# ---- block 1 ----
`src/rtl/seven_seg_scan_driver.sv`:
```
// Four-digit seven-segment scan driver: steps the digit index at a fixed
// refresh rate and swaps in newly loaded values only at frame boundaries.
module seven_seg_scan_driver #(
  parameter int unsigned REFRESH_DIV = 100000,
  parameter int unsigned CNT_W       = 17
) (
  input  logic        clk,
  input  logic        rst,
  input  logic [15:0] bcd_in,
  input  logic        load,
  input  logic        blank_lz,
  output logic [1:0]  en,
  output logic [3:0]  num,
  output logic        digit_blank,
  output logic        bcd_err,
  output logic        load_ack,
  output logic        frame_done
);

  logic [CNT_W-1:0] div;
  logic [15:0]      shadow;
  logic [15:0]      pending;
  logic             pend_v;

  logic             tc;
  logic             fb;
  logic [1:0]       idx_nxt;
  logic [15:0]      shadow_nxt;
  logic [3:0]       dig;
  logic             lz;

  // Outputs for a slot are computed from the next index and the shadow that
  // will be in force, so the first digit of a new frame shows the new value.
  always_comb begin
    tc         = (div == CNT_W'(REFRESH_DIV - 1));
    fb         = tc && (en == 2'd3);
    idx_nxt    = en + 2'd1;
    shadow_nxt = shadow;
    if (fb) begin
      if (load)
        shadow_nxt = bcd_in;
      else if (pend_v)
        shadow_nxt = pending;
    end
    dig = shadow_nxt[{idx_nxt, 2'b00} +: 4];
    case (idx_nxt)
      2'd3:    lz = (shadow_nxt[15:12] == 4'd0);
      2'd2:    lz = (shadow_nxt[15:8]  == 8'd0);
      2'd1:    lz = (shadow_nxt[15:4]  == 12'd0);
      default: lz = 1'b0;
    endcase
  end

  always_ff @(posedge clk) begin
    if (rst) begin
      div         <= '0;
      en          <= '0;
      shadow      <= '0;
      pending     <= '0;
      pend_v      <= 1'b0;
      num         <= '0;
      digit_blank <= 1'b0;
      bcd_err     <= 1'b0;
      load_ack    <= 1'b0;
      frame_done  <= 1'b0;
    end else begin
      load_ack   <= 1'b0;
      frame_done <= 1'b0;
      if (tc) begin
        div         <= '0;
        en          <= idx_nxt;
        shadow      <= shadow_nxt;
        num         <= (dig > 4'd9) ? 4'd0 : dig;
        bcd_err     <= (dig > 4'd9);
        digit_blank <= blank_lz && lz;
        frame_done  <= fb;
        load_ack    <= fb && (load || pend_v);
      end else begin
        div <= div + 1'b1;
      end
      if (fb) begin
        pend_v <= 1'b0;
      end else if (load) begin
        pending <= bcd_in;
        pend_v  <= 1'b1;
      end
    end
  end

endmodule

```
`config.mk`:
```
export PLATFORM = sky130hd
export DESIGN_NAME = seven_seg_scan_driver
export DESIGN_NICKNAME = d
export VERILOG_FILES = /design/src/rtl/seven_seg_scan_driver.sv
export SDC_FILE = /design/constraint.sdc
export NUM_CORES = 1
export LEC_CHECK = 0
export CORE_MARGIN = 3
export CORE_UTILIZATION = 61
export CTS_CLUSTER_SIZE = 16
export DETAILED_ROUTE_END_ITERATION = 16
export PLACE_DENSITY_LB_ADDON = 0.05
export SLEW_MARGIN = 20
export SYNTH_ARGS = -nofsm -noshare
export SYNTH_HDL_FRONTEND = slang
export SYNTH_SLANG_ARGS = --single-unit
```
`constraint.sdc`:
```
create_clock -name clk -period 4.1 [get_ports clk]
set_clock_uncertainty 0.1 [all_clocks]
set_input_delay 0.82 -clock clk [delete_from_list [all_inputs] [get_ports clk]]
set_output_delay 0.82 -clock clk [all_outputs]
set_load 0.005 [all_outputs]
```
**Block 1: placement density heat map**

Drawn at 4 px/um. 8 x 8 tiles, from dark purple (low) to yellow (high), 0 to 100% covered.
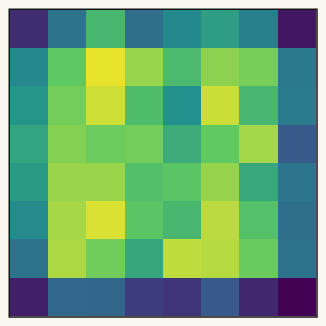
nearly empty tiles: 1.6%
fullest tile: 97%
emptiest ninth of the die: lower right

==> summary.txt <==
Results of the flow run.

The critical path arrival stands at 3.27 ns. In the CTS report, the clock slew at the register clock pins of the worst setup and hold paths is listed as 0.07 ns. The worst-case max-slew headroom was logged as 26.66%. The data required time of the worst path stands at 4.21 ns. The simple-gate share of the synthesized area stands at 29.51%.

The worst setup path is captured at a flop. The setup TNS stands at 0 ns. In the synthesized netlist, the cells that appear most often are nor2_1 (79), dfxtp_1 (60), mux2i_1 (16).

Before antenna repair, the detailed router went through 5 iterations. For this configuration, the core starts out at a cell density of 63.84%. The count of vias placed by the detailed router stands at 2656. Among all flip-flop cells after synthesis, the most frequent one is dfxtp_1. For flop-to-flop paths, the worst setup slack is 0.95 ns. The chip area stands at 0.005858 sq mm. The mux contribution to synthesized area stands at 5.276%. The post-layout period usage of the worst path stands at 76.92%. The post-placement cell count stands at 432.

The flow ran to the end, and the final reports show no timing, DRC or antenna violations. The number of antenna diodes stands at 0. The area of the mapped netlist stands at 0.003035 sq mm. Across every metal layer, demand over resource in global routing totals 25.53%. In this run the worst path has a maximum fanout of 21. The per-instance average area after synthesis stands at 8.623 sq um.

The final standard cell count with taps included and fillers excluded stands at 448. The cell sequence reported for the critical path is or4_4, nor4_4, buf_4, nand3_2, o22a_1, o21ai_1, o22ai_1, a221oi_1, o32ai_2. Per the summary, power density relative to cell area is 348.1 mW/mm^2. The largest single stage delay on the critical path is 0.56 ns. The post-synthesis compound-gate area fraction stands at 14.39%.

The maximum number of pins on one net before global-route repair stands at 30. The number of buffers and inverters on the critical path is 1. The largest individual stage delay along the critical path comes from the cell or4_4. The initialized floorplan defines 25 standard-cell rows. In the Yosys report the total cell count is 352.

After synthesis, the share of flip-flops with an asynchronous set or reset is 0%. Hold repair after CTS inserted 0 buffers. The core region area stands at 0.004755 sq mm. Setup repair after global routing left no endpoint under its margin. The final antenna-violating net count stands at 0. The post-CTS setup buffer count stands at 0. The number of port buffers stands at 29. The synthesis stat section lists a flop and latch total of 60. In this run the deepest clock path goes through 2 buffers. Ranked by total cell area, the synthesized netlist is headed by dfxtp_1 (40%), nor2_1 (9.8%), mux2i_1 (5.3%). The final global-route overflow total stands at 0.

The worst register-to-register path begins at div[12]. The ratio of routed vias to standard cells stands at 5.929. The average wire per standard cell stands at 15.87 um. The worst-case IR drop observed on VDD is 0.0003461 V.

The via count of the first global-routing pass is 2582. The script extracted a total leakage power of 1.326 nW. The clock tree synthesis step divided the H-tree into 3 levels.

Setup violations remaining at the end of the flow were counted as 0.
**Block 1: I/O nets highlighted**

Drawn at 4 px/um.
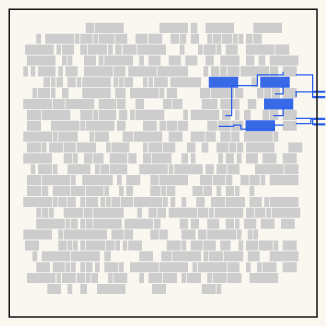
[blue] num | direction: output | edge: right | end cells: 4 | wire: 83.0 um

-- sequential cells by signal, indices dropped and copies added (netlist names) --
signal and cells:
pending 16, div 17, frame_done 1, digit_blank 1, bcd_err 1, num 4, load_ack 1, pend_v 1
en 2, shadow 16
-- final cells by class --
cell class	count	area share (%)
Multi-Input combinational cell	259	47.48
Tap cell	67	2.363
Clock inverter	6	1.799
Inverter	11	1.164
Timing Repair Buffer	35	9.453
Sequential cell	60	33.86
Clock buffer	10	3.880
-- where the power goes --
part	total, mW	switching [mW]	internal (mW)
Combinational	0.0833	0.0431	0.0402
Clock	0.546	0.250	0.296
Sequential	0.606	0.0106	0.595
-- final timing paths --
kind	endpoint	cells after the start
hold / removal	div[0]	1
hold reg to reg	div[0]	1
setup / recovery	num[0]	9
setup reg to reg	num[0]	9
-- per-layer routing --
layer  global-route usage, %  vias to the layer above
li1                        -                     1301
met1                   33.51                     1220
met2                   40.16                      113
met3                   5.319                       22
met4                   11.96                        0
met5                       0                        -
-- per-stage QoR --
stage               power [mW]  worst slack, ns
finish                   1.235           0.9464
global route             1.270           0.7869
CTS                      1.234           0.9810
detailed placement      0.7010           0.7906
global placement        0.6991           0.8639
floorplan               0.6687            1.494

# ---- block 2 ----
--- src/rtl/sum_seq_pkg.sv ---
// Shared types and constants for the keypad-driven adder sequencer.
package sum_seq_pkg;

  localparam int W_OP       = 12;
  localparam int W_SUM      = 14;
  localparam int MAX_DIGITS = 3;
  localparam int TIMEOUT    = 16;
  localparam int W_CNT      = 2;
  localparam int W_TMO      = 5;

  localparam logic [3:0] KEY_NEXT = 4'hA;
  localparam logic [3:0] KEY_EQ   = 4'hB;
  localparam logic [3:0] KEY_CLR  = 4'hC;

  localparam logic [1:0] SEL_OP1 = 2'd0;
  localparam logic [1:0] SEL_OP2 = 2'd1;
  localparam logic [1:0] SEL_SUM = 2'd2;
  localparam logic [1:0] SEL_ERR = 2'd3;

  typedef enum logic [2:0] {
    S_OP1  = 3'd0,
    S_OP2  = 3'd1,
    S_REQ  = 3'd2,
    S_WAIT = 3'd3,
    S_SHOW = 3'd4,
    S_ERR  = 3'd5
  } state_t;

  function automatic logic is_digit(input logic [3:0] key);
    return (key <= 4'd9);
  endfunction

endpackage

--- src/rtl/digit_accumulator.sv ---
// Holds one decimal operand and the number of digits entered into it.
// Digits beyond MAX_DIGITS are dropped, so the value never exceeds 999.
module digit_accumulator
  import sum_seq_pkg::*;
(
  input  logic            i_clk,
  input  logic            i_reset,
  input  logic            i_clear,
  input  logic            i_load,
  input  logic            i_push,
  input  logic [3:0]      i_digit,
  output logic [W_OP-1:0] o_value,
  output logic [W_OP-1:0] o_value_next,
  output logic [W_CNT-1:0] o_count
);

  logic [W_OP-1:0]  r_value;
  logic [W_CNT-1:0] r_count;
  logic [W_OP-1:0]  w_value_next;
  logic [W_CNT-1:0] w_count_next;
  logic [W_OP-1:0]  w_times10;
  logic [W_OP-1:0]  w_digit_ext;

  assign w_times10   = (r_value << 3) + (r_value << 1);
  assign w_digit_ext = {{(W_OP - 4){1'b0}}, i_digit};

  // Next operand value: clear beats load beats push; push honours the digit limit.
  always_comb begin
    w_value_next = r_value;
    w_count_next = r_count;
    if (i_clear) begin
      w_value_next = {W_OP{1'b0}};
      w_count_next = {W_CNT{1'b0}};
    end else if (i_load) begin
      w_value_next = w_digit_ext;
      w_count_next = W_CNT'(1);
    end else if (i_push) begin
      if (r_count < W_CNT'(MAX_DIGITS)) begin
        w_value_next = w_times10 + w_digit_ext;
        w_count_next = r_count + W_CNT'(1);
      end else begin
        w_value_next = r_value;
        w_count_next = r_count;
      end
    end else begin
      w_value_next = r_value;
      w_count_next = r_count;
    end
  end

  // Operand and digit-count registers.
  always_ff @(posedge i_clk) begin
    if (i_reset) begin
      r_value <= {W_OP{1'b0}};
      r_count <= {W_CNT{1'b0}};
    end else begin
      r_value <= w_value_next;
      r_count <= w_count_next;
    end
  end

  assign o_value      = r_value;
  assign o_value_next = w_value_next;
  assign o_count      = r_count;

endmodule

--- src/rtl/sum_sequencer.sv ---
// Keypad-to-adder sequencer: builds two decimal operands, requests one add,
// latches the adder result and selects what the display shows.
// Optional feature macro: ADDER_TIMEOUT_EN (gives up on a silent adder and
// reports an error after TIMEOUT cycles in S_WAIT).
module sum_sequencer
  import sum_seq_pkg::*;
(
  input  logic             i_clk,
  input  logic             i_reset,
  input  logic             i_key_valid,
  input  logic [3:0]       i_key_code,
  output logic [W_OP-1:0]  o_number1,
  output logic [W_OP-1:0]  o_number2,
  output logic             o_enable,
  input  logic [W_SUM-1:0] i_sum_result,
  input  logic             i_sum_state,
  output logic [W_SUM-1:0] o_display_value,
  output logic [1:0]       o_display_sel,
  output logic             o_busy,
  output logic             o_error
);

  state_t           r_state;
  state_t           w_state_next;
  logic [W_SUM-1:0] r_sum;
  logic [W_SUM-1:0] w_sum_next;
  logic             r_enable;
  logic             r_busy;
  logic [1:0]       r_display_sel;
  logic [W_SUM-1:0] r_display_value;

  logic w_digit_key;
  logic w_next_key;
  logic w_eq_key;
  logic w_clr_key;

  logic w_op1_clear;
  logic w_op1_load;
  logic w_op1_push;
  logic w_op2_clear;
  logic w_op2_push;

  logic [W_OP-1:0]  w_op1_value;
  logic [W_OP-1:0]  w_op1_value_next;
  logic [W_CNT-1:0] w_op1_count;
  logic [W_OP-1:0]  w_op2_value;
  logic [W_OP-1:0]  w_op2_value_next;
  logic [W_CNT-1:0] w_op2_count;

`ifdef ADDER_TIMEOUT_EN
  logic [W_TMO-1:0] r_wait_cnt;
  logic             r_error;
`endif

  assign w_digit_key = i_key_valid && is_digit(i_key_code);
  assign w_next_key  = i_key_valid && (i_key_code == KEY_NEXT);
  assign w_eq_key    = i_key_valid && (i_key_code == KEY_EQ);
  assign w_clr_key   = i_key_valid && (i_key_code == KEY_CLR);

  digit_accumulator u_op1 (
    .i_clk        (i_clk),
    .i_reset      (i_reset),
    .i_clear      (w_op1_clear),
    .i_load       (w_op1_load),
    .i_push       (w_op1_push),
    .i_digit      (i_key_code),
    .o_value      (w_op1_value),
    .o_value_next (w_op1_value_next),
    .o_count      (w_op1_count)
  );

  digit_accumulator u_op2 (
    .i_clk        (i_clk),
    .i_reset      (i_reset),
    .i_clear      (w_op2_clear),
    .i_load       (1'b0),
    .i_push       (w_op2_push),
    .i_digit      (i_key_code),
    .o_value      (w_op2_value),
    .o_value_next (w_op2_value_next),
    .o_count      (w_op2_count)
  );

  // Key/adder event decode into next state and operand strobes; clear wins over everything.
  always_comb begin
    w_state_next = r_state;
    w_op1_clear  = 1'b0;
    w_op1_load   = 1'b0;
    w_op1_push   = 1'b0;
    w_op2_clear  = 1'b0;
    w_op2_push   = 1'b0;
    if (w_clr_key) begin
      w_state_next = S_OP1;
      w_op1_clear  = 1'b1;
      w_op2_clear  = 1'b1;
    end else begin
      case (r_state)
        S_OP1: begin
          if (w_digit_key) begin
            w_op1_push = 1'b1;
          end else if (w_next_key && (w_op1_count != {W_CNT{1'b0}})) begin
            w_state_next = S_OP2;
          end else begin
            w_state_next = S_OP1;
          end
        end
        S_OP2: begin
          if (w_digit_key) begin
            w_op2_push = 1'b1;
          end else if (w_eq_key && (w_op2_count != {W_CNT{1'b0}})) begin
            w_state_next = S_REQ;
          end else begin
            w_state_next = S_OP2;
          end
        end
        S_REQ: begin
          w_state_next = S_WAIT;
        end
        S_WAIT: begin
          if (i_sum_state) begin
            w_state_next = S_SHOW;
`ifdef ADDER_TIMEOUT_EN
          end else if (r_wait_cnt == W_TMO'(TIMEOUT - 1)) begin
            w_state_next = S_ERR;
`endif
          end else begin
            w_state_next = S_WAIT;
          end
        end
        S_SHOW, S_ERR: begin
          if (w_digit_key) begin
            w_state_next = S_OP1;
            w_op1_load   = 1'b1;
            w_op2_clear  = 1'b1;
          end else begin
            w_state_next = r_state;
          end
        end
        default: begin
          w_state_next = S_OP1;
          w_op1_clear  = 1'b1;
          w_op2_clear  = 1'b1;
        end
      endcase
    end
  end

  // Result latch: captured only on the S_WAIT cycle where the adder reports valid.
  always_comb begin
    w_sum_next = r_sum;
    if (w_clr_key) begin
      w_sum_next = {W_SUM{1'b0}};
    end else if ((r_state == S_WAIT) && i_sum_state) begin
      w_sum_next = i_sum_result;
    end else begin
      w_sum_next = r_sum;
    end
  end

  // FSM state plus outputs registered from the next state so they line up with it.
  always_ff @(posedge i_clk) begin
    if (i_reset) begin
      r_state         <= S_OP1;
      r_sum           <= {W_SUM{1'b0}};
      r_enable        <= 1'b0;
      r_busy          <= 1'b0;
      r_display_sel   <= SEL_OP1;
      r_display_value <= {W_SUM{1'b0}};
`ifdef ADDER_TIMEOUT_EN
      r_wait_cnt      <= {W_TMO{1'b0}};
      r_error         <= 1'b0;
`endif
    end else begin
      r_state  <= w_state_next;
      r_sum    <= w_sum_next;
      r_enable <= (w_state_next == S_REQ);
      r_busy   <= (w_state_next == S_REQ) || (w_state_next == S_WAIT);
`ifdef ADDER_TIMEOUT_EN
      r_error  <= (w_state_next == S_ERR);
      if ((r_state == S_WAIT) && (w_state_next == S_WAIT)) begin
        r_wait_cnt <= r_wait_cnt + W_TMO'(1);
      end else begin
        r_wait_cnt <= {W_TMO{1'b0}};
      end
`endif
      case (w_state_next)
        S_OP1: begin
          r_display_sel   <= SEL_OP1;
          r_display_value <= {{(W_SUM - W_OP){1'b0}}, w_op1_value_next};
        end
        S_OP2, S_REQ, S_WAIT: begin
          r_display_sel   <= SEL_OP2;
          r_display_value <= {{(W_SUM - W_OP){1'b0}}, w_op2_value_next};
        end
        S_SHOW: begin
          r_display_sel   <= SEL_SUM;
          r_display_value <= w_sum_next;
        end
        S_ERR: begin
          r_display_sel   <= SEL_ERR;
          r_display_value <= {W_SUM{1'b0}};
        end
        default: begin
          r_display_sel   <= SEL_OP1;
          r_display_value <= {W_SUM{1'b0}};
        end
      endcase
    end
  end

  assign o_number1       = w_op1_value;
  assign o_number2       = w_op2_value;
  assign o_enable        = r_enable;
  assign o_busy          = r_busy;
  assign o_display_sel   = r_display_sel;
  assign o_display_value = r_display_value;
`ifdef ADDER_TIMEOUT_EN
  assign o_error         = r_error;
`else
  assign o_error         = 1'b0;
`endif

endmodule

--- config.mk ---
export PLATFORM = sky130hd
export DESIGN_NAME = sum_sequencer
export DESIGN_NICKNAME = d
export VERILOG_FILES = /design/src/rtl/sum_seq_pkg.sv /design/src/rtl/digit_accumulator.sv /design/src/rtl/sum_sequencer.sv
export SDC_FILE = /design/constraint.sdc
export NUM_CORES = 1
export LEC_CHECK = 0
export CAP_MARGIN = 20
export CORE_AREA = 2 2 102 104
export CTS_CLUSTER_DIAMETER = 50
export DETAILED_ROUTE_END_ITERATION = 10
export DIE_AREA = 0 0 104 106
export HOLD_SLACK_MARGIN = 0.1
export PLACE_DENSITY_LB_ADDON = 0.3
export SYNTH_ARGS = -nofsm -noshare
export SYNTH_HDL_FRONTEND = slang
export SYNTH_SLANG_ARGS = --single-unit
--- constraint.sdc ---
create_clock -name i_clk -period 3.9 [get_ports i_clk]
set_clock_uncertainty 0.15 [all_clocks]
set_input_delay 0.39 -clock i_clk [delete_from_list [all_inputs] [get_ports i_clk]]
set_output_delay 0.39 -clock i_clk [all_outputs]
set_load 0.02 [all_outputs]
**Block 2: I/O nets highlighted**

Drawn at 4 px/um.
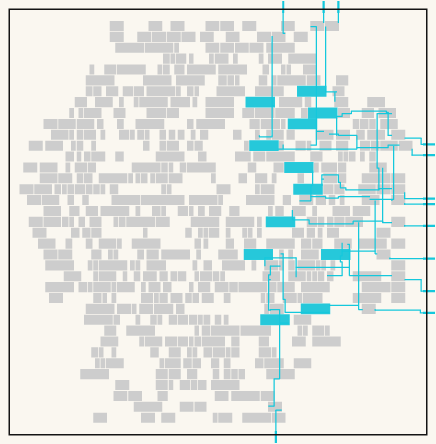
[cyan] o_number2 | direction: output | edge: 8 right, 3 top, 1 bottom | end cells: 12 | wire: 551 um
number of primary I/O pins: 65
number of port buffers: 63

==> summary.txt <==
Results of the flow run.

The run finished with clean final reports. Per the synth stats, the flop cell with the highest instance count is dfxtp_1. The hold violation total from the final report stands at 0. Per the post-synthesis report, the number of cells in the design is 457. The post-route standard cell area excluding fillers stands at 0.004837 sq mm. The tree is rooted in a clkbuf_8. For this run, the chip area from Yosys synthesis comes to 0.003900 sq mm. On the critical path, the stage with the largest delay is an instance of fa_1. The initial antenna violation count stands at 0. Setup repair after global routing left no endpoint under its margin. By area, combinational gates come first. The area of combinational cells with multiple inputs stands at 0.002452 sq mm. The first routing iteration left 208 violations. The number of clock buffers added by TritonCTS is 9. The relative area of non-clock buffer cells in the final design stands at 13.81%.

Wire segments on met2 add up to 4791 um in the final route. The number of sinks driven by the clock tree stands at 63. The count of distinct cell types in the synthesized netlist stands at 68. For the worst-skew pair, the clock arrives at the later sink with an insertion delay of 0.35 ns. The clock-cell share of area stands at 4.268%. The flow measured a signed area growth from synthesis to layout of 24.03%. Across all layers, the routed design uses 3473 vias. The number of warnings reported in the stage logs is 28.

The highest metal layer carrying signal wires in the routed design is met4. The pre-CTS setup check shows a worst slack of 0.1525 ns. The net switching fraction of the power stands at 28.14%. The global routing met1 resource utilization stands at 23.17%.

Registers are responsible for 44.9% of the overall power. The report lists the cells along the critical path as clkdlybuf4s50_1, inv_1, fa_1, inv_1, ha_1, a211oi_1, nor2_1, o21a_1, o41a_1, xnor2_1, a211oi_1, a211o_1. The portion of synthesized cell area occupied by the leading cell type stands at 32.34%.

Across all setup checks in the final design, the least slack found is 0.5207 ns. Entering global routing, the biggest net connects 21 pins. The die extent in y stands at 106 um.

The quantity of hold-fixing buffers added after cts stands at 0. The global routing usage on met2 stands at 32.00%. Looking at the reg2reg group, the worst path starts from u_op2.o_value[0].
**Block 2: gate families picked out**

Drawn at 4 px/um.
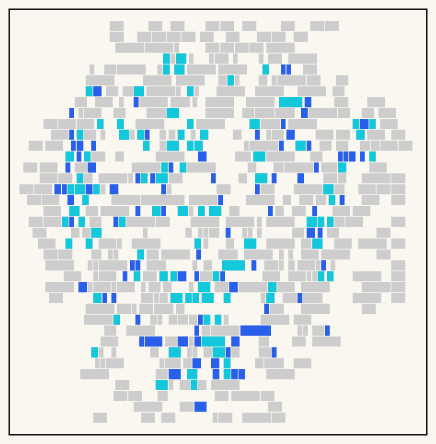
[cyan] inverting AOI/OAI gates | cells: 91 | most used: a21oi_1
[blue] NOR gates | cells: 85 | most used: nor2_1
combinational fraction of the cell area: 50.70%
count of placed standard cells in the final layout, fillers left out: 658

power groups by stage:
stage / clock [mW] / combinational (mW) / sequential (mW)
after detailed placement: 0 / 0.239 / 0.693
final: 0.592 / 0.241 / 0.678
after global routing: 0.631 / 0.266 / 0.681
after CTS: 0.602 / 0.241 / 0.678
after floorplan: 0 / 0.127 / 0.710
after global placement: 0 / 0.236 / 0.693
kinds of logic after synthesis:
| logic type | Yosys count |
|---|---|
| flops | 63 |
| mux | 17 |
| other cells | 1 |
| buf+inv | 40 |
| simple gates | 168 |
| compound gates | 106 |
| xor+xnor | 18 |
| fa+ha+maj | 44 |
how the worst max path moves through the flow:
| stage | startpoint | end | slack, ns | depth (start not counted) |
|---|---|---|---|---|
| 2_1_floorplan | u_op2.o_value[0] | o_display_value[9] | 0.88 | 11 |
| 3_3_place_gp | i_key_code[3] | o_display_value[9] | 0.20 | 12 |
| 3_5_place_dp | i_key_code[3] | o_display_value[9] | 0.15 | 12 |
| 4_1_cts | i_key_code[3] | o_display_value[9] | 0.50 | 12 |
| 5_1_grt | i_key_code[3] | u_op2.o_value[9] | 0.34 | 12 |
| 6_report | i_key_code[3] | o_display_value[9] | 0.52 | 12 |

# ---- block 3 ----
--- src/rtl/kb_key_sequencer.sv ---
// PS/2 set-2 key sequencer: prefix parsing, shift/capslock tracking, converter handshake, ASCII FIFO.
// Optional build macro KB_TYPEMATIC_FILTER_EN suppresses repeated makes of the same key.
module kb_key_sequencer #(
    parameter int unsigned FIFO_DEPTH = 4,
    parameter int unsigned FIFO_AW    = 2
) (
    input  logic       i_clk,
    input  logic       i_rst,
    input  logic [7:0] i_scancode,
    input  logic       i_scancode_valid,
    output logic [7:0] o_conv_scancode,
    output logic       o_conv_shift,
    output logic       o_conv_capslock,
    input  logic [7:0] i_conv_ascii,
    output logic [7:0] o_ascii,
    output logic       o_ascii_valid,
    input  logic       i_ascii_ready,
    output logic       o_capslock_led,
    output logic       o_overflow
);

    typedef enum logic [1:0] {StIdle, StBreak, StExt, StExtBreak} state_e;

    localparam logic [FIFO_AW:0]   CountFull = (FIFO_AW + 1)'(FIFO_DEPTH);
    localparam logic [FIFO_AW:0]   CountOne  = (FIFO_AW + 1)'(1);
    localparam logic [FIFO_AW-1:0] PtrOne    = FIFO_AW'(1);

    state_e state_q, state_d;

    logic       lshift_q, rshift_q, caps_q, caps_held_q, conv_pending_q;
    logic [7:0] conv_scancode_q;
    logic       overflow_q;

    logic [7:0]         fifo_mem [FIFO_DEPTH];
    logic [FIFO_AW-1:0] wr_ptr_q, rd_ptr_q;
    logic [FIFO_AW:0]   count_q, count_d;

    // Decoded per-byte actions
    logic set_lshift, clr_lshift, set_rshift, clr_rshift;
    logic caps_press, clr_caps_held, make_seen, break_seen, latch_code;

    logic push_req, fifo_full, do_push, do_pop;

    // ---------------- FSM: state register ----------------
    always_ff @(posedge i_clk or posedge i_rst) begin
        if (i_rst) state_q <= StIdle;
        else       state_q <= state_d;
    end

    // ---------------- FSM: next state ----------------
    always_comb begin
        state_d = state_q;
        if (i_scancode_valid) begin
            unique case (state_q)
                StIdle: begin
                    if (i_scancode == 8'hF0)      state_d = StBreak;
                    else if (i_scancode == 8'hE0) state_d = StExt;
                end
                StBreak:    state_d = StIdle;
                StExt:      state_d = (i_scancode == 8'hF0) ? StExtBreak : StIdle;
                StExtBreak: state_d = StIdle;
                default:    state_d = StIdle;
            endcase
        end
    end

    // ---------------- FSM: action decode ----------------
    always_comb begin
        set_lshift    = 1'b0;
        clr_lshift    = 1'b0;
        set_rshift    = 1'b0;
        clr_rshift    = 1'b0;
        caps_press    = 1'b0;
        clr_caps_held = 1'b0;
        make_seen     = 1'b0;
        break_seen    = 1'b0;
        if (i_scancode_valid) begin
            unique case (state_q)
                StIdle: begin
                    case (i_scancode)
                        8'h12:        set_lshift = 1'b1;
                        8'h59:        set_rshift = 1'b1;
                        8'h58:        caps_press = 1'b1;
                        8'hF0, 8'hE0: ;
                        default:      make_seen  = 1'b1;
                    endcase
                end
                StBreak: begin
                    break_seen = 1'b1;
                    case (i_scancode)
                        8'h12:   clr_lshift    = 1'b1;
                        8'h59:   clr_rshift    = 1'b1;
                        8'h58:   clr_caps_held = 1'b1;
                        default: ;
                    endcase
                end
                default: ;
            endcase
        end
    end

`ifdef KB_TYPEMATIC_FILTER_EN
    logic [7:0] last_make_q;

    assign latch_code = make_seen && (i_scancode != last_make_q);

    always_ff @(posedge i_clk or posedge i_rst) begin
        if (i_rst) begin
            last_make_q <= 8'h00;
        end else if (latch_code) begin
            last_make_q <= i_scancode;
        end else if (break_seen && (i_scancode == last_make_q)) begin
            last_make_q <= 8'h00;
        end
    end
`else
    assign latch_code = make_seen;
`endif

    // ---------------- Modifiers and converter latch ----------------
    always_ff @(posedge i_clk or posedge i_rst) begin
        if (i_rst) begin
            lshift_q        <= 1'b0;
            rshift_q        <= 1'b0;
            caps_q          <= 1'b0;
            caps_held_q     <= 1'b0;
            conv_pending_q  <= 1'b0;
            conv_scancode_q <= 8'h00;
        end else begin
            if (set_lshift)      lshift_q <= 1'b1;
            else if (clr_lshift) lshift_q <= 1'b0;
            if (set_rshift)      rshift_q <= 1'b1;
            else if (clr_rshift) rshift_q <= 1'b0;
            // Only the first 58 of a held key toggles; typematic repeats are swallowed
            if (caps_press && !caps_held_q) begin
                caps_q      <= ~caps_q;
                caps_held_q <= 1'b1;
            end else if (clr_caps_held) begin
                caps_held_q <= 1'b0;
            end
            conv_pending_q <= latch_code;
            if (latch_code) conv_scancode_q <= i_scancode;
        end
    end

    // ---------------- ASCII FIFO ----------------
    assign push_req  = conv_pending_q && (i_conv_ascii != 8'hFF);
    assign fifo_full = (count_q == CountFull);
    assign do_pop    = o_ascii_valid && i_ascii_ready;
    assign do_push   = push_req && (!fifo_full || do_pop);

    always_comb begin
        count_d = count_q;
        if (do_push && !do_pop)      count_d = count_q + CountOne;
        else if (!do_push && do_pop) count_d = count_q - CountOne;
    end

    always_ff @(posedge i_clk or posedge i_rst) begin
        if (i_rst) begin
            wr_ptr_q   <= '0;
            rd_ptr_q   <= '0;
            count_q    <= '0;
            overflow_q <= 1'b0;
        end else begin
            if (do_push) wr_ptr_q <= wr_ptr_q + PtrOne;
            if (do_pop)  rd_ptr_q <= rd_ptr_q + PtrOne;
            count_q <= count_d;
            if (push_req && fifo_full && !do_pop) overflow_q <= 1'b1;
        end
    end

    // Storage needs no reset: the head is masked whenever the FIFO is empty
    always_ff @(posedge i_clk) begin
        if (do_push) fifo_mem[wr_ptr_q] <= i_conv_ascii;
    end

    // ---------------- Outputs ----------------
    assign o_conv_scancode = conv_scancode_q;
    assign o_conv_shift    = lshift_q | rshift_q;
    assign o_conv_capslock = caps_q;
    assign o_capslock_led  = caps_q;
    assign o_ascii_valid   = (count_q != '0);
    assign o_ascii         = o_ascii_valid ? fifo_mem[rd_ptr_q] : 8'h00;
    assign o_overflow      = overflow_q;

endmodule

--- config.mk ---
export PLATFORM = sky130hd
export DESIGN_NAME = kb_key_sequencer
export DESIGN_NICKNAME = d
export VERILOG_FILES = /design/src/rtl/kb_key_sequencer.sv
export SDC_FILE = /design/constraint.sdc
export NUM_CORES = 1
export LEC_CHECK = 0
export CAP_MARGIN = 20
export CORE_ASPECT_RATIO = 1.75
export CORE_UTILIZATION = 45
export CTS_CLUSTER_SIZE = 20
export DETAILED_ROUTE_END_ITERATION = 7
export GPL_ROUTABILITY_DRIVEN = 0
export PLACE_DENSITY = 0.72
export SYNTH_ARGS = -nofsm -noshare
export SYNTH_HDL_FRONTEND = slang
export SYNTH_SLANG_ARGS = --single-unit
--- constraint.sdc ---
create_clock -name i_clk -period 1.9 [get_ports i_clk]
set_input_delay 0.38 -clock i_clk [delete_from_list [all_inputs] [get_ports i_clk]]
set_output_delay 0.38 -clock i_clk [all_outputs]
set_load 0.03 [all_outputs]
**Block 3: placement density heat map**

Drawn at 4 px/um. 6 x 10 tiles, from dark purple (low) to yellow (high), 0 to 100% covered.
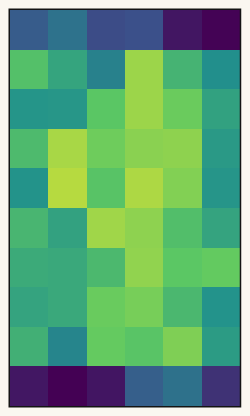
fullest tile: 89%
nearly empty tiles: 3.3%
densest ninth of the die: centre
mean over tiles: 58%
tiles over 75% full: 30%

==> summary.txt <==
Results of the flow run.

Per the OpenROAD floorplan log, the height of the die is 99.03 um. The tightest min-delay check is of the in2async type. After synthesis, the chip area reported by Yosys is 0.002421 sq mm. The portion of synthesized cell area occupied by the leading cell type stands at 39.69%. Measured against its own limit, the worst slew margin works out to 69.07%. According to the I/O placement log, the pin count is 41.

The via count of the first global-routing pass stands at 1780. Final hold analysis gives a worst-case slack of 0.4237 ns. In this design, the stage delay of the slowest critical-path cell is 0.43 ns. The ratio of total power to cell area stands at 1389 mW/mm^2.

The run finished, with violations left. By instance count after routing, the leading logic cell types are buf_4 (34), edfxtp_1 (32), dfrtp_1 (22). The core region area stands at 0.005211 sq mm.

The share of the Yosys chip area taken by registers is 63.46%. For this floorplan the total number of well-tap instances is 55. The transition time recorded at the tightest slew-check pin is 0.4639 ns.

For this run, design rule violations remaining after detail routing come to 4. Between the synthesized netlist and the finished layout, the area growth was recorded as 39.64%. Per the post-place timing report, worst setup slack is -0.6135 ns. Setup repair after global routing could not meet its margin everywhere. The overall global routing resource usage stands at 20.57%. The simple-gate share of the synthesized area stands at 12.51%. The post-layout worst setup margin stands at -0.1844 ns.

The post-layout period usage of the worst path stands at 109.7%. The count of standard-cell rows stands at 35. The post-detailed-placement half-perimeter wirelength stands at 3757 um. Among the non-sequential cells, multiplexers take the most area. The routed design has 5169 um of wire.

The leakage power stands at 1.434 nW. Per the final report, the share of cell area in clock cells is 3.294%. The count of vias placed by the detailed router stands at 1537. In the routed layout, each cell is associated on average with a via count of 5.450. The flip-flop count of the largest register, all copies and words added stands at 32. The root buffer cell chosen for the clock tree is clkbuf_8.

The final reports fail on design-rule violations, negative setup slack. The number of levels the H-tree was split into stands at 2. For this configuration, the core starts out at a cell density of 46.46%.

In this run the deepest clock path goes through 2 buffers. Multi-input logic gates represent a cell area share of 26.83%. The largest cell class by area is flip-flops and latches. Of the total standard cell area in the layout, the sequential portion is 45.48%.

The clock edge transition at the registers on the reported setup and hold paths stands at 0.09 ns. Non-clock buffers in the final layout number 79. The number of fill cells in the layout stands at 379. The cell type that accounts for the most area after synthesis is edfxtp_1. The TritonCTS buffer count stands at 5. The final number of setup-violating endpoints stands at 10. The initial DRC count stands at 29. Once the clock tree was built, the setup fixing pass inserted 4 buffers. Sorting the synthesized cells by area gives the leading types as edfxtp_1 (40%), dfrtp_1 (24%), mux4_2 (7.4%). The shortest clock period the worst path allows after layout stands at 2.084 ns.
per-layer routing:
layer	routed length (um)	track usage (%)	vias up
li1	-	-	701
met3	230	3.937	16
met2	3062	40.34	49
met4	180	9.568	0
met5	0	0	-
met1	1696	19.32	771
power by group:
part / total, mW / internal, mW / switching (mW)
logic: 2.24 / 1.22 / 1.02
clock network: 0.756 / 0.393 / 0.363
registers: 1.70 / 1.53 / 0.163
total: 4.69 / 3.15 / 1.54
per-stage QoR:
| stage | util, % | area (sq um) |
|---|---|---|
| after floorplan | - | 2435 |
| after global placement | 60.05 | 3129 |
| after detailed placement | 60.05 | 3129 |
| after CTS | 64.37 | 3354 |
| after global routing | 64.87 | 3381 |
| final | 64.87 | 3381 |
path summary, 6_finish.rpt:
kind | startpoint | endpoint | slack [ns] | depth (start not counted)
setup / recovery | count_q[1] | count_q[1] | -0.18 | 7
min in group i_clk | rshift_q | rshift_q | 0.50 | 2
hold / removal | i_rst | o_overflow | 0.42 | 3
max in group asynchronous | i_rst | rd_ptr_q[0] | 1.23 | 3
hold reg to reg | rshift_q | rshift_q | 0.50 | 2
setup reg to reg | count_q[1] | count_q[1] | -0.18 | 7

# ---- block 4 ----
### src/rtl/proc_pkg.sv
// Shared processor types: decoded control bundle and
// result-select / register constants used across pipeline stages.
package proc_pkg;

   typedef struct packed {
      logic       alusrc;
      logic       memtoreg;
      logic       regwrite;
      logic       memwrite;
      logic [2:0] aluop;
      logic       imm;
      logic       dir;
      logic [1:0] mush;
      logic       wr;
   } ctrl_bundle_t;

   localparam ctrl_bundle_t CTRL_BUBBLE = '0;

   localparam logic [1:0] MUSH_ALU   = 2'b00;
   localparam logic [1:0] MUSH_SHIFT = 2'b01;
   localparam logic [1:0] MUSH_MUL   = 2'b10;

   localparam logic [4:0] XZR = 5'd31;

endpackage

### src/rtl/id_ex_stage_load_use_detect.sv
// Load-use comparator: a valid load in EX whose destination
// is read by the instruction in decode. XZR never conflicts.
module load_use_detect
   import proc_pkg::*;
(
   input  logic       ex_valid,
   input  logic       ex_memtoreg,
   input  logic       ex_regwrite,
   input  logic [4:0] ex_rd,
   input  logic       id_valid,
   input  logic [4:0] id_rn,
   input  logic [4:0] id_rm,
   input  logic       id_uses_rm,
   output logic       load_use
);

   logic ex_is_load;
   logic rn_hit;
   logic rm_hit;

   assign ex_is_load = ex_valid & ex_memtoreg & ex_regwrite
                     & (ex_rd != XZR);
   assign rn_hit     = (ex_rd == id_rn);
   assign rm_hit     = id_uses_rm & (ex_rd == id_rm);
   assign load_use   = ex_is_load & id_valid & (rn_hit | rm_hit);

endmodule

### src/rtl/id_ex_stage.sv
// ID/EX pipeline register with load-use bubbles, branch kill
// of the decode slot and a hold while a multi-cycle MUL is in EX.
module id_ex_stage
   import proc_pkg::*;
#(
   parameter int DW         = 64,
   parameter int MUL_CYCLES = 3
) (
   input  logic          clk,
   input  logic          reset_n,
   input  logic          id_alusrc,
   input  logic          id_memtoreg,
   input  logic          id_regwrite,
   input  logic          id_memwrite,
   input  logic          id_imm,
   input  logic          id_dir,
   input  logic          id_wr,
   input  logic [2:0]    id_aluop,
   input  logic [1:0]    id_mush,
   input  logic          id_valid,
   input  logic [4:0]    id_rn,
   input  logic [4:0]    id_rm,
   input  logic          id_uses_rm,
   input  logic [4:0]    id_rd,
   input  logic [DW-1:0] id_rn_data,
   input  logic [DW-1:0] id_rm_data,
   input  logic [DW-1:0] id_imm_ext,
   input  logic          flush_id,
   output logic          ex_alusrc,
   output logic          ex_memtoreg,
   output logic          ex_regwrite,
   output logic          ex_memwrite,
   output logic          ex_imm,
   output logic          ex_dir,
   output logic          ex_wr,
   output logic [2:0]    ex_aluop,
   output logic [1:0]    ex_mush,
   output logic          ex_valid,
   output logic [4:0]    ex_rn,
   output logic [4:0]    ex_rm,
   output logic [4:0]    ex_rd,
   output logic [DW-1:0] ex_rn_data,
   output logic [DW-1:0] ex_rm_data,
   output logic [DW-1:0] ex_imm_ext,
   output logic          stall_id,
   output logic          mul_busy
);

   localparam int CW = $clog2(MUL_CYCLES + 1);

   ctrl_bundle_t  ctrl_q, ctrl_d;
   logic          valid_q, valid_d;
   logic [4:0]    rn_q, rn_d;
   logic [4:0]    rm_q, rm_d;
   logic [4:0]    rd_q, rd_d;
   logic [DW-1:0] rn_data_q, rn_data_d;
   logic [DW-1:0] rm_data_q, rm_data_d;
   logic [DW-1:0] imm_ext_q, imm_ext_d;
   logic [CW-1:0] cnt_q, cnt_d;
   logic          kill_q, kill_d;

   logic          load_use;
   logic          hold;
   ctrl_bundle_t  id_ctrl;

   load_use_detect u_lud (
      .ex_valid    (valid_q),
      .ex_memtoreg (ctrl_q.memtoreg),
      .ex_regwrite (ctrl_q.regwrite),
      .ex_rd       (rd_q),
      .id_valid    (id_valid),
      .id_rn       (id_rn),
      .id_rm       (id_rm),
      .id_uses_rm  (id_uses_rm),
      .load_use    (load_use)
   );

   assign hold     = (cnt_q != '0);
   assign mul_busy = hold;
   assign stall_id = hold | (load_use & ~flush_id & ~kill_q);

   // A MUL never writes from memory; this masks an undefined memtoreg.
   always_comb begin
      id_ctrl.alusrc   = id_alusrc;
      id_ctrl.memtoreg = (id_mush == MUSH_MUL) ? 1'b0 : id_memtoreg;
      id_ctrl.regwrite = id_regwrite;
      id_ctrl.memwrite = id_memwrite;
      id_ctrl.aluop    = id_aluop;
      id_ctrl.imm      = id_imm;
      id_ctrl.dir      = id_dir;
      id_ctrl.mush     = id_mush;
      id_ctrl.wr       = id_wr;
   end

   always_comb begin
      ctrl_d    = ctrl_q;
      valid_d   = valid_q;
      rn_d      = rn_q;
      rm_d      = rm_q;
      rd_d      = rd_q;
      rn_data_d = rn_data_q;
      rm_data_d = rm_data_q;
      imm_ext_d = imm_ext_q;
      cnt_d     = cnt_q;
      kill_d    = kill_q;
      if (hold) begin
         cnt_d  = cnt_q - CW'(1);
         kill_d = kill_q | flush_id;
      end else if (flush_id | kill_q | ~id_valid | load_use) begin
         ctrl_d    = CTRL_BUBBLE;
         valid_d   = 1'b0;
         rn_d      = XZR;
         rm_d      = XZR;
         rd_d      = XZR;
         rn_data_d = '0;
         rm_data_d = '0;
         imm_ext_d = '0;
         kill_d    = 1'b0;
      end else begin
         ctrl_d    = id_ctrl;
         valid_d   = 1'b1;
         rn_d      = id_rn;
         rm_d      = id_rm;
         rd_d      = id_rd;
         rn_data_d = id_rn_data;
         rm_data_d = id_rm_data;
         imm_ext_d = id_imm_ext;
         kill_d    = 1'b0;
         if (id_mush == MUSH_MUL && MUL_CYCLES > 1)
            cnt_d = CW'(MUL_CYCLES - 1);
      end
   end

   always_ff @(posedge clk) begin
      if (!reset_n) begin
         ctrl_q    <= CTRL_BUBBLE;
         valid_q   <= 1'b0;
         rn_q      <= '0;
         rm_q      <= '0;
         rd_q      <= '0;
         rn_data_q <= '0;
         rm_data_q <= '0;
         imm_ext_q <= '0;
         cnt_q     <= '0;
         kill_q    <= 1'b0;
      end else begin
         ctrl_q    <= ctrl_d;
         valid_q   <= valid_d;
         rn_q      <= rn_d;
         rm_q      <= rm_d;
         rd_q      <= rd_d;
         rn_data_q <= rn_data_d;
         rm_data_q <= rm_data_d;
         imm_ext_q <= imm_ext_d;
         cnt_q     <= cnt_d;
         kill_q    <= kill_d;
      end
   end

   assign ex_alusrc   = ctrl_q.alusrc;
   assign ex_memtoreg = ctrl_q.memtoreg;
   assign ex_regwrite = ctrl_q.regwrite;
   assign ex_memwrite = ctrl_q.memwrite;
   assign ex_imm      = ctrl_q.imm;
   assign ex_dir      = ctrl_q.dir;
   assign ex_wr       = ctrl_q.wr;
   assign ex_aluop    = ctrl_q.aluop;
   assign ex_mush     = ctrl_q.mush;
   assign ex_valid    = valid_q;
   assign ex_rn       = rn_q;
   assign ex_rm       = rm_q;
   assign ex_rd       = rd_q;
   assign ex_rn_data  = rn_data_q;
   assign ex_rm_data  = rm_data_q;
   assign ex_imm_ext  = imm_ext_q;

endmodule

### config.mk
export PLATFORM = sky130hd
export DESIGN_NAME = id_ex_stage
export DESIGN_NICKNAME = d
export VERILOG_FILES = /design/src/rtl/proc_pkg.sv /design/src/rtl/id_ex_stage_load_use_detect.sv /design/src/rtl/id_ex_stage.sv
export SDC_FILE = /design/constraint.sdc
export NUM_CORES = 1
export LEC_CHECK = 0
export ABC_CLOCK_PERIOD_IN_PS = 5190
export CORE_AREA = 3 3 172 174
export DETAILED_ROUTE_END_ITERATION = 7
export DIE_AREA = 0 0 175 177
export DONT_BUFFER_PORTS = 1
export GPL_TIMING_DRIVEN = 0
export SETUP_SLACK_MARGIN = 0.02
export SYNTH_ARGS = -nofsm -noshare
export SYNTH_HDL_FRONTEND = slang
export SYNTH_HIERARCHICAL = 1
export SYNTH_SLANG_ARGS = --single-unit
### constraint.sdc
create_clock -name clk -period 5.19 [get_ports clk]
set_input_delay 1.038 -clock clk [delete_from_list [all_inputs] [get_ports clk]]
set_output_delay 1.038 -clock clk [all_outputs]
set_load 0.05 [all_outputs]
**Block 4: gate families picked out**

Drawn at 3 px/um.
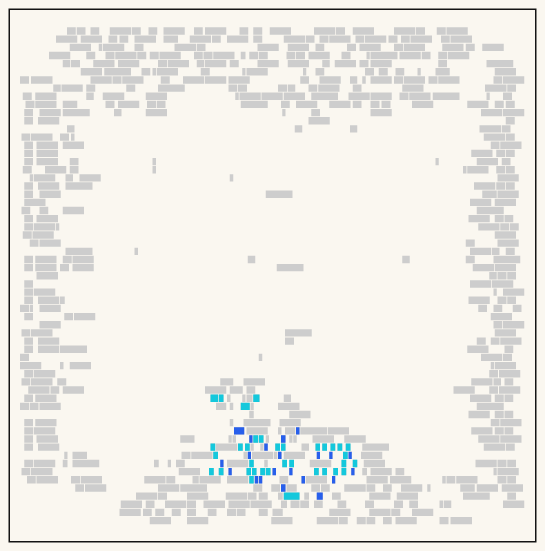
[cyan] inverting AOI/OAI gates | cells: 35 | most used: o21ai_0 | where: bottom centre
[blue] NOR gates | cells: 21 | most used: nor2_1 | where: bottom centre
most frequent standard cell in the layout excluding fill and tap cells: dfxtp_1
count of placed standard cells in the final layout, fillers left out: 987
combinational fraction of the cell area: 27.65%

==> summary.txt <==
Results of the flow run.

By area the synthesized netlist is led by dfxtp_1 (64%), a22o_1 (25%), buf_4 (1.8%). The count of vias placed by the detailed router stands at 4870. Yosys printed 6 warnings. The timing report gives the worst reg2reg path a setup slack of 1.82 ns. The area recorded from the Yosys report for this design is 0.007017 sq mm. After synthesis the cells add up to 0.007017 sq mm. After synthesis, the most frequently instantiated cells are dfxtp_1 (223), a22o_1 (203), clkbuf_1 (28).

Signal routing reaches up to met4. The number of cells traversed by the worst register-to-register path stands at 8. The pre-antenna-repair detailed-routing pass consisted of 5 iterations. According to the cell report, flip-flops and latches in the layout number 223. The most common logic cells in the final layout are dfxtp_1 (223), a22o_1 (203), clkbuf_1 (35). The number of warnings the tools reported stands at 27.

The clock reaches the later pin of the worst-skew pair after 0.51 ns. met3 track demand over resource after global routing is 4.998%. The proportion of synthesized chip area in sequential cells stands at 63.62%. By area, the class that comes first in the final layout consists of flip-flops and latches. Total global-route track usage over all layers is 13.22%. The CTS report gives the tree buffer count as 23.

The count of distinct cell types in the synthesized netlist stands at 31. The first global-routing pass estimated 31500 um of wire. For the worst min-delay path, the startpoint reported by OpenROAD is kill_q. The run finished with clean final reports. The post-synthesis cell count stands at 565.

In the hold report, the worst path ends at kill_q. TritonCTS built the clock tree. The buffer_ports step reported a buffer count of 0.
**Block 4: where the registers sit**

Drawn at 2 px/um. Other sequential cells in the stronger grey, the rest of the logic in the fainter grey.
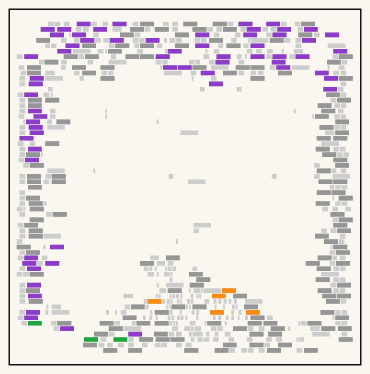
[purple] ex_imm_ext | sequential cells: 64 | where: spread over the die
[green] ex_aluop | sequential cells: 3
[orange] ex_rm | sequential cells: 5 | where: bottom centre
not coloured: 151
Register Area: 0.004464 sq mm
sequential group power: 2.75 mW
final standard cell utilization of the core: 29.45%
share of the final layout cell area in sequential cells: 54.27%

==> sequential cells by signal, indices dropped and copies added, names as in the netlist <==
signal,cells
ex_mush,2
ex_imm_ext,64
ex_memwrite,1
ex_rm_data,64
ex_rn_data,64
ex_aluop,3
ex_rn,5
kill_q,1
ex_dir,1
ex_imm,1
ex_valid,1
cnt_q,2
ex_memtoreg,1
ex_rm,5
ex_regwrite,1
ex_alusrc,1
ex_rd,5
ex_wr,1
==> power by group <==
| part | switching [mW] | internal [mW] |
|---|---|---|
| combinational | 0.497 | 0.246 |
| clock | 0.660 | 0.920 |
| sequential | 0.835 | 1.91 |
==> cells by family (layout without fill, tap and decap cells) <==
kind of cell	count (synthesis)	in the layout	share of synthesized area [%]
flops	223	223	63.62
compound gates	241	241	28.48
buf+inv	56	98	3.958
xor+xnor	10	10	1.248
fa+ha+maj	2	2	0.3566
simple gates	33	33	2.336
other cells	0	2	0
==> critical path: stages, from the launching register on <==
cell and delay (ns):
dfxtp_1 0.74, xor2_1 0.18, nor4_1 0.29, nand3_1 0.13, a221oi_2 0.31, nand2_1 0.08, nand2_1 0.39

# ---- block 5 ----
===== src/rtl/fp_pkg.sv =====
// Shared widths, mantissa bit positions, FSM states and flag layout for the
// FP normalize/round stage.
package fp_pkg;

    localparam int EXP_W   = 8;
    localparam int FRAC_W  = 23;
    localparam int BIAS    = 127;
    localparam int EXP_MAX = 255;

    // Raw mantissa layout from the adder: {carry, hidden, frac, G, R, S}
    localparam int S_BIT      = 0;
    localparam int R_BIT      = 1;
    localparam int G_BIT      = 2;
    localparam int FRAC_LSB   = 3;
    localparam int HIDDEN_BIT = FRAC_W + FRAC_LSB;
    localparam int CARRY_BIT  = HIDDEN_BIT + 1;
    localparam int MANT_W     = FRAC_W + 5;

    typedef enum logic [1:0] {
        IDLE,
        NORM,
        ROUND,
        OUT
    } state_t;

    typedef struct packed {
        logic overflow;
        logic underflow;
        logic inexact;
        logic zero;
    } flags_t;

endpackage


===== src/rtl/fp_round_rne.sv =====
// Round-to-nearest-even of {hidden, frac} using guard/round/sticky; reports
// carry-out of the increment and whether any discarded bits were nonzero.
module fp_round_rne
    import fp_pkg::*;
#(
    parameter int FRAC_W = 23
) (
    input  logic              hidden,
    input  logic [FRAC_W-1:0] frac,
    input  logic              guard,
    input  logic              rnd,
    input  logic              sticky,
    output logic [FRAC_W:0]   mant_out,
    output logic              mant_ovf,
    output logic              inexact
);

    function automatic logic rne_incr(input logic g, input logic r,
                                      input logic s, input logic lsb);
        return g & (r | s | lsb);
    endfunction

    logic [FRAC_W+1:0] sum;

    always_comb begin
        sum      = {1'b0, hidden, frac} + {{(FRAC_W+1){1'b0}}, rne_incr(guard, rnd, sticky, frac[0])};
        mant_ovf = sum[FRAC_W+1];
        // On carry-out the significand is exactly 10...0, so dropping the LSB loses nothing
        mant_out = mant_ovf ? sum[FRAC_W+1:1] : sum[FRAC_W:0];
        inexact  = guard | rnd | sticky;
    end

endmodule


===== src/rtl/fp_norm_round.sv =====
// Iterative normalize + RNE round of the FP adder's raw sum into a packed
// binary32 word with {overflow, underflow, inexact, zero} flags.
module fp_norm_round
    import fp_pkg::*;
#(
    parameter int EXP_W      = 8,
    parameter int FRAC_W     = 23,
    parameter int SHIFT_STEP = 1
) (
    input  logic                    clk,
    input  logic                    rst_n,
    input  logic                    in_valid,
    output logic                    in_ready,
    input  logic                    in_sign,
    input  logic [EXP_W-1:0]        in_exp,
    input  logic [FRAC_W+4:0]       in_mant,
    output logic                    out_valid,
    input  logic                    out_ready,
    output logic [EXP_W+FRAC_W:0]   out_result,
    output logic [3:0]              out_flags
);

    localparam int MW  = FRAC_W + 5;
    localparam int HID = FRAC_W + FRAC_LSB;
    localparam int CAR = HID + 1;
    localparam int EW  = EXP_W + 2;
    localparam logic signed [EW-1:0] EXP_ONE = EW'(1);
    localparam logic signed [EW-1:0] EXP_INF = EW'((1 << EXP_W) - 1);

    state_t                   state_q, state_d;
    logic                     sign_q, sign_d;
    logic signed [EW-1:0]     exp_q, exp_d, exp_rnd;
    logic [MW-1:0]            mant_q, mant_d;
    logic                     out_valid_q, out_valid_d;
    logic [EXP_W+FRAC_W:0]    out_result_q, out_result_d;
    flags_t                   out_flags_q, out_flags_d;

    logic [FRAC_W:0]          mant_rnd;
    logic                     mant_ovf;
    logic                     inexact;
    logic [EXP_W-1:0]         exp_field;
    logic                     lz_found;
    int                       lz, k, exp_m1;

    fp_round_rne #(.FRAC_W(FRAC_W)) u_round (
        .hidden   (mant_q[HID]),
        .frac     (mant_q[HID-1:FRAC_LSB]),
        .guard    (mant_q[G_BIT]),
        .rnd      (mant_q[R_BIT]),
        .sticky   (mant_q[S_BIT]),
        .mant_out (mant_rnd),
        .mant_ovf (mant_ovf),
        .inexact  (inexact)
    );

    // Left-shift amount: bounded by step size, leading zeros, and the denormal floor
    always_comb begin
        lz       = 0;
        lz_found = 1'b0;
        for (int i = HID; i >= 0; i--) begin
            if (!lz_found) begin
                if (mant_q[i]) lz_found = 1'b1;
                else           lz = lz + 1;
            end
        end
        exp_m1 = int'(exp_q) - 1;
        k      = SHIFT_STEP;
        if (lz < k)     k = lz;
        if (exp_m1 < k) k = exp_m1;
    end

    always_comb begin
        state_d      = state_q;
        sign_d       = sign_q;
        exp_d        = exp_q;
        mant_d       = mant_q;
        out_valid_d  = out_valid_q;
        out_result_d = out_result_q;
        out_flags_d  = out_flags_q;
        exp_rnd      = exp_q + $signed({{(EW-1){1'b0}}, mant_ovf});
        exp_field    = mant_rnd[FRAC_W] ? exp_rnd[EXP_W-1:0] : '0;

        case (state_q)
            IDLE: begin
                if (in_valid) begin
                    sign_d  = in_sign;
                    exp_d   = (in_exp == '0) ? EXP_ONE : $signed({2'b00, in_exp});
                    mant_d  = in_mant;
                    state_d = NORM;
                end
            end
            NORM: begin
                if (mant_q == '0) begin
                    out_result_d     = {sign_q, {(EXP_W+FRAC_W){1'b0}}};
                    out_flags_d      = '0;
                    out_flags_d.zero = 1'b1;
                    out_valid_d      = 1'b1;
                    state_d          = OUT;
                end else if (mant_q[CAR]) begin
                    mant_d  = {1'b0, mant_q[MW-1:2], mant_q[1] | mant_q[0]};
                    exp_d   = exp_q + EXP_ONE;
                    state_d = ROUND;
                end else if (mant_q[HID] || exp_q <= EXP_ONE) begin
                    state_d = ROUND;
                end else begin
                    mant_d = mant_q << k;
                    exp_d  = exp_q - EW'(k);
                end
            end
            ROUND: begin
                out_flags_d = '0;
                if (exp_rnd >= EXP_INF) begin
                    out_result_d         = {sign_q, {EXP_W{1'b1}}, {FRAC_W{1'b0}}};
                    out_flags_d.overflow = 1'b1;
                    out_flags_d.inexact  = 1'b1;
                end else begin
                    out_result_d          = {sign_q, exp_field, mant_rnd[FRAC_W-1:0]};
                    out_flags_d.inexact   = inexact;
                    out_flags_d.underflow = (exp_field == '0) & inexact;
                end
                out_valid_d = 1'b1;
                state_d     = OUT;
            end
            OUT: begin
                if (out_ready) begin
                    out_valid_d = 1'b0;
                    state_d     = IDLE;
                end
            end
            default: state_d = IDLE;
        endcase
    end

    always_ff @(posedge clk or negedge rst_n) begin
        if (!rst_n) begin
            state_q      <= IDLE;
            out_valid_q  <= 1'b0;
            out_result_q <= '0;
            out_flags_q  <= '0;
        end else begin
            state_q      <= state_d;
            out_valid_q  <= out_valid_d;
            out_result_q <= out_result_d;
            out_flags_q  <= out_flags_d;
        end
    end

    // Working operand registers are only meaningful while busy
    always_ff @(posedge clk) begin
        sign_q <= sign_d;
        exp_q  <= exp_d;
        mant_q <= mant_d;
    end

    assign in_ready   = (state_q == IDLE);
    assign out_valid  = out_valid_q;
    assign out_result = out_result_q;
    assign out_flags  = out_flags_q;

endmodule


===== config.mk =====
export PLATFORM = sky130hd
export DESIGN_NAME = fp_norm_round
export DESIGN_NICKNAME = d
export VERILOG_FILES = /design/src/rtl/fp_pkg.sv /design/src/rtl/fp_round_rne.sv /design/src/rtl/fp_norm_round.sv
export SDC_FILE = /design/constraint.sdc
export NUM_CORES = 1
export LEC_CHECK = 0
export CAP_MARGIN = 20
export CORE_AREA = 2 2 159 161
export DETAILED_ROUTE_END_ITERATION = 7
export DIE_AREA = 0 0 161 163
export GPL_ROUTABILITY_DRIVEN = 1
export SYNTH_ARGS = -nofsm -noshare
export SYNTH_HDL_FRONTEND = slang
export SYNTH_SLANG_ARGS = --single-unit

===== constraint.sdc =====
create_clock -name clk -period 23.3 [get_ports clk]
set_input_delay 4.66 -clock clk [delete_from_list [all_inputs] [get_ports clk]]
set_output_delay 4.66 -clock clk [all_outputs]
set_load 0.03 [all_outputs]

==> summary.txt <==
Results of the flow run.

The flow ran to the end, and the final reports show no timing, DRC or antenna violations. The class occupying the most area after layout is reported as combinational gates. From left edge to right edge, the die measures 161 um. The top cell types in the final layout, fill and taps aside, are nand2_1 (169), nor2_1 (124), a21oi_1 (88).

In this run the standard cell core region covers 0.02467 sq mm. The most used flip-flop cell after synthesis is edfxtp_1. The post-layout period usage of the worst path stands at 92.45%. The top fanout value on the critical path stands at 9. In the Yosys report the total cell count is 1369. The H-tree was split into 3 levels.

The final standard cell count with taps included and fillers excluded stands at 1752. Counting flops with a built-in enable in the synthesized netlist gives 39. The number of antenna diodes stands at 0. The area of combinational cells with multiple inputs stands at 0.008260 sq mm. The clock edge transition at the registers on the reported setup and hold paths stands at 0.07 ns. The post-synthesis compound-gate area fraction stands at 20.33%. The count of vias placed by the detailed router stands at 10318.

The proportion of synthesized chip area in sequential cells stands at 19.83%. The slew at the pin closest to its max-slew limit stands at 1.016 ns. edfxtp_1 takes more of the synthesized area than any other cell. Synthesis produced 1369 cells.

Leaving out the clock tree, the finished layout contains a buffer count of 102. The hold violation total from the final report stands at 0. Measured against its own limit, the worst slew margin works out to 30.80%. Dividing the detail-routed wire length by the instance count gives 18.54 um. The share of flip-flops with an asynchronous set or reset stands at 50.00%. As reported, the later end of the worst-skew pair has a clock insertion delay of 0.35 ns. The final layout contains a sequential cell count of 78. Leaving out fill and tap cells, the most frequent cell in the layout is nand2_1.

The final number of setup-violating endpoints stands at 0. The final cell utilization of the core stands at 49.66%. Setup repair after global routing left no endpoint under its margin. STA classifies the critical path startpoint as a flop. The largest stage delay on the critical path stands at 0.56 ns. Entering global routing, the biggest net connects 69 pins.
repair_timing:
action	4_1_cts	5_1_grt
hold buffers	0	0
buffers inserted	0	7
setup endpoints to repair	0	7
gates resized	0	4
sequential cells by signal, indices dropped and copies added, names as in the netlist:
signal,flops
exp_q,10
out_flags,4
sign_q,1
state_q,2
mant_q,28
out_valid,1
out_result,32
kinds of logic after synthesis:
kind of cell             count (synthesis)
multiplexers                            93
buffers and inverters                  136
other                                    1
flip-flops                              78
AND-OR/OR-AND                          340
adder cells (fa/ha/maj)                 69
AND/OR/NAND/NOR                        540
XOR/XNOR                               112
per-layer routing:
metal  wire, um  track usage (%)
met4       1090            8.807
met3       1645            3.132
met1      14800            33.80
met2      14950            40.19
met5          0                0
final timing paths:
path / start / to / slack (ns) / cells after the start
worst max-delay path: mant_q[26] / exp_q[9] / 1.76 / 106
worst min-delay path: out_result[22] / out_result[22] / 0.48 / 1
worst max register to register: mant_q[26] / exp_q[9] / 1.76 / 106
worst min register to register: out_result[22] / out_result[22] / 0.48 / 1
max in group asynchronous: rst_n / out_result[16] / 18.32 / 1
min in group asynchronous: rst_n / out_result[24] / 4.43 / 1
**Block 5: I/O nets highlighted**

Drawn at 2 px/um.
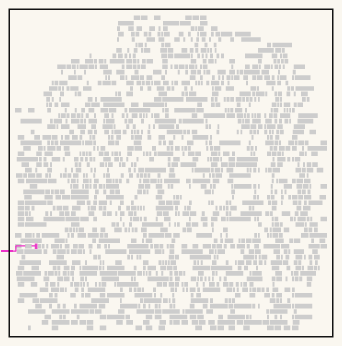
[magenta] out_ready | direction: input | edge: left | end cells: 1 | wire: 11.7 um

**Block 5: gate families picked out**

Drawn at 3 px/um.
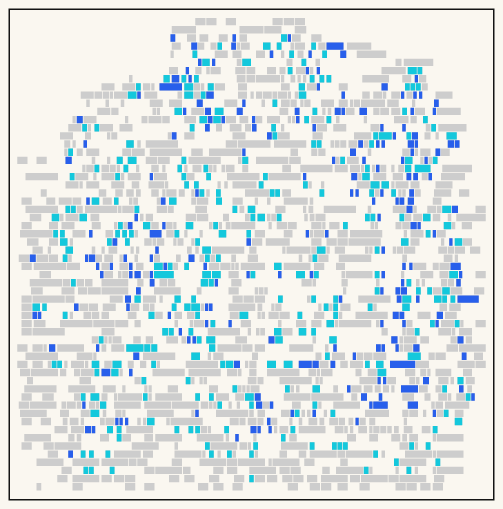
[cyan] inverting AOI/OAI gates | cells: 276 | most used: a21oi_1 | where: spread over the die
[blue] NOR gates | cells: 211 | most used: nor2_1 | where: spread over the die


# ---- block 6 ----
## src/rtl/nn_isa_pkg.sv

```systemverilog
// ============================================================================
// Module   : nn_isa_pkg
// Purpose  : NN processor ISA constants, field layout and fetch state encoding
// Revision : 1.0
// ============================================================================
`default_nettype none

package nn_isa_pkg;

    localparam logic [3:0] OP_NOP  = 4'b0000;
    localparam logic [3:0] OP_ADD  = 4'b0001;
    localparam logic [3:0] OP_ADDI = 4'b1001;
    localparam logic [3:0] OP_MUL  = 4'b0010;
    localparam logic [3:0] OP_SINN = 4'b0011;
    localparam logic [3:0] OP_MAC  = 4'b0100;
    localparam logic [3:0] OP_LD   = 4'b1110;
    localparam logic [3:0] OP_ST   = 4'b1111;
    localparam logic [3:0] OP_HALT = 4'b1011;

    localparam int OPCODE_MSB = 31;
    localparam int OPCODE_LSB = 28;
    localparam int RS_MSB     = 27;
    localparam int RS_LSB     = 24;
    localparam int RT_MSB     = 23;
    localparam int RT_LSB     = 20;
    localparam int RD_MSB     = 19;
    localparam int RD_LSB     = 16;
    localparam int IMM_MSB    = 15;
    localparam int IMM_LSB    = 0;

    localparam logic [31:0] NOP_WORD = 32'h0000_0000;

    typedef enum logic [1:0] {
        ST_PRIME   = 2'd0,
        ST_RUN     = 2'd1,
        ST_HALTING = 2'd2,
        ST_HALTED  = 2'd3
    } fetch_state_t;

    function automatic logic is_legal_op(input logic [3:0] op);
        case (op)
            OP_NOP, OP_ADD, OP_ADDI, OP_MUL, OP_SINN,
            OP_MAC, OP_LD, OP_ST, OP_HALT: is_legal_op = 1'b1;
            default:                       is_legal_op = 1'b0;
        endcase
    endfunction

endpackage

`default_nettype wire

```

## src/rtl/instr_field_decode.sv

```systemverilog
// ============================================================================
// Module   : instr_field_decode
// Purpose  : Slices an instruction word into fields and flags illegal opcodes
// Revision : 1.0
// ============================================================================
`default_nettype none

module instr_field_decode
    import nn_isa_pkg::*;
#(
    parameter int INSTR_W = 32
) (
    input  logic [INSTR_W-1:0] ir,
    input  logic               valid,
    output logic [3:0]         opcode,
    output logic [3:0]         rs,
    output logic [3:0]         rt,
    output logic [3:0]         rd,
    output logic [31:0]        imm_ext,
    output logic               illegal_op
);

    assign opcode     = ir[OPCODE_MSB:OPCODE_LSB];
    assign rs         = ir[RS_MSB:RS_LSB];
    assign rt         = ir[RT_MSB:RT_LSB];
    assign rd         = ir[RD_MSB:RD_LSB];
    assign imm_ext    = {{16{ir[IMM_MSB]}}, ir[IMM_MSB:IMM_LSB]};
    assign illegal_op = valid & ~is_legal_op(ir[OPCODE_MSB:OPCODE_LSB]);

endmodule

`default_nettype wire

```

## src/rtl/instr_fetch_unit.sv

```systemverilog
// ============================================================================
// Module   : instr_fetch_unit
// Purpose  : PC, synchronous-read imem addressing, IR and HALT freeze
// Revision : 1.0
// ============================================================================
`default_nettype none

module instr_fetch_unit
    import nn_isa_pkg::*;
#(
    parameter int PC_W    = 8,
    parameter int INSTR_W = 32
) (
    input  logic               clk,
    input  logic               reset,
    input  logic               pc_en,
    input  logic               stall,
    output logic [PC_W-1:0]    imem_addr,
    input  logic [INSTR_W-1:0] imem_rdata,
    output logic [3:0]         opcode,
    output logic [3:0]         rs,
    output logic [3:0]         rt,
    output logic [3:0]         rd,
    output logic [31:0]        imm_ext,
    output logic [PC_W-1:0]    pc_out,
    output logic               instr_valid,
    output logic               illegal_op,
    output logic               halted
);

    fetch_state_t        r_state;
    fetch_state_t        w_state_next;
    logic [PC_W-1:0]     r_fetch_pc;
    logic [PC_W-1:0]     r_ir_pc;
    logic [INSTR_W-1:0]  r_ir;
    logic                r_valid;
    logic                r_halted;
    logic                w_advance;
    logic                w_run_adv;

    always_ff @(posedge clk) begin
        if (reset) begin
            r_state <= ST_PRIME;
        end else begin
            r_state <= w_state_next;
        end
    end

    always_comb begin
        w_state_next = r_state;
        case (r_state)
            ST_PRIME:   w_state_next = ST_RUN;
            ST_RUN:     if (w_advance && imem_rdata[OPCODE_MSB:OPCODE_LSB] == OP_HALT)
                            w_state_next = ST_HALTING;
            ST_HALTING: if (w_advance) w_state_next = ST_HALTED;
            default:    w_state_next = ST_HALTED;
        endcase
    end

    // Look-ahead addressing keeps imem_rdata equal to mem[fetch_pc] in RUN.
    always_comb begin
        w_advance = pc_en & ~stall & (r_state == ST_RUN || r_state == ST_HALTING);
        w_run_adv = w_advance & (r_state == ST_RUN);
        imem_addr = r_fetch_pc + PC_W'(w_run_adv);
    end

    always_ff @(posedge clk) begin
        if (reset) begin
            r_fetch_pc <= '0;
            r_ir_pc    <= '0;
            r_ir       <= '0;
            r_valid    <= 1'b0;
            r_halted   <= 1'b0;
        end else if (w_run_adv) begin
            r_ir       <= imem_rdata;
            r_ir_pc    <= r_fetch_pc;
            r_fetch_pc <= r_fetch_pc + PC_W'(1);
            r_valid    <= 1'b1;
        end else if (w_advance) begin
            // HALT consumed: replace it with a NOP and freeze for good.
            r_ir       <= INSTR_W'(NOP_WORD);
            r_valid    <= 1'b0;
            r_halted   <= 1'b1;
        end
    end

    instr_field_decode #(
        .INSTR_W (INSTR_W)
    ) u_decode (
        .ir         (r_ir),
        .valid      (r_valid),
        .opcode     (opcode),
        .rs         (rs),
        .rt         (rt),
        .rd         (rd),
        .imm_ext    (imm_ext),
        .illegal_op (illegal_op)
    );

    assign pc_out      = r_ir_pc;
    assign instr_valid = r_valid;
    assign halted      = r_halted;

endmodule

`default_nettype wire

```

## config.mk

```make
export PLATFORM = sky130hd
export DESIGN_NAME = instr_fetch_unit
export DESIGN_NICKNAME = d
export VERILOG_FILES = /design/src/rtl/nn_isa_pkg.sv /design/src/rtl/instr_field_decode.sv /design/src/rtl/instr_fetch_unit.sv
export SDC_FILE = /design/constraint.sdc
export NUM_CORES = 1
export LEC_CHECK = 0
export ABC_AREA = 0
export CORE_AREA = 2 2 80 82
export DETAILED_ROUTE_END_ITERATION = 12
export DIE_AREA = 0 0 82 84
export GPL_TIMING_DRIVEN = 0
export HOLD_SLACK_MARGIN = 0.03
export PLACE_DENSITY = 0.84
export SKIP_LAST_GASP = 1
export SYNTH_ARGS = -nofsm -noshare
export SYNTH_HDL_FRONTEND = slang
export SYNTH_SLANG_ARGS = --single-unit
```

## constraint.sdc

```tcl
create_clock -name clk -period 2.4 [get_ports clk]
set_input_delay 0.48 -clock clk [delete_from_list [all_inputs] [get_ports clk]]
set_output_delay 0.48 -clock clk [all_outputs]
set_load 0.01 [all_outputs]
```

**Block 6: gate families picked out**

Drawn at 6 px/um.
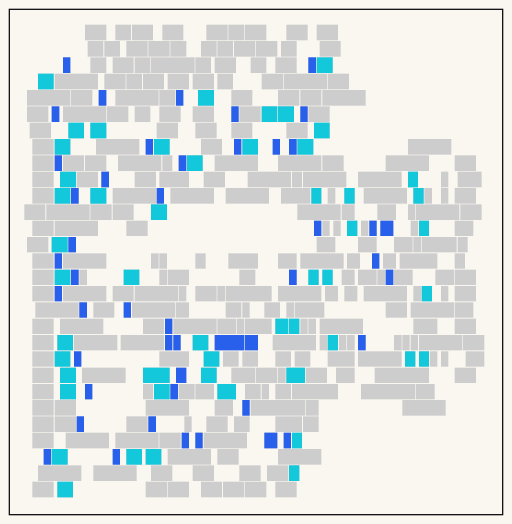
[blue] NOR gates | cells: 47 | most used: nor2_1
[cyan] inverting AOI/OAI gates | cells: 51 | most used: a22oi_1 | where: spread over the die

**Block 6: I/O nets highlighted**

Drawn at 4 px/um.
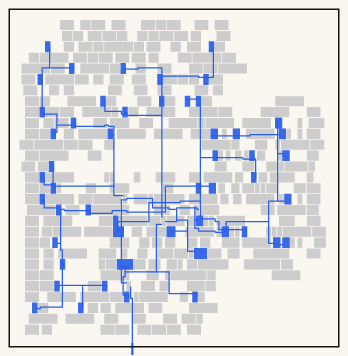
[blue] reset | direction: input | edge: bottom | end cells: 53 | wire: 605 um

**Block 6: placement density heat map**

Drawn at 3 px/um. 8 x 8 tiles, from dark purple (low) to yellow (high), 0 to 100% covered.
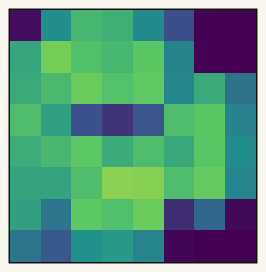
mean over tiles: 49%
emptiest ninth of the die: upper right
tiles over 75% full: 11%
fullest tile: 82%
nearly empty tiles: 11%

==> summary.txt <==
Results of the flow run.

The sequential portion of the cell area stands at 30.49%. The clock buffer instance count of the final layout stands at 5. The post-route standard cell area excluding fillers stands at 0.003488 sq mm.

The shortest clock period the worst path allows after layout stands at 2.330 ns. The OpenROAD report gives the critical path a required time of 1.92 ns. The die covers 0.006888 sq mm. The share of power burned in registers stands at 50.4%.

The slew at the pin closest to its max-slew limit stands at 0.5622 ns. The clock drives 53 sinks. The clock-cell share of area stands at 2.475%.

Walking the critical path from launch to capture passes 10 cell instances. The run finished with clean final reports. The area of the mapped netlist stands at 0.002178 sq mm. After synthesis, the chip area reported by Yosys is 0.002178 sq mm. The largest vdd supply drop stands at 0.0002792 V. STA lists the startpoint of the worst register-to-register path as r_state[1]. For reference, the top cells by count after synthesis are dfxtp_1 (53), nor2_1 (43), a22oi_1 (31).
worst reg2reg max path, delay by kind of cell, from the launching register on:
kind	cells	cell delay, ns
AND/OR/NAND/NOR	1	0.12
adder cells (fa/ha/maj)	1	0.30
AND-OR/OR-AND	2	0.40
buffers and inverters	5	0.98
flip-flops	1	0.36
repair_timing:
action / CTS / global route
setup buffers: 7 / 2
pin swaps: 4 / 3
gates resized: 33 / 3
endpoints found under the setup margin: 8 / 6
cloned: 0 / 0
routing by layer:
metal	up-vias	GRT usage (%)	share of wire (%)
li1	1035	-	-
met1	1012	19.64	40
met2	67	32.30	52
met3	7	6.710	7.0
met4	0	4.848	0.95
met5	-	0	0
per-stage QoR:
| step | power (mW) | util, % |
|---|---|---|
| after floorplan | 1.170 | - |
| after global placement | 1.350 | 54.23 |
| after detailed placement | 1.362 | 54.23 |
| after CTS | 1.880 | 57.12 |
| after global routing | 1.968 | 57.23 |
| final | 1.889 | 57.23 |
registers in the layout, summed over array words and instances (netlist names), named ones only:
| name | cells |
|---|---|
| instr_valid | 1 |
| halted | 1 |
| r_fetch_pc | 8 |
| pc_out | 8 |
| r_ir | 32 |
| r_state | 2 |

# ---- block 7 ----
**Block 7: I/O nets highlighted**

Drawn at 8 px/um.
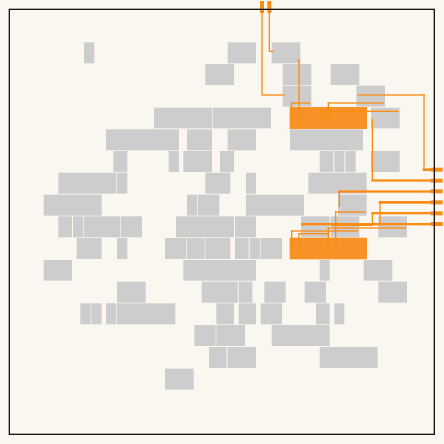
**Block 7: gate families picked out**

Drawn at 10 px/um.
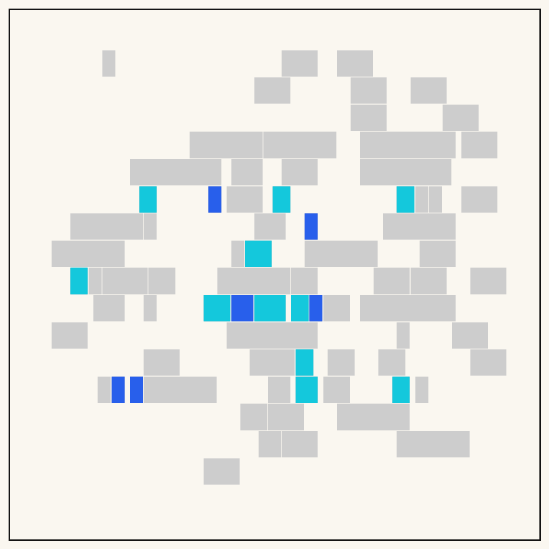
==> src/rtl/mux_scan_reg.sv <==
// Registered N-channel multiplexer with manual select and auto-scan modes.
// The output data, channel tag and change strobe are registered together, so they stay aligned.
module mux_scan_reg #(
   parameter  int WIDTH = 2,
   parameter  int NCH   = 4,
   parameter  int DWELL = 4,
   localparam int SELW  = $clog2(NCH)
) (
   input  logic                  clk,
   input  logic                  rst,
   input  logic [NCH*WIDTH-1:0]  din,
   input  logic                  mode,
   input  logic [SELW-1:0]       sel,
   input  logic                  hold,
   output logic [WIDTH-1:0]      y,
   output logic [SELW-1:0]       ch,
   output logic                  strobe,
   output logic                  err
);

   localparam int              CNTW     = (DWELL > 1) ? $clog2(DWELL) : 1;
   localparam logic [SELW-1:0] LAST_CH  = SELW'(NCH - 1);
   localparam logic [CNTW-1:0] LAST_CNT = CNTW'(DWELL - 1);
   localparam logic [SELW:0]   NCH_EXT  = (SELW + 1)'(NCH);

   typedef enum logic [1:0] {
      ST_RESET,
      ST_HELD,
      ST_MANUAL,
      ST_AUTO
   } state_e;

   state_e           w_state;

   logic [SELW-1:0]  r_cur,  w_cur_nxt;
   logic [CNTW-1:0]  r_cnt,  w_cnt_nxt;
   logic             r_prev_mode, w_prev_mode_nxt;
   logic [WIDTH-1:0] r_y,    w_y_nxt;
   logic [SELW-1:0]  r_ch,   w_ch_nxt;
   logic             r_strobe, w_strobe_nxt;
   logic             r_err,  w_err_nxt;
   logic [WIDTH-1:0] w_cur_data;

   // No extra transition cycles: the state follows rst/hold/mode directly each edge.
   assign w_state = rst  ? ST_RESET  :
                    hold ? ST_HELD   :
                    mode ? ST_AUTO   : ST_MANUAL;

   // r_cur is always below NCH, so the slice never leaves the bus.
   assign w_cur_data = din[r_cur*WIDTH +: WIDTH];

   always_comb begin
      // NOTE: every output of this block gets a default first, so no path can infer a latch.
      w_cur_nxt       = r_cur;
      w_cnt_nxt       = r_cnt;
      w_prev_mode_nxt = r_prev_mode;
      w_y_nxt         = r_y;
      w_ch_nxt        = r_ch;
      w_strobe_nxt    = 1'b0;
      w_err_nxt       = 1'b0;

      if (w_state == ST_MANUAL || w_state == ST_AUTO) begin
         w_y_nxt      = w_cur_data;
         w_ch_nxt     = r_cur;
         w_strobe_nxt = (r_cur != r_ch);
      end

      case (w_state)
         ST_MANUAL: begin
            w_cnt_nxt       = '0;
            w_prev_mode_nxt = 1'b0;
            if ({1'b0, sel} < NCH_EXT) w_cur_nxt = sel;
            else                       w_err_nxt = 1'b1;
         end
         ST_AUTO: begin
            w_prev_mode_nxt = 1'b1;
            if (!r_prev_mode) begin
               w_cnt_nxt = '0;
            end else if (r_cnt == LAST_CNT) begin
               w_cnt_nxt = '0;
               w_cur_nxt = (r_cur == LAST_CH) ? '0 : r_cur + SELW'(1);
            end else begin
               w_cnt_nxt = r_cnt + CNTW'(1);
            end
         end
         default: ;
      endcase
   end

   // NOTE: sequential state uses non-blocking assignments so every register samples pre-edge values.
   always_ff @(posedge clk) begin
      if (rst) begin
         r_cur       <= '0;
         r_cnt       <= '0;
         r_prev_mode <= 1'b0;
         r_y         <= '0;
         r_ch        <= '0;
         r_strobe    <= 1'b0;
         r_err       <= 1'b0;
      end else begin
         r_cur       <= w_cur_nxt;
         r_cnt       <= w_cnt_nxt;
         r_prev_mode <= w_prev_mode_nxt;
         r_y         <= w_y_nxt;
         r_ch        <= w_ch_nxt;
         r_strobe    <= w_strobe_nxt;
         r_err       <= w_err_nxt;
      end
   end

   assign y      = r_y;
   assign ch     = r_ch;
   assign strobe = r_strobe;
   assign err    = r_err;

endmodule

==> config.mk <==
export PLATFORM = sky130hd
export DESIGN_NAME = mux_scan_reg
export DESIGN_NICKNAME = d
export VERILOG_FILES = /design/src/rtl/mux_scan_reg.sv
export SDC_FILE = /design/constraint.sdc
export NUM_CORES = 1
export LEC_CHECK = 0
export CAP_MARGIN = 10
export CELL_PAD_IN_SITES_DETAIL_PLACEMENT = 0
export CELL_PAD_IN_SITES_GLOBAL_PLACEMENT = 2
export CORE_MARGIN = 3
export CORE_UTILIZATION = 23
export CTS_BUF_LIST = sky130_fd_sc_hd__clkbuf_16
export CTS_CLUSTER_SIZE = 14
export DETAILED_ROUTE_END_ITERATION = 6
export PLACE_DENSITY = 0.71
export SYNTH_ARGS = -nofsm -noshare
export SYNTH_HDL_FRONTEND = slang
export SYNTH_SLANG_ARGS = --single-unit
==> constraint.sdc <==
create_clock -name clk -period 1.7 [get_ports clk]
set_input_delay 0.17 -clock clk [delete_from_list [all_inputs] [get_ports clk]]
set_output_delay 0.17 -clock clk [all_outputs]
set_load 0.01 [all_outputs]
==> summary.txt <==
Results of the flow run.

The top fanout value on the critical path stands at 3. STA shows the worst reg2reg path with a cell count of 4. The post-detailed-placement half-perimeter wirelength stands at 980.9 um. The layout net count stands at 96. Looking at the critical path, the single cell with the biggest stage delay is or4b_1. The initial antenna violation count was 0. The report lists the cells along the critical path as ha_1, or4b_1, or3_1, a31oi_1.

In this run, distinct cell masters in the synthesized netlist total 24. The share of power burned in registers stands at 32.8%. The layout has 209 filler cells. After clock tree synthesis, the flow added hold-fix buffers numbering 0. Per the power-grid run, VDD falls by no more than 0.0005741 V.

The post-synthesis cell count stands at 54. The post-layout worst setup margin stands at 0.1820 ns. The average instance in the mapped netlist occupies 9.384 sq um.

The number of setup buffers added after CTS is 0. Per the OpenROAD floorplan log, the area of the core is 0.002022 sq mm. Power spread over the standard cell area amounts to 933.2 mW/mm^2. Counting flops with a built-in enable in the synthesized netlist gives 0.

The script logs the mean routed wire length per placed instance as 12.35 um. Post-synth the commonest register cell is dfxtp_1. Among cell families on the critical path, the largest total delay comes from simple AND/OR/NAND/NOR gates. Per the timing report, the most critical flop-to-flop path originates at r_cur[0]. The tightest hold path in the finished design has a slack of 0.4493 ns. TritonCTS built the clock tree.

The worst setup path is launched from a flop. Per the final layout report, the fraction of cells sized above drive strength 1 comes to 12.82%. For the worst min-delay path, the startpoint reported by OpenROAD is r_cnt[1]. The stage logs contain a warning count of 26. The overall global routing resource usage stands at 10.49%. In this run, placement finished with an instance count of 102. The data required time of the worst path stands at 1.86 ns. The endpoint of the worst hold path is reported as r_cnt[1].

The flow ran to the end, and the final reports show no timing, DRC or antenna violations. CTS placed an instance of clkbuf_16 at the clock tree root. The ratio of routed vias to standard cells stands at 4.543. The final layout contains routed wiring with a total length of 1297 um. The area of the mapped netlist stands at 506.7 sq um.

For reference, the placement row count at floorplan is 16. The final global-route overflow total stands at 0. The share of the core area taken by cells at floorplan is 25.06%. The via count of the first global-routing pass stands at 462. The clock edge transition at the registers on the reported setup and hold paths stands at 0.04 ns.
Notes on 'I/O nets highlighted' of block 7 above:
[orange] din | direction: input | edge: 6 right, 2 top | end cells: 2 | wire: 173 um

Notes on 'gate families picked out' of block 7 above:
[blue] NOR gates | cells: 6 | most used: nor2_1
[cyan] inverting AOI/OAI gates | cells: 11 | most used: a21oi_1
most frequent standard cell in the layout excluding fill and tap cells: clkdlybuf4s50_1
count of placed standard cells in the final layout, fillers left out: 105

-- cell type report --
| class | count | area, sq um | share of cell area (%) |
|---|---|---|---|
| Timing Repair Buffer | 24 | 225.2 | 27.27 |
| Multi-Input combinational cell | 40 | 287.8 | 34.85 |
| Clock buffer | 3 | 75.07 | 9.091 |
| Inverter | 1 | 3.754 | 0.4545 |
| Sequential cell | 10 | 200.2 | 24.24 |
| Tap cell | 27 | 33.78 | 4.091 |
-- cells by family (layout without fill, tap and decap cells) --
| family | Yosys count | count (layout) | share of synthesized area, % |
|---|---|---|---|
| AND-OR/OR-AND | 11 | 11 | 12.84 |
| XOR/XNOR | 2 | 2 | 3.457 |
| adder cells (fa/ha/maj) | 2 | 2 | 4.937 |
| buffers and inverters | 4 | 28 | 3.702 |
| flip-flops | 10 | 10 | 39.51 |
| multiplexers | 5 | 5 | 16.30 |
| other | 1 | 1 | 0.7400 |
| AND/OR/NAND/NOR | 19 | 19 | 18.52 |
-- registers in the layout (all words and copies together), names as in the netlist --
| register | count |
|---|---|
| ch | 2 |
| r_cnt | 2 |
| r_cur | 2 |
| y | 2 |
| r_prev_mode | 1 |
| strobe | 1 |

# ---- block 8 ----
**Block 8: I/O nets highlighted**

Drawn at 3 px/um.
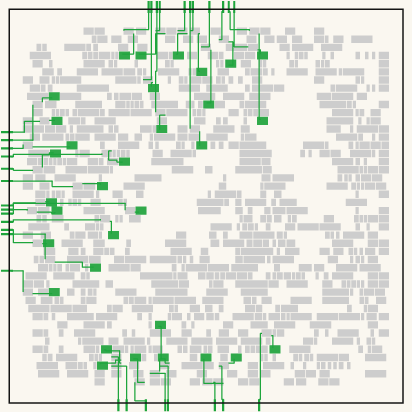
$ cat src/rtl/mem_access.sv
// mem_access: MIPS memory-access stage. Passes execute results straight to
// writeback, or runs one word load/store over a req/ack data-memory port.
module mem_access #(
    parameter int TIMEOUT = 16
) (
    input  logic        clk,
    input  logic        reset,
    input  logic        ex_valid,
    input  logic [63:0] ex_result,
    input  logic [31:0] ex_store_data,
    input  logic [1:0]  ex_mem_op,
    input  logic [4:0]  ex_dest,
    input  logic        ex_reg_write,
    output logic        ex_stall,
    output logic        dmem_req,
    output logic        dmem_we,
    output logic [31:0] dmem_addr,
    output logic [31:0] dmem_wdata,
    input  logic        dmem_ack,
    input  logic [31:0] dmem_rdata,
    output logic        wb_valid,
    output logic [4:0]  wb_dest,
    output logic [31:0] wb_data,
    output logic        wb_reg_write,
    output logic        align_err,
    output logic        bus_err
);
    localparam logic [0:0] S_IDLE   = 1'b0;
    localparam logic [0:0] S_WAIT   = 1'b1;
    localparam logic [1:0] OP_LW    = 2'b01;
    localparam logic [1:0] OP_SW    = 2'b10;
    localparam logic [7:0] CNT_LAST = 8'(TIMEOUT - 1);

    logic [0:0]  state;
    logic [7:0]  cnt;
    logic [4:0]  dest_q;
    logic        reg_write_q;
    logic [31:0] ex_addr;
    logic        is_mem;
    logic        misaligned;
    logic        unused_hi;

    assign ex_addr    = ex_result[31:0];
    assign unused_hi  = ^ex_result[63:32];
    assign is_mem     = (ex_mem_op == OP_LW) || (ex_mem_op == OP_SW);
    assign misaligned = (ex_addr[1:0] != 2'b00);

    // Request and stall are pure decodes of the state register, so neither
    // ex_valid nor dmem_ack can reach them combinationally.
    assign ex_stall = (state == S_WAIT);
    assign dmem_req = (state == S_WAIT);

    // NOTE: every register here is sequential state, so all updates use <=;
    // blocking assignments would let later statements see half-updated values.
    always_ff @(posedge clk) begin
        // NOTE: datapath registers are reset too because every output must
        // read 0 after reset, not just the control state.
        if (reset) begin
            state        <= S_IDLE;
            cnt          <= '0;
            dest_q       <= '0;
            reg_write_q  <= 1'b0;
            dmem_we      <= 1'b0;
            dmem_addr    <= '0;
            dmem_wdata   <= '0;
            wb_valid     <= 1'b0;
            wb_dest      <= '0;
            wb_data      <= '0;
            wb_reg_write <= 1'b0;
            align_err    <= 1'b0;
            bus_err      <= 1'b0;
        end else begin
            wb_valid  <= 1'b0;
            align_err <= 1'b0;
            bus_err   <= 1'b0;

            if (state == S_IDLE) begin
                if (ex_valid) begin
                    if (!is_mem) begin
                        wb_valid     <= 1'b1;
                        wb_data      <= ex_addr;
                        wb_dest      <= ex_dest;
                        wb_reg_write <= ex_reg_write;
                    end else if (misaligned) begin
                        wb_valid     <= 1'b1;
                        wb_data      <= ex_addr;
                        wb_dest      <= ex_dest;
                        wb_reg_write <= 1'b0;
                        align_err    <= 1'b1;
                    end else begin
                        dmem_addr   <= ex_addr;
                        dmem_we     <= (ex_mem_op == OP_SW);
                        dmem_wdata  <= ex_store_data;
                        dest_q      <= ex_dest;
                        reg_write_q <= ex_reg_write;
                        cnt         <= '0;
                        state       <= S_WAIT;
                    end
                end
            end else begin
                // An ack on the timeout cycle wins: it is tested first.
                if (dmem_ack) begin
                    state    <= S_IDLE;
                    wb_valid <= 1'b1;
                    wb_dest  <= dest_q;
                    if (dmem_we) begin
                        wb_data      <= dmem_addr;
                        wb_reg_write <= 1'b0;
                    end else begin
                        wb_data      <= dmem_rdata;
                        wb_reg_write <= reg_write_q;
                    end
                end else if (cnt == CNT_LAST) begin
                    state        <= S_IDLE;
                    wb_valid     <= 1'b1;
                    wb_dest      <= dest_q;
                    wb_data      <= dmem_addr;
                    wb_reg_write <= 1'b0;
                    bus_err      <= 1'b1;
                end else begin
                    cnt <= cnt + 8'd1;
                end
            end
        end
    end

endmodule

$ cat config.mk
export PLATFORM = sky130hd
export DESIGN_NAME = mem_access
export DESIGN_NICKNAME = d
export VERILOG_FILES = /design/src/rtl/mem_access.sv
export SDC_FILE = /design/constraint.sdc
export NUM_CORES = 1
export LEC_CHECK = 0
export CORE_MARGIN = 4
export CORE_UTILIZATION = 35
export DETAILED_ROUTE_END_ITERATION = 6
export PLACE_DENSITY_LB_ADDON = 0.12
export SYNTH_ARGS = -nofsm -noshare
export SYNTH_HDL_FRONTEND = slang
export SYNTH_SLANG_ARGS = --single-unit
export TNS_END_PERCENT = 20
$ cat constraint.sdc
create_clock -name clk -period 5.6 [get_ports clk]
set_clock_uncertainty 0.1 [all_clocks]
set_input_delay 1.12 -clock clk [delete_from_list [all_inputs] [get_ports clk]]
set_output_delay 1.12 -clock clk [all_outputs]
set_load 0.01 [all_outputs]
==> summary.txt <==
Results of the flow run.

The run finished with clean final reports. The final number of setup-violating endpoints stands at 0. By instance count after routing, the leading logic cell type is clkdlybuf4s50_1. The maximum number of pins on one net before global-route repair stands at 82.

The first global-routing pass estimated 25910 um of wire. The global routing usage on met2 stands at 30.80%. The top fanout value on the critical path stands at 38.

The initial DRC count stands at 289. The placement report lists the number of port buffers as 215. The final antenna-violating net count stands at 0. The post-detailed-placement half-perimeter wirelength stands at 10850 um. The mux contribution to synthesized area stands at 7.209%. The ratio of routed vias to standard cells stands at 5.135. Data on the critical path is required at its endpoint by 5.74 ns. The average wire per standard cell stands at 16.50 um.

The quantity of hold-fixing buffers added after cts stands at 0. The die is 130.8 um wide. The clock edge transition at the registers on the reported setup and hold paths stands at 0.05 ns. Per the detail_route log, met3 wirelength is 1454 um. The setup slack at placement stands at 1.499 ns. The largest vdd supply drop stands at 0.0002055 V. The report lists the number of cells resized after CTS as 0. The top cell types in the final layout, fill and taps aside, are clkdlybuf4s50_1 (214), nand2_1 (142), dfxtp_1 (120). The script extracted a total leakage power of 2.905 nW.

The clock passes through at most 2 buffers. The ratio of total power to cell area stands at 312.0 mW/mm^2. The number of cells on the worst hold path stands at 2. After floorplanning, the core was sized to cover 0.01464 sq mm. For this design, Yosys synthesis ends with a cell count of 626. The H-tree generated during clock tree synthesis spans 4 levels.
Notes on 'I/O nets highlighted' of block 8 above:
[green] dmem_rdata | direction: input | edge: 13 left, 11 top, 8 bottom | end cells: 32 | wire: 815 um

synth_stat cells, drive strengths merged (6+ instances only):
library cell / n
nand2: 142
a2111o: 32
o21ai: 33
buf: 31
mux2i: 38
a211oi: 6
a21oi: 113
clkbuf: 28
nor2: 37
dfxtp: 121
state kept, by name, summed over array words and instances, names as in the netlist:
signal,count
align_err,1
wb_valid,1
wb_data,32
reg_write_q,1
bus_err,1
dmem_addr,32
dmem_we,1
dmem_req,1
wb_reg_write,1
wb_dest,5
cnt,8
dmem_wdata,32
dest_q,5
critical path, stage by stage:
cell and delay, ns:
clkdlybuf4s50_1 0.46, inv_1 0.04, ha_1 0.32, or3b_4 0.41, or3_2 0.74, buf_4 0.40, nand2_1 0.19, o311ai_0 0.12
cell type report:
type                            instances  area, sq um  share of cell area [%]
Timing Repair Buffer                  222         2227                   27.34
Clock buffer                           21        480.5                   5.899
Inverter                                4        15.01                  0.1843
Multi-Input combinational cell        442         2530                   31.06
Tap cell                              184        230.2                   2.826
Clock inverter                         11        239.0                   2.934
Sequential cell                       121         2424                   29.75
power by group:
part	total [mW]	switching [mW]	internal (mW)
sequential	0.915	0.0195	0.895
clock	1.32	0.392	0.928
combinational	0.307	0.135	0.172
total	2.54	0.547	1.99

# ---- block 9 ----
**src/rtl/pc_unit.sv**
```systemverilog
// Program-counter unit: selects the next fetch address from sequential, branch,
// jump, call/return and exception sources, with a circular return-address stack.
module pc_unit #(
    parameter int unsigned      WIDTH        = 32,
    parameter logic [WIDTH-1:0] RESET_VECTOR = WIDTH'(0),
    parameter logic [WIDTH-1:0] EXC_VECTOR   = WIDTH'(32'h80),
    parameter int unsigned      RAS_DEPTH    = 4
) (
    input  logic             Clk,
    input  logic             Reset,
    input  logic             Stall,
    input  logic             Branch_Taken,
    input  logic [WIDTH-1:0] Branch_Target,
    input  logic             Jump,
    input  logic             Call,
    input  logic [WIDTH-1:0] Jump_Target,
    input  logic             Ret,
    input  logic [WIDTH-1:0] Ret_Fallback,
    input  logic             Exc,
    input  logic             Eret,
    output logic [WIDTH-1:0] PC,
    output logic [WIDTH-1:0] PC_Plus4,
    output logic [WIDTH-1:0] EPC,
    output logic             Ras_Empty,
    output logic             Ras_Underflow
);

    localparam int unsigned PTR_W = (RAS_DEPTH > 1) ? $clog2(RAS_DEPTH) : 1;
    localparam int unsigned CNT_W = $clog2(RAS_DEPTH + 1);

    logic [WIDTH-1:0] pc_q, pc_d;
    logic [WIDTH-1:0] epc_q, epc_d;
    logic [PTR_W-1:0] ptr_q, ptr_d;
    logic [CNT_W-1:0] cnt_q, cnt_d;
    logic             uf_q, uf_d;
    logic [WIDTH-1:0] ras_q [RAS_DEPTH];
    logic [WIDTH-1:0] ras_d [RAS_DEPTH];

    logic [WIDTH-1:0] pc_plus4;
    logic [PTR_W-1:0] top_idx;
    logic             ras_empty;
    logic             push;

    // Every loaded target is forced word-aligned.
    function automatic logic [WIDTH-1:0] align_w(input logic [WIDTH-1:0] a);
        return a & ~WIDTH'(3);
    endfunction

    assign pc_plus4  = pc_q + WIDTH'(4);
    assign top_idx   = ptr_q - PTR_W'(1);
    assign ras_empty = (cnt_q == CNT_W'(0));

    // Next-PC selection in strict priority order.
    always_comb begin
        pc_d  = pc_q;
        epc_d = epc_q;
        ptr_d = ptr_q;
        cnt_d = cnt_q;
        uf_d  = 1'b0;
        push  = 1'b0;
        if (Exc) begin
            pc_d  = EXC_VECTOR;
            epc_d = pc_q;
        end else if (Eret) begin
            pc_d = align_w(epc_q);
        end else if (Stall) begin
            pc_d = pc_q;
        end else if (Ret) begin
            if (!ras_empty) begin
                pc_d  = align_w(ras_q[top_idx]);
                ptr_d = top_idx;
                cnt_d = cnt_q - CNT_W'(1);
            end else begin
                pc_d = align_w(Ret_Fallback);
                uf_d = 1'b1;
            end
        end else if (Call) begin
            pc_d  = align_w(Jump_Target);
            push  = 1'b1;
            ptr_d = ptr_q + PTR_W'(1);
            if (cnt_q != CNT_W'(RAS_DEPTH)) begin
                cnt_d = cnt_q + CNT_W'(1);
            end
        end else if (Jump) begin
            pc_d = align_w(Jump_Target);
        end else if (Branch_Taken) begin
            pc_d = align_w(Branch_Target);
        end else begin
            pc_d = pc_plus4;
        end
    end

    // Push writes the return address at the pointer; a full stack overwrites the oldest slot.
    always_comb begin
        for (int i = 0; i < int'(RAS_DEPTH); i++) begin
            ras_d[i] = ras_q[i];
        end
        if (push) begin
            ras_d[ptr_q] = pc_plus4;
        end
    end

    always_ff @(posedge Clk or negedge Reset) begin
        if (!Reset) begin
            pc_q  <= RESET_VECTOR;
            epc_q <= '0;
            ptr_q <= '0;
            cnt_q <= '0;
            uf_q  <= 1'b0;
            for (int i = 0; i < int'(RAS_DEPTH); i++) begin
                ras_q[i] <= '0;
            end
        end else begin
            pc_q  <= pc_d;
            epc_q <= epc_d;
            ptr_q <= ptr_d;
            cnt_q <= cnt_d;
            uf_q  <= uf_d;
            for (int i = 0; i < int'(RAS_DEPTH); i++) begin
                ras_q[i] <= ras_d[i];
            end
        end
    end

    assign PC            = pc_q;
    assign PC_Plus4      = pc_plus4;
    assign EPC           = epc_q;
    assign Ras_Empty     = ras_empty;
    assign Ras_Underflow = uf_q;

endmodule

```
**config.mk**
```make
export PLATFORM = sky130hd
export DESIGN_NAME = pc_unit
export DESIGN_NICKNAME = d
export VERILOG_FILES = /design/src/rtl/pc_unit.sv
export SDC_FILE = /design/constraint.sdc
export NUM_CORES = 1
export LEC_CHECK = 0
export ABC_AREA = 1
export CAP_MARGIN = 10
export CELL_PAD_IN_SITES_DETAIL_PLACEMENT = 1
export CELL_PAD_IN_SITES_GLOBAL_PLACEMENT = 1
export CORE_MARGIN = 2
export CORE_UTILIZATION = 38
export CTS_BUF_LIST = sky130_fd_sc_hd__clkbuf_16
export DETAILED_ROUTE_END_ITERATION = 6
export MAX_ROUTING_LAYER = met4
export PLACE_DENSITY = 0.81
export SKIP_CTS_REPAIR_TIMING = 1
export SYNTH_ARGS = -nofsm -noshare
export SYNTH_HDL_FRONTEND = slang
export SYNTH_SLANG_ARGS = --single-unit
```
**constraint.sdc**
```tcl
create_clock -name Clk -period 2.5 [get_ports Clk]
set_clock_uncertainty 0.2 [all_clocks]
set_input_delay 0.625 -clock Clk [delete_from_list [all_inputs] [get_ports Clk]]
set_output_delay 0.625 -clock Clk [all_outputs]
set_load 0.02 [all_outputs]
```
**Block 9: placement density heat map**

Drawn at 1.5 px/um. 17 x 17 tiles, from dark purple (low) to yellow (high), 0 to 100% covered.
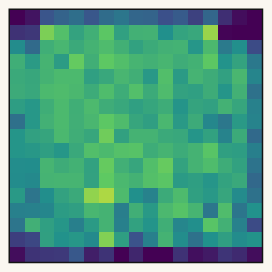
densest ninth of the die: centre
nearly empty tiles: 2.8%
mean over tiles: 52%
fullest tile: 88%
final standard cell utilization of the core: 57.89%
starting density of the core: 38.94%

==> summary.txt <==
Results of the flow run.

Measured against its own limit, the worst slew margin works out to 61.67%. STA classifies the critical path startpoint as a flop. Walking the worst path, the cells encountered are ha_2, nand2_4, nor2_4, nand3_2, nand2_1, nand2_4, inv_1, buf_2. The portion of synthesized cell area occupied by the leading cell type stands at 45.61%. The clock group power stands at 2.88 mW. The worst hold path belongs to the class reg2reg. In this run the maximum-capacitance check reported violations numbering 0. Summed over all instances, the cell type with the most area after synthesis is dfrtp_1. The buffer depth of the longest clock path stands at 2.

The most common logic cells in the final layout are nand2_1 (358), o21ai_0 (202), buf_4 (186). Per the hold report, the tightest min-delay path originates at ras_q[55]. The shortest clock period the worst path allows after layout stands at 2.964 ns. The die is 167.9 um tall. IR analysis of the VDD net gives a maximum drop of 0.0004691 V.

TritonCTS built the clock tree. For this run, the final setup violation count is recorded as 29. The stage logs contain a warning count of 36. The number of antenna diodes stands at 0. The global routing usage on met2 stands at 51.17%.

The stat command in Yosys gives a chip area of 0.01020 sq mm. The final antenna-violating net count stands at 0. The average wire per standard cell stands at 22.36 um. The largest stage delay on the critical path stands at 0.42 ns. The number of levels the H-tree was split into stands at 4.

The width of the die stands at 167.9 um. The main area contributors are dfrtp_1 (46%), nand2_1 (15%), o21ai_0 (10%). The maximum number of pins on one net before global-route repair stands at 76. The final weighted congestion in routability-driven placement stands at 0.9237.

The number of sinks driven by the clock tree stands at 186. The via count of the first global-routing pass is 11722. The group that draws the most power in this run is combinational logic. The final reports fail on negative setup slack. The worst hold path terminates at ras_q[55]. The total count of max-transition violations in the final report stands at 0.

Among the stages of the critical path, the cell type that occurs most often is nand2_4. In the final layout, the share of cells above drive strength 1 is 23.86%. The number of port buffers stands at 190. The chip area stands at 0.02818 sq mm. The share of flip-flops with an asynchronous set or reset stands at 100.0%. The post-layout period usage of the worst path stands at 118.6%. Yosys stat counts 1400 cells in the synthesized netlist. The report shows a maximum critical-path fanout of 5. The flow ran to the end, but the final reports show violations. Derived from the worst setup path, the maximum achievable clock frequency is 337.4 MHz. The most critical setup path has its endpoint at PC_Plus4[14].

The global-route wire length before repair stands at 65550 um. Global routing finished with a remaining overflow of 0. The clock edge transition at the registers on the reported setup and hold paths stands at 0.09 ns. The launch point of the critical path was reported as PC[2]. Using the TritonRoute via totals, the vias-per-cell ratio works out to 5.567. STA reports a reg2reg setup slack of 0.06 ns. As reported, the later end of the worst-skew pair has a clock insertion delay of 0.46 ns.

Summed over all sequential cells, the power is 3.91 mW. The post-synthesis cell count stands at 1400. Across all setup checks in the final design, the least slack found is -0.4638 ns. The number of top-level pins stands at 203. The total of flip-flops plus latches after synthesis stands at 186. The count of vias placed by the detailed router stands at 11663. More flip-flops sit in one register than any other, and that register is ras_q.

After synthesis the cells add up to 0.01020 sq mm.
**Block 9: gate families picked out**

Drawn at 3 px/um.
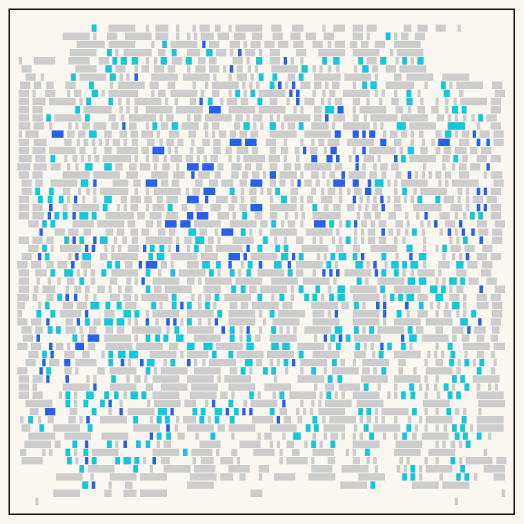
[cyan] inverting AOI/OAI gates | cells: 342 | most used: o21ai_0 | where: spread over the die
[blue] NOR gates | cells: 167 | most used: nor2_1
combinational fraction of the cell area: 33.66%
most frequent standard cell in the layout excluding fill and tap cells: nand2_1
count of placed standard cells in the final layout, fillers left out: 2095

cell type report:
cell class	count	area, sq um
fill	3169	11030
multi-input combinational	1001	5107
sequential	186	4666
timing repair buffer	402	3834
inverter	139	531.8
clock buffer	17	425.4
tap	335	419.2
clock inverter	15	188.9
metrics by stage:
stage | util, % | worst slack (ns) | hold slack (ns) | setup TNS (ns) | instances
CTS | 55.26 | -0.9564 | -0.1948 | -23.38 | 2065
global placement | 52.92 | -0.3453 | 0.2568 | -10.53 | 2033
finish | 57.89 | -0.4638 | 0.2886 | -9.436 | 2095
global route | 57.89 | -0.5181 | 0.3027 | -11.09 | 2095
floorplan | - | 0.07958 | 0.1294 | 0 | 1405
detailed placement | 52.92 | -0.4240 | 0.2602 | -15.46 | 2033
logic make-up after synthesis:
| group | after synthesis | share of synthesized area [%] |
|---|---|---|
| compound gates | 343 | 18.71 |
| xor+xnor | 7 | 0.6744 |
| fa+ha+maj | 6 | 0.8092 |
| buf+inv | 218 | 8.521 |
| flops | 186 | 45.61 |
| mux | 1 | 0.09809 |
| other cells | 1 | 0.03675 |
| simple gates | 638 | 25.54 |

# ---- block 10 ----
**Block 10: gate families picked out**

Drawn at 8 px/um.
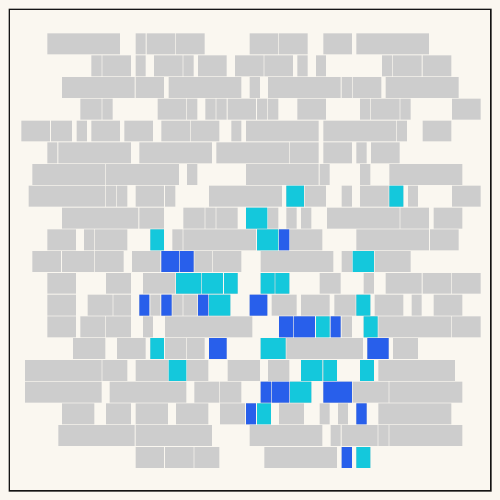
===== src/rtl/seg7_pkg.sv =====
// Seven-segment code constants and receiver state type.
// Codes are active-low in abcdefg order; bit [0] of a [0:6] vector is segment a.
package seg7_pkg;

  localparam int unsigned SEG_W   = 7;
  localparam int unsigned DIGIT_W = 4;

  localparam logic [0:6] SEG_D0    = 7'b0000001;
  localparam logic [0:6] SEG_D1    = 7'b1001111;
  localparam logic [0:6] SEG_D2    = 7'b0010010;
  localparam logic [0:6] SEG_D3    = 7'b0000110;
  localparam logic [0:6] SEG_D4    = 7'b1001100;
  localparam logic [0:6] SEG_D5    = 7'b0100100;
  localparam logic [0:6] SEG_D6    = 7'b0100000;
  localparam logic [0:6] SEG_D7    = 7'b0001111;
  localparam logic [0:6] SEG_D8    = 7'b0000000;
  localparam logic [0:6] SEG_D9    = 7'b0000100;
  localparam logic [0:6] SEG_BLANK = 7'b1111111;

  typedef enum logic {
    COLLECT = 1'b0,
    FULL    = 1'b1
  } state_t;

endpackage


===== src/rtl/seg7_lookup.sv =====
// Combinational decode of an active-low seven-segment code.
// Ports:
//   seg     - segment code, abcdefg, seg[0] = a
//   legal_c - code is one of the ten digit patterns
//   blank_c - code is the all-off pattern
//   digit_c - decoded digit value (0 when not legal)
module seg7_lookup
  import seg7_pkg::*;
(
  input  logic [0:6]         seg,
  output logic               legal_c,
  output logic               blank_c,
  output logic [DIGIT_W-1:0] digit_c
);

  always_comb begin
    legal_c = 1'b1;
    blank_c = 1'b0;
    digit_c = '0;
    case (seg)
      SEG_D0:    digit_c = 4'd0;
      SEG_D1:    digit_c = 4'd1;
      SEG_D2:    digit_c = 4'd2;
      SEG_D3:    digit_c = 4'd3;
      SEG_D4:    digit_c = 4'd4;
      SEG_D5:    digit_c = 4'd5;
      SEG_D6:    digit_c = 4'd6;
      SEG_D7:    digit_c = 4'd7;
      SEG_D8:    digit_c = 4'd8;
      SEG_D9:    digit_c = 4'd9;
      SEG_BLANK: begin
        legal_c = 1'b0;
        blank_c = 1'b1;
      end
      default:   legal_c = 1'b0;
    endcase
  end

endmodule


===== src/rtl/seg7_to_bcd_rx.sv =====
// Seven-segment to BCD receiver: debounces sampled segment codes, shifts
// accepted digits into a BCD word and hands the full word to a consumer.
// Ports:
//   CLOCK_50   - clock, rising edge
//   RST        - asynchronous active-high reset
//   SEG_IN     - active-low segment code, abcdefg, SEG_IN[0] = a
//   SEG_VALID  - SEG_IN meaningful this cycle
//   SEG_READY  - receiver is sampling SEG_IN (collecting)
//   BCD_WORD   - assembled digits, most recent in [3:0]
//   WORD_VALID - BCD_WORD complete and held
//   WORD_READY - consumer takes BCD_WORD
//   DIGIT_CNT  - digits collected in the current word
//   ERR        - one-cycle pulse when an illegal code is accepted
module seg7_to_bcd_rx
  import seg7_pkg::*;
#(
  parameter int unsigned STABLE_CYCLES = 4,
  parameter int unsigned NDIGITS       = 4
) (
  input  logic                   CLOCK_50,
  input  logic                   RST,
  input  logic [0:6]             SEG_IN,
  input  logic                   SEG_VALID,
  output logic                   SEG_READY,
  output logic [4*NDIGITS-1:0]   BCD_WORD,
  output logic                   WORD_VALID,
  input  logic                   WORD_READY,
  output logic [2:0]             DIGIT_CNT,
  output logic                   ERR
);

  localparam int unsigned WORD_W = 4 * NDIGITS;
  localparam int unsigned CNT_W  = 4;
  localparam int unsigned DCNT_W = 3;

  localparam logic [CNT_W-1:0]  STABLE_N = CNT_W'(STABLE_CYCLES);
  localparam logic [DCNT_W-1:0] FULL_N   = DCNT_W'(NDIGITS);

  state_t              state_q, state_d;
  logic [CNT_W-1:0]    cnt_q, cnt_d;
  logic [0:6]          last_q, last_d;
  logic                armed_q, armed_d;
  logic [WORD_W-1:0]   word_q, word_d;
  logic [DCNT_W-1:0]   dcnt_q, dcnt_d;
  logic                err_q, err_d;
  logic                wvalid_q, wvalid_d;
  logic                sready_q, sready_d;

  logic                legal_c;
  logic                blank_c;
  logic [DIGIT_W-1:0]  digit_c;

  seg7_lookup u_lookup (
    .seg     (SEG_IN),
    .legal_c (legal_c),
    .blank_c (blank_c),
    .digit_c (digit_c)
  );

  // State and datapath registers
  always_ff @(posedge CLOCK_50 or posedge RST) begin
    if (RST) begin
      state_q  <= COLLECT;
      cnt_q    <= '0;
      last_q   <= SEG_BLANK;
      armed_q  <= 1'b1;
      word_q   <= '0;
      dcnt_q   <= '0;
      err_q    <= 1'b0;
      wvalid_q <= 1'b0;
      sready_q <= 1'b1;
    end else begin
      state_q  <= state_d;
      cnt_q    <= cnt_d;
      last_q   <= last_d;
      armed_q  <= armed_d;
      word_q   <= word_d;
      dcnt_q   <= dcnt_d;
      err_q    <= err_d;
      wvalid_q <= wvalid_d;
      sready_q <= sready_d;
    end
  end

  // Next state: stability filter, digit shift and word handoff
  always_comb begin
    state_d  = state_q;
    cnt_d    = cnt_q;
    last_d   = last_q;
    armed_d  = armed_q;
    word_d   = word_q;
    dcnt_d   = dcnt_q;
    err_d    = 1'b0;
    wvalid_d = wvalid_q;
    sready_d = sready_q;

    case (state_q)
      COLLECT: begin
        if (!SEG_VALID) begin
          cnt_d   = '0;
          armed_d = 1'b1;
        end else begin
          // A count of zero means no run is in progress, so any code starts one.
          if ((cnt_q == '0) || (SEG_IN != last_q)) begin
            cnt_d   = CNT_W'(1);
            last_d  = SEG_IN;
            armed_d = 1'b1;
          end else if (cnt_q < STABLE_N) begin
            cnt_d = cnt_q + CNT_W'(1);
          end

          // Saturated count plus disarm gives one acceptance per long hold.
          if (armed_d && (cnt_d == STABLE_N)) begin
            armed_d = blank_c;
            if (legal_c) begin
              word_d = WORD_W'({word_q, digit_c});
              dcnt_d = dcnt_q + DCNT_W'(1);
              if (dcnt_d == FULL_N) begin
                state_d  = FULL;
                wvalid_d = 1'b1;
                sready_d = 1'b0;
                cnt_d    = '0;
                armed_d  = 1'b1;
              end
            end else if (!blank_c) begin
              err_d = 1'b1;
            end
          end
        end
      end

      FULL: begin
        cnt_d   = '0;
        armed_d = 1'b1;
        if (WORD_READY) begin
          state_d  = COLLECT;
          word_d   = '0;
          dcnt_d   = '0;
          wvalid_d = 1'b0;
          sready_d = 1'b1;
        end
      end

      default: begin
        state_d  = COLLECT;
        sready_d = 1'b1;
        wvalid_d = 1'b0;
      end
    endcase
  end

  assign SEG_READY  = sready_q;
  assign BCD_WORD   = word_q;
  assign WORD_VALID = wvalid_q;
  assign DIGIT_CNT  = dcnt_q;
  assign ERR        = err_q;

endmodule


===== config.mk =====
export PLATFORM = sky130hd
export DESIGN_NAME = seg7_to_bcd_rx
export DESIGN_NICKNAME = d
export VERILOG_FILES = /design/src/rtl/seg7_pkg.sv /design/src/rtl/seg7_lookup.sv /design/src/rtl/seg7_to_bcd_rx.sv
export SDC_FILE = /design/constraint.sdc
export NUM_CORES = 1
export LEC_CHECK = 0
export CAP_MARGIN = 15
export CORE_MARGIN = 1
export CORE_UTILIZATION = 56
export DETAILED_ROUTE_END_ITERATION = 12
export PLACE_DENSITY = 0.83
export REMOVE_ABC_BUFFERS = 1
export SLEW_MARGIN = 30
export SYNTH_ARGS = -nofsm -noshare
export SYNTH_HDL_FRONTEND = slang
export SYNTH_SLANG_ARGS = --single-unit

===== constraint.sdc =====
create_clock -name CLOCK_50 -period 6.7 [get_ports CLOCK_50]
set_input_delay 1.005 -clock CLOCK_50 [delete_from_list [all_inputs] [get_ports CLOCK_50]]
set_output_delay 1.005 -clock CLOCK_50 [all_outputs]
set_load 0.01 [all_outputs]

==> summary.txt <==
Results of the flow run.

The run finished with clean final reports. The clock-cell share of area stands at 3.288%. The clock buffer instance count of the final layout stands at 7. The number of port buffers stands at 32. The timing-limited maximum frequency stands at 314.5 MHz. The script logs the ratio of routed vias to standard cells as 5.672. Per Yosys stat, the portion of area used by sequential elements is 47.08%.

STA reports a reg2reg setup slack of 4.04 ns. For reference, the critical path cell chain is clkdlybuf4s50_1, xor2_1, a2111o_1, or4_1, or4_1, a21oi_1. The first global-routing pass estimated 6506 um of wire. Synthesis produced a netlist whose cell count is 186.

The number of max-capacitance violations reported stands at 0. The synthesis report lists the most area-consuming cells as dfrtp_1 (35%), dfstp_2 (13%), mux2i_1 (8.0%). The synthesis stats list as the most numerous cell nand2_1. Once the clock tree was built, the resizer swapped 0 gates to a different size.

Logic depth along the worst register-to-register path is recorded as 7. The pin closest to its max-slew limit shows a slew of 0.7762 ns. TritonCTS created 5 clock buffers. The buffer depth of the longest clock path stands at 2. Of all flip-flops after synthesis, the portion carrying an async set or reset was 100.0%. In the final layout, flip-flops and latches take up 38.85% of the cell area. The final weighted congestion in routability-driven placement stands at 0.8113. The total stage count of the critical path stands at 6. Measured on the final layout, buffering overhead outside the clock network stands at 14.36%. TritonCTS built the clock tree.

The yosys synthesis chip area stands at 0.001884 sq mm. By area, combinational gates come first. The die extent in y stands at 60.01 um.
Notes on 'gate families picked out' of block 10 above:
[cyan] inverting AOI/OAI gates | cells: 24 | most used: a21oi_1
[blue] NOR gates | cells: 18 | most used: nor2_1

==> kinds of logic (layout without fill, tap and decap cells) <==
kind of cell | count (synthesis) | in the layout | share of synthesized area [%]
simple gates | 69 | 69 | 18.53
flops | 35 | 35 | 47.08
compound gates | 28 | 28 | 10.03
mux | 22 | 22 | 12.15
buf+inv | 18 | 50 | 4.913
xor+xnor | 10 | 10 | 4.648
fa+ha+maj | 4 | 4 | 2.656
==> state kept, by name, indices dropped and copies added, names as in the netlist, 3 cells and up <==
name and flops:
BCD_WORD 16, last_q 7, cnt_q 4, DIGIT_CNT 3
==> power groups by stage <==
stage | clock network (mW) | logic (mW) | registers (mW)
floorplan | 0 | 0.0234 | 0.228
global placement | 0 | 0.0388 | 0.228
detailed placement | 0 | 0.0406 | 0.229
CTS | 0.151 | 0.0412 | 0.225
global route | 0.161 | 0.0457 | 0.226
finish | 0.148 | 0.0408 | 0.225
==> layer usage <==
layer  GRT usage, %  vias to the layer above  part of all wire, %
met5              0                        -                    0
met3          5.844                       11                  5.0
li1               -                      718                    -
met1          30.83                      707                   44
met2          39.52                       50                   50
met4          12.96                        0                  1.8

# ---- block 11 ----
==> src/rtl/rifl_tx_arb_pkg.sv <==
// rtl/rifl_tx_arb_pkg.sv - shared constants and types for the RIFL TX channel arbiter
//
// Holds the 2-bit frame header encodings and the arbiter state enum.

package rifl_tx_arb_pkg;

    localparam logic [1:0] HDR_NONE = 2'b00;  // empty frame, no user data
    localparam logic [1:0] HDR_DATA = 2'b10;  // data beat, packet continues
    localparam logic [1:0] HDR_LAST = 2'b11;  // data beat, last of packet

    typedef enum logic {
        ARB_IDLE   = 1'b0,
        ARB_LOCKED = 1'b1
    } arb_state_t;

endpackage

==> src/rtl/rifl_rr_arbiter.sv <==
// rtl/rifl_rr_arbiter.sv - combinational rotating-priority encoder
//
// Ports:
//   req       requests, one bit per channel
//   ptr       highest-priority channel this cycle (must be < NUM_CH)
//   gnt_valid at least one request is set
//   gnt_id    first requesting channel at or after ptr, wrapping NUM_CH-1 -> 0

module rifl_rr_arbiter #(
    parameter int NUM_CH      = 4,
    parameter int CH_ID_WIDTH = 4
) (
    input  logic [NUM_CH-1:0]      req,
    input  logic [CH_ID_WIDTH-1:0] ptr,
    output logic                   gnt_valid,
    output logic [CH_ID_WIDTH-1:0] gnt_id
);

    int p;
    int d;
    int best_d;
    int best;

    // Each channel's distance from ptr is measured modulo NUM_CH, so the
    // wrap works for any channel count, not just powers of two. The request
    // with the smallest distance wins.
    always_comb begin
        p         = int'(ptr);
        d         = 0;
        best_d    = NUM_CH;
        best      = 0;
        gnt_valid = 1'b0;
        for (int i = 0; i < NUM_CH; i++) begin
            d = (i >= p) ? (i - p) : (i + NUM_CH - p);
            if (req[i] && (d < best_d)) begin
                best_d    = d;
                best      = i;
                gnt_valid = 1'b1;
            end
        end
        gnt_id = CH_ID_WIDTH'(best);
    end

endmodule

==> src/rtl/rifl_tx_arbiter.sv <==
// rtl/rifl_tx_arbiter.sv - packet-locked round-robin mux of user streams onto the RIFL TX payload
//
// Ports:
//   clk, rst         clock, synchronous active-high reset
//   s_tdata          NUM_CH packed data words, channel i at [i*DATA_WIDTH +: DATA_WIDTH]
//   s_tvalid/s_tlast per-channel beat valid / last beat of packet
//   s_tready         per-channel beat accepted this cycle (at most one bit set)
//   ch_enable        per-channel permission to start a new packet
//   rifl_tx_ready    TX controller consumes rifl_tx_payload this cycle
//   rifl_tx_payload  {hdr, ch_id, data}; all zeros when no beat is held
//   grant_id         channel currently locked or last granted
//   locked           a packet is in progress

module rifl_tx_arbiter
    import rifl_tx_arb_pkg::*;
#(
    parameter int NUM_CH        = 4,
    parameter int PAYLOAD_WIDTH = 240,
    parameter int CH_ID_WIDTH   = 4,
    localparam int DATA_WIDTH   = PAYLOAD_WIDTH - CH_ID_WIDTH
) (
    input  logic                         clk,
    input  logic                         rst,
    input  logic [NUM_CH*DATA_WIDTH-1:0] s_tdata,
    input  logic [NUM_CH-1:0]            s_tvalid,
    input  logic [NUM_CH-1:0]            s_tlast,
    output logic [NUM_CH-1:0]            s_tready,
    input  logic [NUM_CH-1:0]            ch_enable,
    input  logic                         rifl_tx_ready,
    output logic [PAYLOAD_WIDTH+1:0]     rifl_tx_payload,
    output logic [CH_ID_WIDTH-1:0]       grant_id,
    output logic                         locked
);

    arb_state_t               state;
    arb_state_t               state_nxt;
    logic [CH_ID_WIDTH-1:0]   rr_ptr;
    logic                     arb_valid;
    logic [CH_ID_WIDTH-1:0]   arb_id;
    logic [CH_ID_WIDTH-1:0]   sel_ch;
    logic                     sel_ok;
    logic                     sel_tvalid;
    logic                     sel_tlast;
    logic [DATA_WIDTH-1:0]    sel_tdata;
    logic                     load_en;
    logic                     accept;
    logic [PAYLOAD_WIDTH+1:0] out_reg;
    logic                     out_valid;

    rifl_rr_arbiter #(
        .NUM_CH      (NUM_CH),
        .CH_ID_WIDTH (CH_ID_WIDTH)
    ) u_rr (
        .req       (s_tvalid & ch_enable),
        .ptr       (rr_ptr),
        .gnt_valid (arb_valid),
        .gnt_id    (arb_id)
    );

    // The output register can take a new beat when it is empty or being drained.
    assign load_en = ~out_valid | rifl_tx_ready;

    // While locked, grant_id holds the owning channel; ch_enable is ignored
    // so a packet already started always completes.
    assign sel_ch = (state == ARB_LOCKED) ? grant_id : arb_id;
    assign sel_ok = (state == ARB_LOCKED) | arb_valid;

    always_comb begin
        sel_tvalid = 1'b0;
        sel_tlast  = 1'b0;
        sel_tdata  = '0;
        for (int i = 0; i < NUM_CH; i++) begin
            if (sel_ch == CH_ID_WIDTH'(i)) begin
                sel_tvalid = s_tvalid[i];
                sel_tlast  = s_tlast[i];
                sel_tdata  = s_tdata[i*DATA_WIDTH +: DATA_WIDTH];
            end
        end
    end

    // State register
    always_ff @(posedge clk) begin
        if (rst) begin
            state <= ARB_IDLE;
        end else begin
            state <= state_nxt;
        end
    end

    // Next-state logic
    always_comb begin
        state_nxt = state;
        case (state)
            ARB_IDLE:   if (accept && !sel_tlast) state_nxt = ARB_LOCKED;
            ARB_LOCKED: if (accept && sel_tlast)  state_nxt = ARB_IDLE;
            default:    state_nxt = ARB_IDLE;
        endcase
    end

    // Output logic
    always_comb begin
        s_tready = '0;
        for (int i = 0; i < NUM_CH; i++) begin
            if (sel_ch == CH_ID_WIDTH'(i)) begin
                s_tready[i] = load_en & sel_ok;
            end
        end
        accept = load_en & sel_ok & sel_tvalid;
        locked = (state == ARB_LOCKED);
    end

    // Output beat, grant and round-robin pointer
    always_ff @(posedge clk) begin
        if (rst) begin
            out_reg   <= '0;
            out_valid <= 1'b0;
            grant_id  <= '0;
            rr_ptr    <= '0;
        end else if (load_en) begin
            out_valid <= accept;
            if (accept) begin
                out_reg  <= {(sel_tlast ? HDR_LAST : HDR_DATA), sel_ch, sel_tdata};
                grant_id <= sel_ch;
                if (sel_tlast) begin
                    rr_ptr <= (sel_ch == CH_ID_WIDTH'(NUM_CH - 1)) ? '0
                                                                  : sel_ch + CH_ID_WIDTH'(1);
                end
            end
        end
    end

    // Empty cycles go out as header-00 frames with all-zero content.
    assign rifl_tx_payload = out_valid ? out_reg : '0;

endmodule

==> config.mk <==
export PLATFORM = sky130hd
export DESIGN_NAME = rifl_tx_arbiter
export DESIGN_NICKNAME = d
export VERILOG_FILES = /design/src/rtl/rifl_tx_arb_pkg.sv /design/src/rtl/rifl_rr_arbiter.sv /design/src/rtl/rifl_tx_arbiter.sv
export SDC_FILE = /design/constraint.sdc
export NUM_CORES = 1
export LEC_CHECK = 0
export CORE_AREA = 2 2 470 472
export DETAILED_ROUTE_END_ITERATION = 8
export DIE_AREA = 0 0 472 474
export MAX_ROUTING_LAYER = met4
export PLACE_DENSITY = 0.31
export SETUP_SLACK_MARGIN = 0.15
export SYNTH_ARGS = -nofsm -noshare
export SYNTH_HDL_FRONTEND = slang
export SYNTH_SLANG_ARGS = --single-unit
export TNS_END_PERCENT = 30
==> constraint.sdc <==
create_clock -name clk -period 17.2 [get_ports clk]
set_clock_uncertainty 0.05 [all_clocks]
set_input_delay 3.44 -clock clk [delete_from_list [all_inputs] [get_ports clk]]
set_output_delay 3.44 -clock clk [all_outputs]
set_load 0.05 [all_outputs]
**Block 11: placement density heat map**

Drawn at 0.5 px/um. 24 x 24 tiles, from dark purple (low) to yellow (high), 0 to 100% covered.
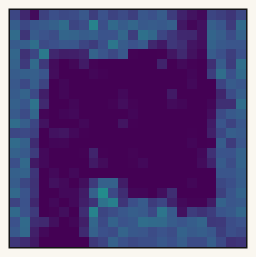
fullest tile: 48%
nearly empty tiles: 38%
mean over tiles: 13%
emptiest ninth of the die: centre
Placeable Area: 0.2187 sq mm
final standard cell utilization of the core: 15.42%
starting density of the core: 7.942%

==> summary.txt <==
Results of the flow run.

The kind of cell with the highest combined delay along the critical path is simple AND/OR/NAND/NOR gates. STA classifies the critical path endpoint as an output pin. The setup path with the least slack is of type in2out. The overall global routing resource usage stands at 13.95%. Yosys mapped a number of flops with a built-in enable equal to 0. Per the GRT congestion report, total overflow comes to 0. Counting the clock-network buffers in the layout gives 59.

In the hold report, the worst path ends at out_reg[241]. In the final layout, flip-flops and latches take up 14.74% of the cell area. Among all stages on the critical path, the largest delay is contributed by clkdlybuf4s50_1. Grouping non-sequential cells by family puts the most area in AND-OR/OR-AND gates. The clock-cell share of area stands at 3.901%.

In the final layout, the share of cells above drive strength 1 is 5.559%. Per the synth log, the flip-flop and latch total comes to 248. The biggest area contributor in the post-synthesis netlist is dfxtp_1. The largest stage delay on the critical path stands at 0.82 ns. Setup repair after global routing left no endpoint under its margin. The clock power share stands at 9.3%. The chip area stands at 0.2237 sq mm.

Per the area breakdown, the dominant cell category is buffers. Per the layout report, the design carries 1251 non-clock buffers. In this run the most critical hold path is launched from out_reg[241]. In this run the static leakage power is 11.10 nW. STA shows the worst reg2reg path with a cell count of 41. The shortest clock period the worst path allows after layout stands at 15.14 ns.

Once layout is complete, the cells apart from fillers number 6336. Counting distinct cell types in the post-synthesis netlist gives 54. 1210 I/O pins were placed. CTS reports a maximum clock tree buffer depth of 3. The flop-to-flop setup slack stands at 5.57 ns.

The script logs the mean routed wire length per placed instance as 25.28 um. The number of tap instances stands at 2871. The final antenna-violating net count stands at 0.

Per the Yosys statistics, synthesis produced 2373 cells. The adder-cell share of the synthesized area stands at 1.873%. The overall power stands at 9.265 mW. The per-instance average area after synthesis stands at 7.317 sq um.

The setup slack at placement stands at 2.090 ns. Tracing the worst setup path back leads to its startpoint at s_tvalid[0]. Per the final report, max-transition violations number 0. The power report attributes to the sequential group a share of 9.3%.

The design has 248 sequential cells. The ratio of total power to cell area stands at 274.9 mW/mm^2. The initial DRC count stands at 1181. The area fraction of the largest cell type after synthesis is 28.59%. The combinational share of power stands at 81.4%. The TritonCTS buffer count stands at 41. The floorplan net count stands at 3358.

The cell area after placement stands at 0.03227 sq mm. The share of flip-flops with an asynchronous set or reset stands at 0%. The area of the mapped netlist stands at 0.01736 sq mm. The HPWL after detailed placement is 130700 um. Entering global routing, the biggest net connects 146 pins. In the synthesized netlist the dominant register cell turns out to be dfxtp_1.

The area taken by multi-input combinational cells is reported as 0.01113 sq mm. The post-CTS setup buffer count stands at 0. The cell that appears most often on the critical path is ha_1. Per the detail_route report, vias per standard cell equal 3.584. The synthesis report lists the most area-consuming cells as dfxtp_1 (29%), a221oi_1 (12%), nor2_1 (11%). The run finished with clean final reports. The library cell used most frequently in the layout, excluding fill and tap cells, is clkdlybuf4s50_1. Per the CTS log, the root buffer master is clkbuf_16. The total wirelength of the detailed-routed design stands at 160200 um. In this run the critical register-to-register path is captured at out_reg[173].
layer usage:
layer | up-vias | global-route usage (%) | share of wire [%]
li1 | 10838 | - | -
met1 | 10630 | 15.96 | 41
met2 | 1080 | 23.23 | 48
met3 | 159 | 5.188 | 8.8
met4 | 0 | 2.779 | 2.1
met5 | - | - | 0
synth_stat cells, drive strengths merged (2+ instances only):
library cell / count
a21o: 5
a21oi: 251
mux2: 4
a211oi: 238
dfxtp: 248
nand2: 17
ha: 26
o22ai: 2
buf: 70
nand2b: 8
clkbuf: 207
o31ai: 2
xnor2: 7
nor3: 240
o21ai: 7
o211ai: 3
xor2: 2
nor2: 491
mux2i: 7
and2: 245
nand3: 3
or3: 2
o21a: 4
nor3b: 5
inv: 19
and3b: 2
nand4b: 2
a221oi: 239
power groups by stage:
stage / Combinational, mW / Sequential [mW] / Clock [mW]
finish: 7.54 / 0.857 / 0.866
global route: 8.40 / 0.878 / 0.928
CTS: 7.75 / 0.860 / 0.920
detailed placement: 7.73 / 0.871 / 0
global placement: 7.70 / 0.868 / 0
floorplan: 5.10 / 0.830 / 0


## Gallery

Gate families picked out.
panel A
Drawn at 6 px/um.
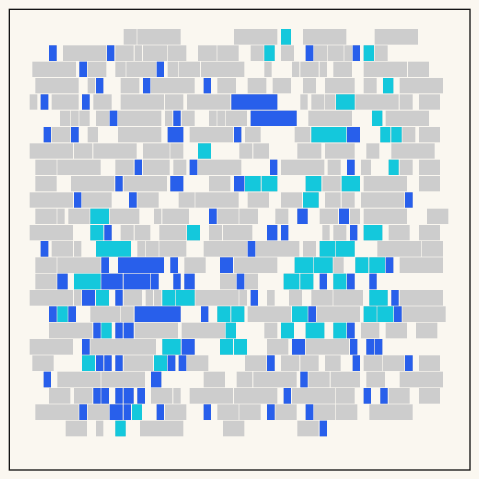
panel B
Drawn at 4 px/um.
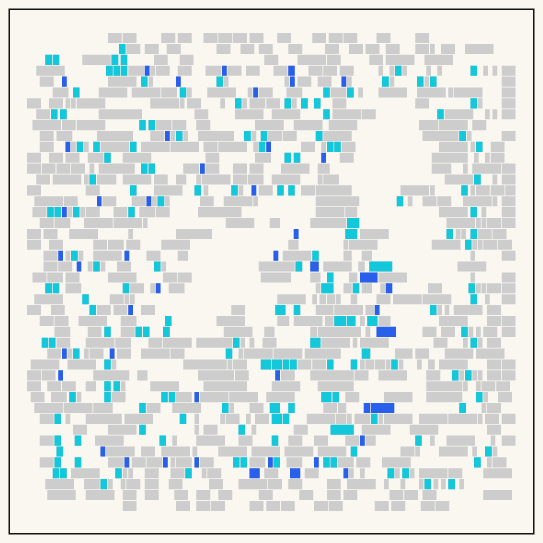
panel C
Drawn at 6 px/um.
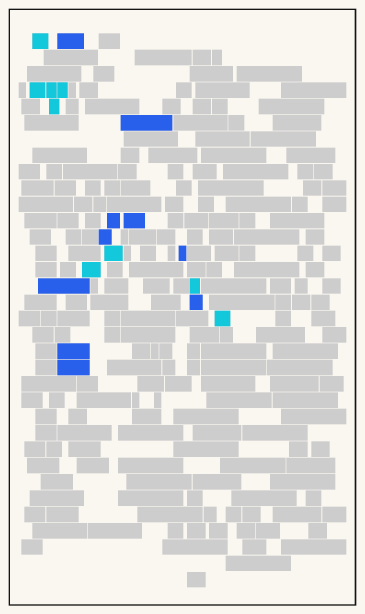
- largest die: panel B
- most cells: panel B
Block 1 is panel A.
Block 3 is panel C.
Block 8 is panel B.

Key to panel B:
[cyan] inverting AOI/OAI gates | cells: 160 | most used: a21oi_1 | where: spread over the die
[blue] NOR gates | cells: 46 | most used: nor2_1


==> gallery <==
Placement density heat map.
image #1
Drawn at 4 px/um. 11 x 11 tiles, from dark purple (low) to yellow (high), 0 to 100% covered.
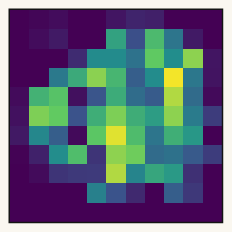
image #2
Drawn at 2 px/um. 10 x 11 tiles, from dark purple (low) to yellow (high), 0 to 100% covered.
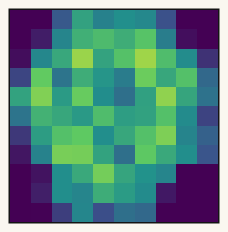
image #3
Drawn at 4 px/um. 6 x 6 tiles, from dark purple (low) to yellow (high), 0 to 100% covered.
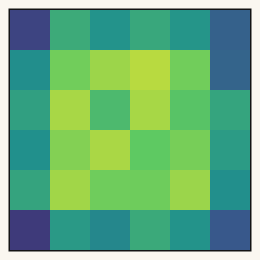
image #4
Drawn at 1.5 px/um. 16 x 16 tiles, from dark purple (low) to yellow (high), 0 to 100% covered.
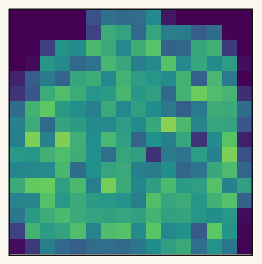
image #5
Drawn at 1.5 px/um. 18 x 18 tiles, from dark purple (low) to yellow (high), 0 to 100% covered.
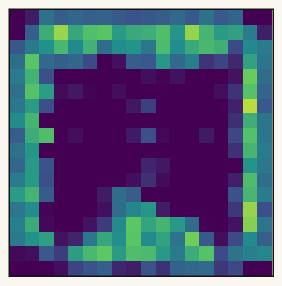
image #6
Drawn at 2 px/um. 13 x 13 tiles, from dark purple (low) to yellow (high), 0 to 100% covered.
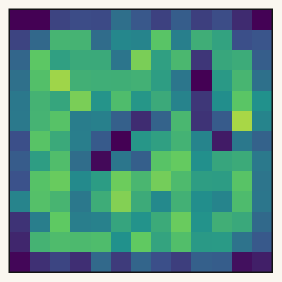
Image #6 comes from block 8.
Image #1 comes from block 7.
Image #4 comes from block 5.
Image #5 comes from block 4.
Image #3 comes from block 10.
Image #2 comes from block 2.

Key to image #6:
mean over tiles: 46%
nearly empty tiles: 3.6%
tiles over 75% full: 7.1%
fullest tile: 87%
emptiest ninth of the die: upper right

Power is estimated from default activity; no workload was simulated.
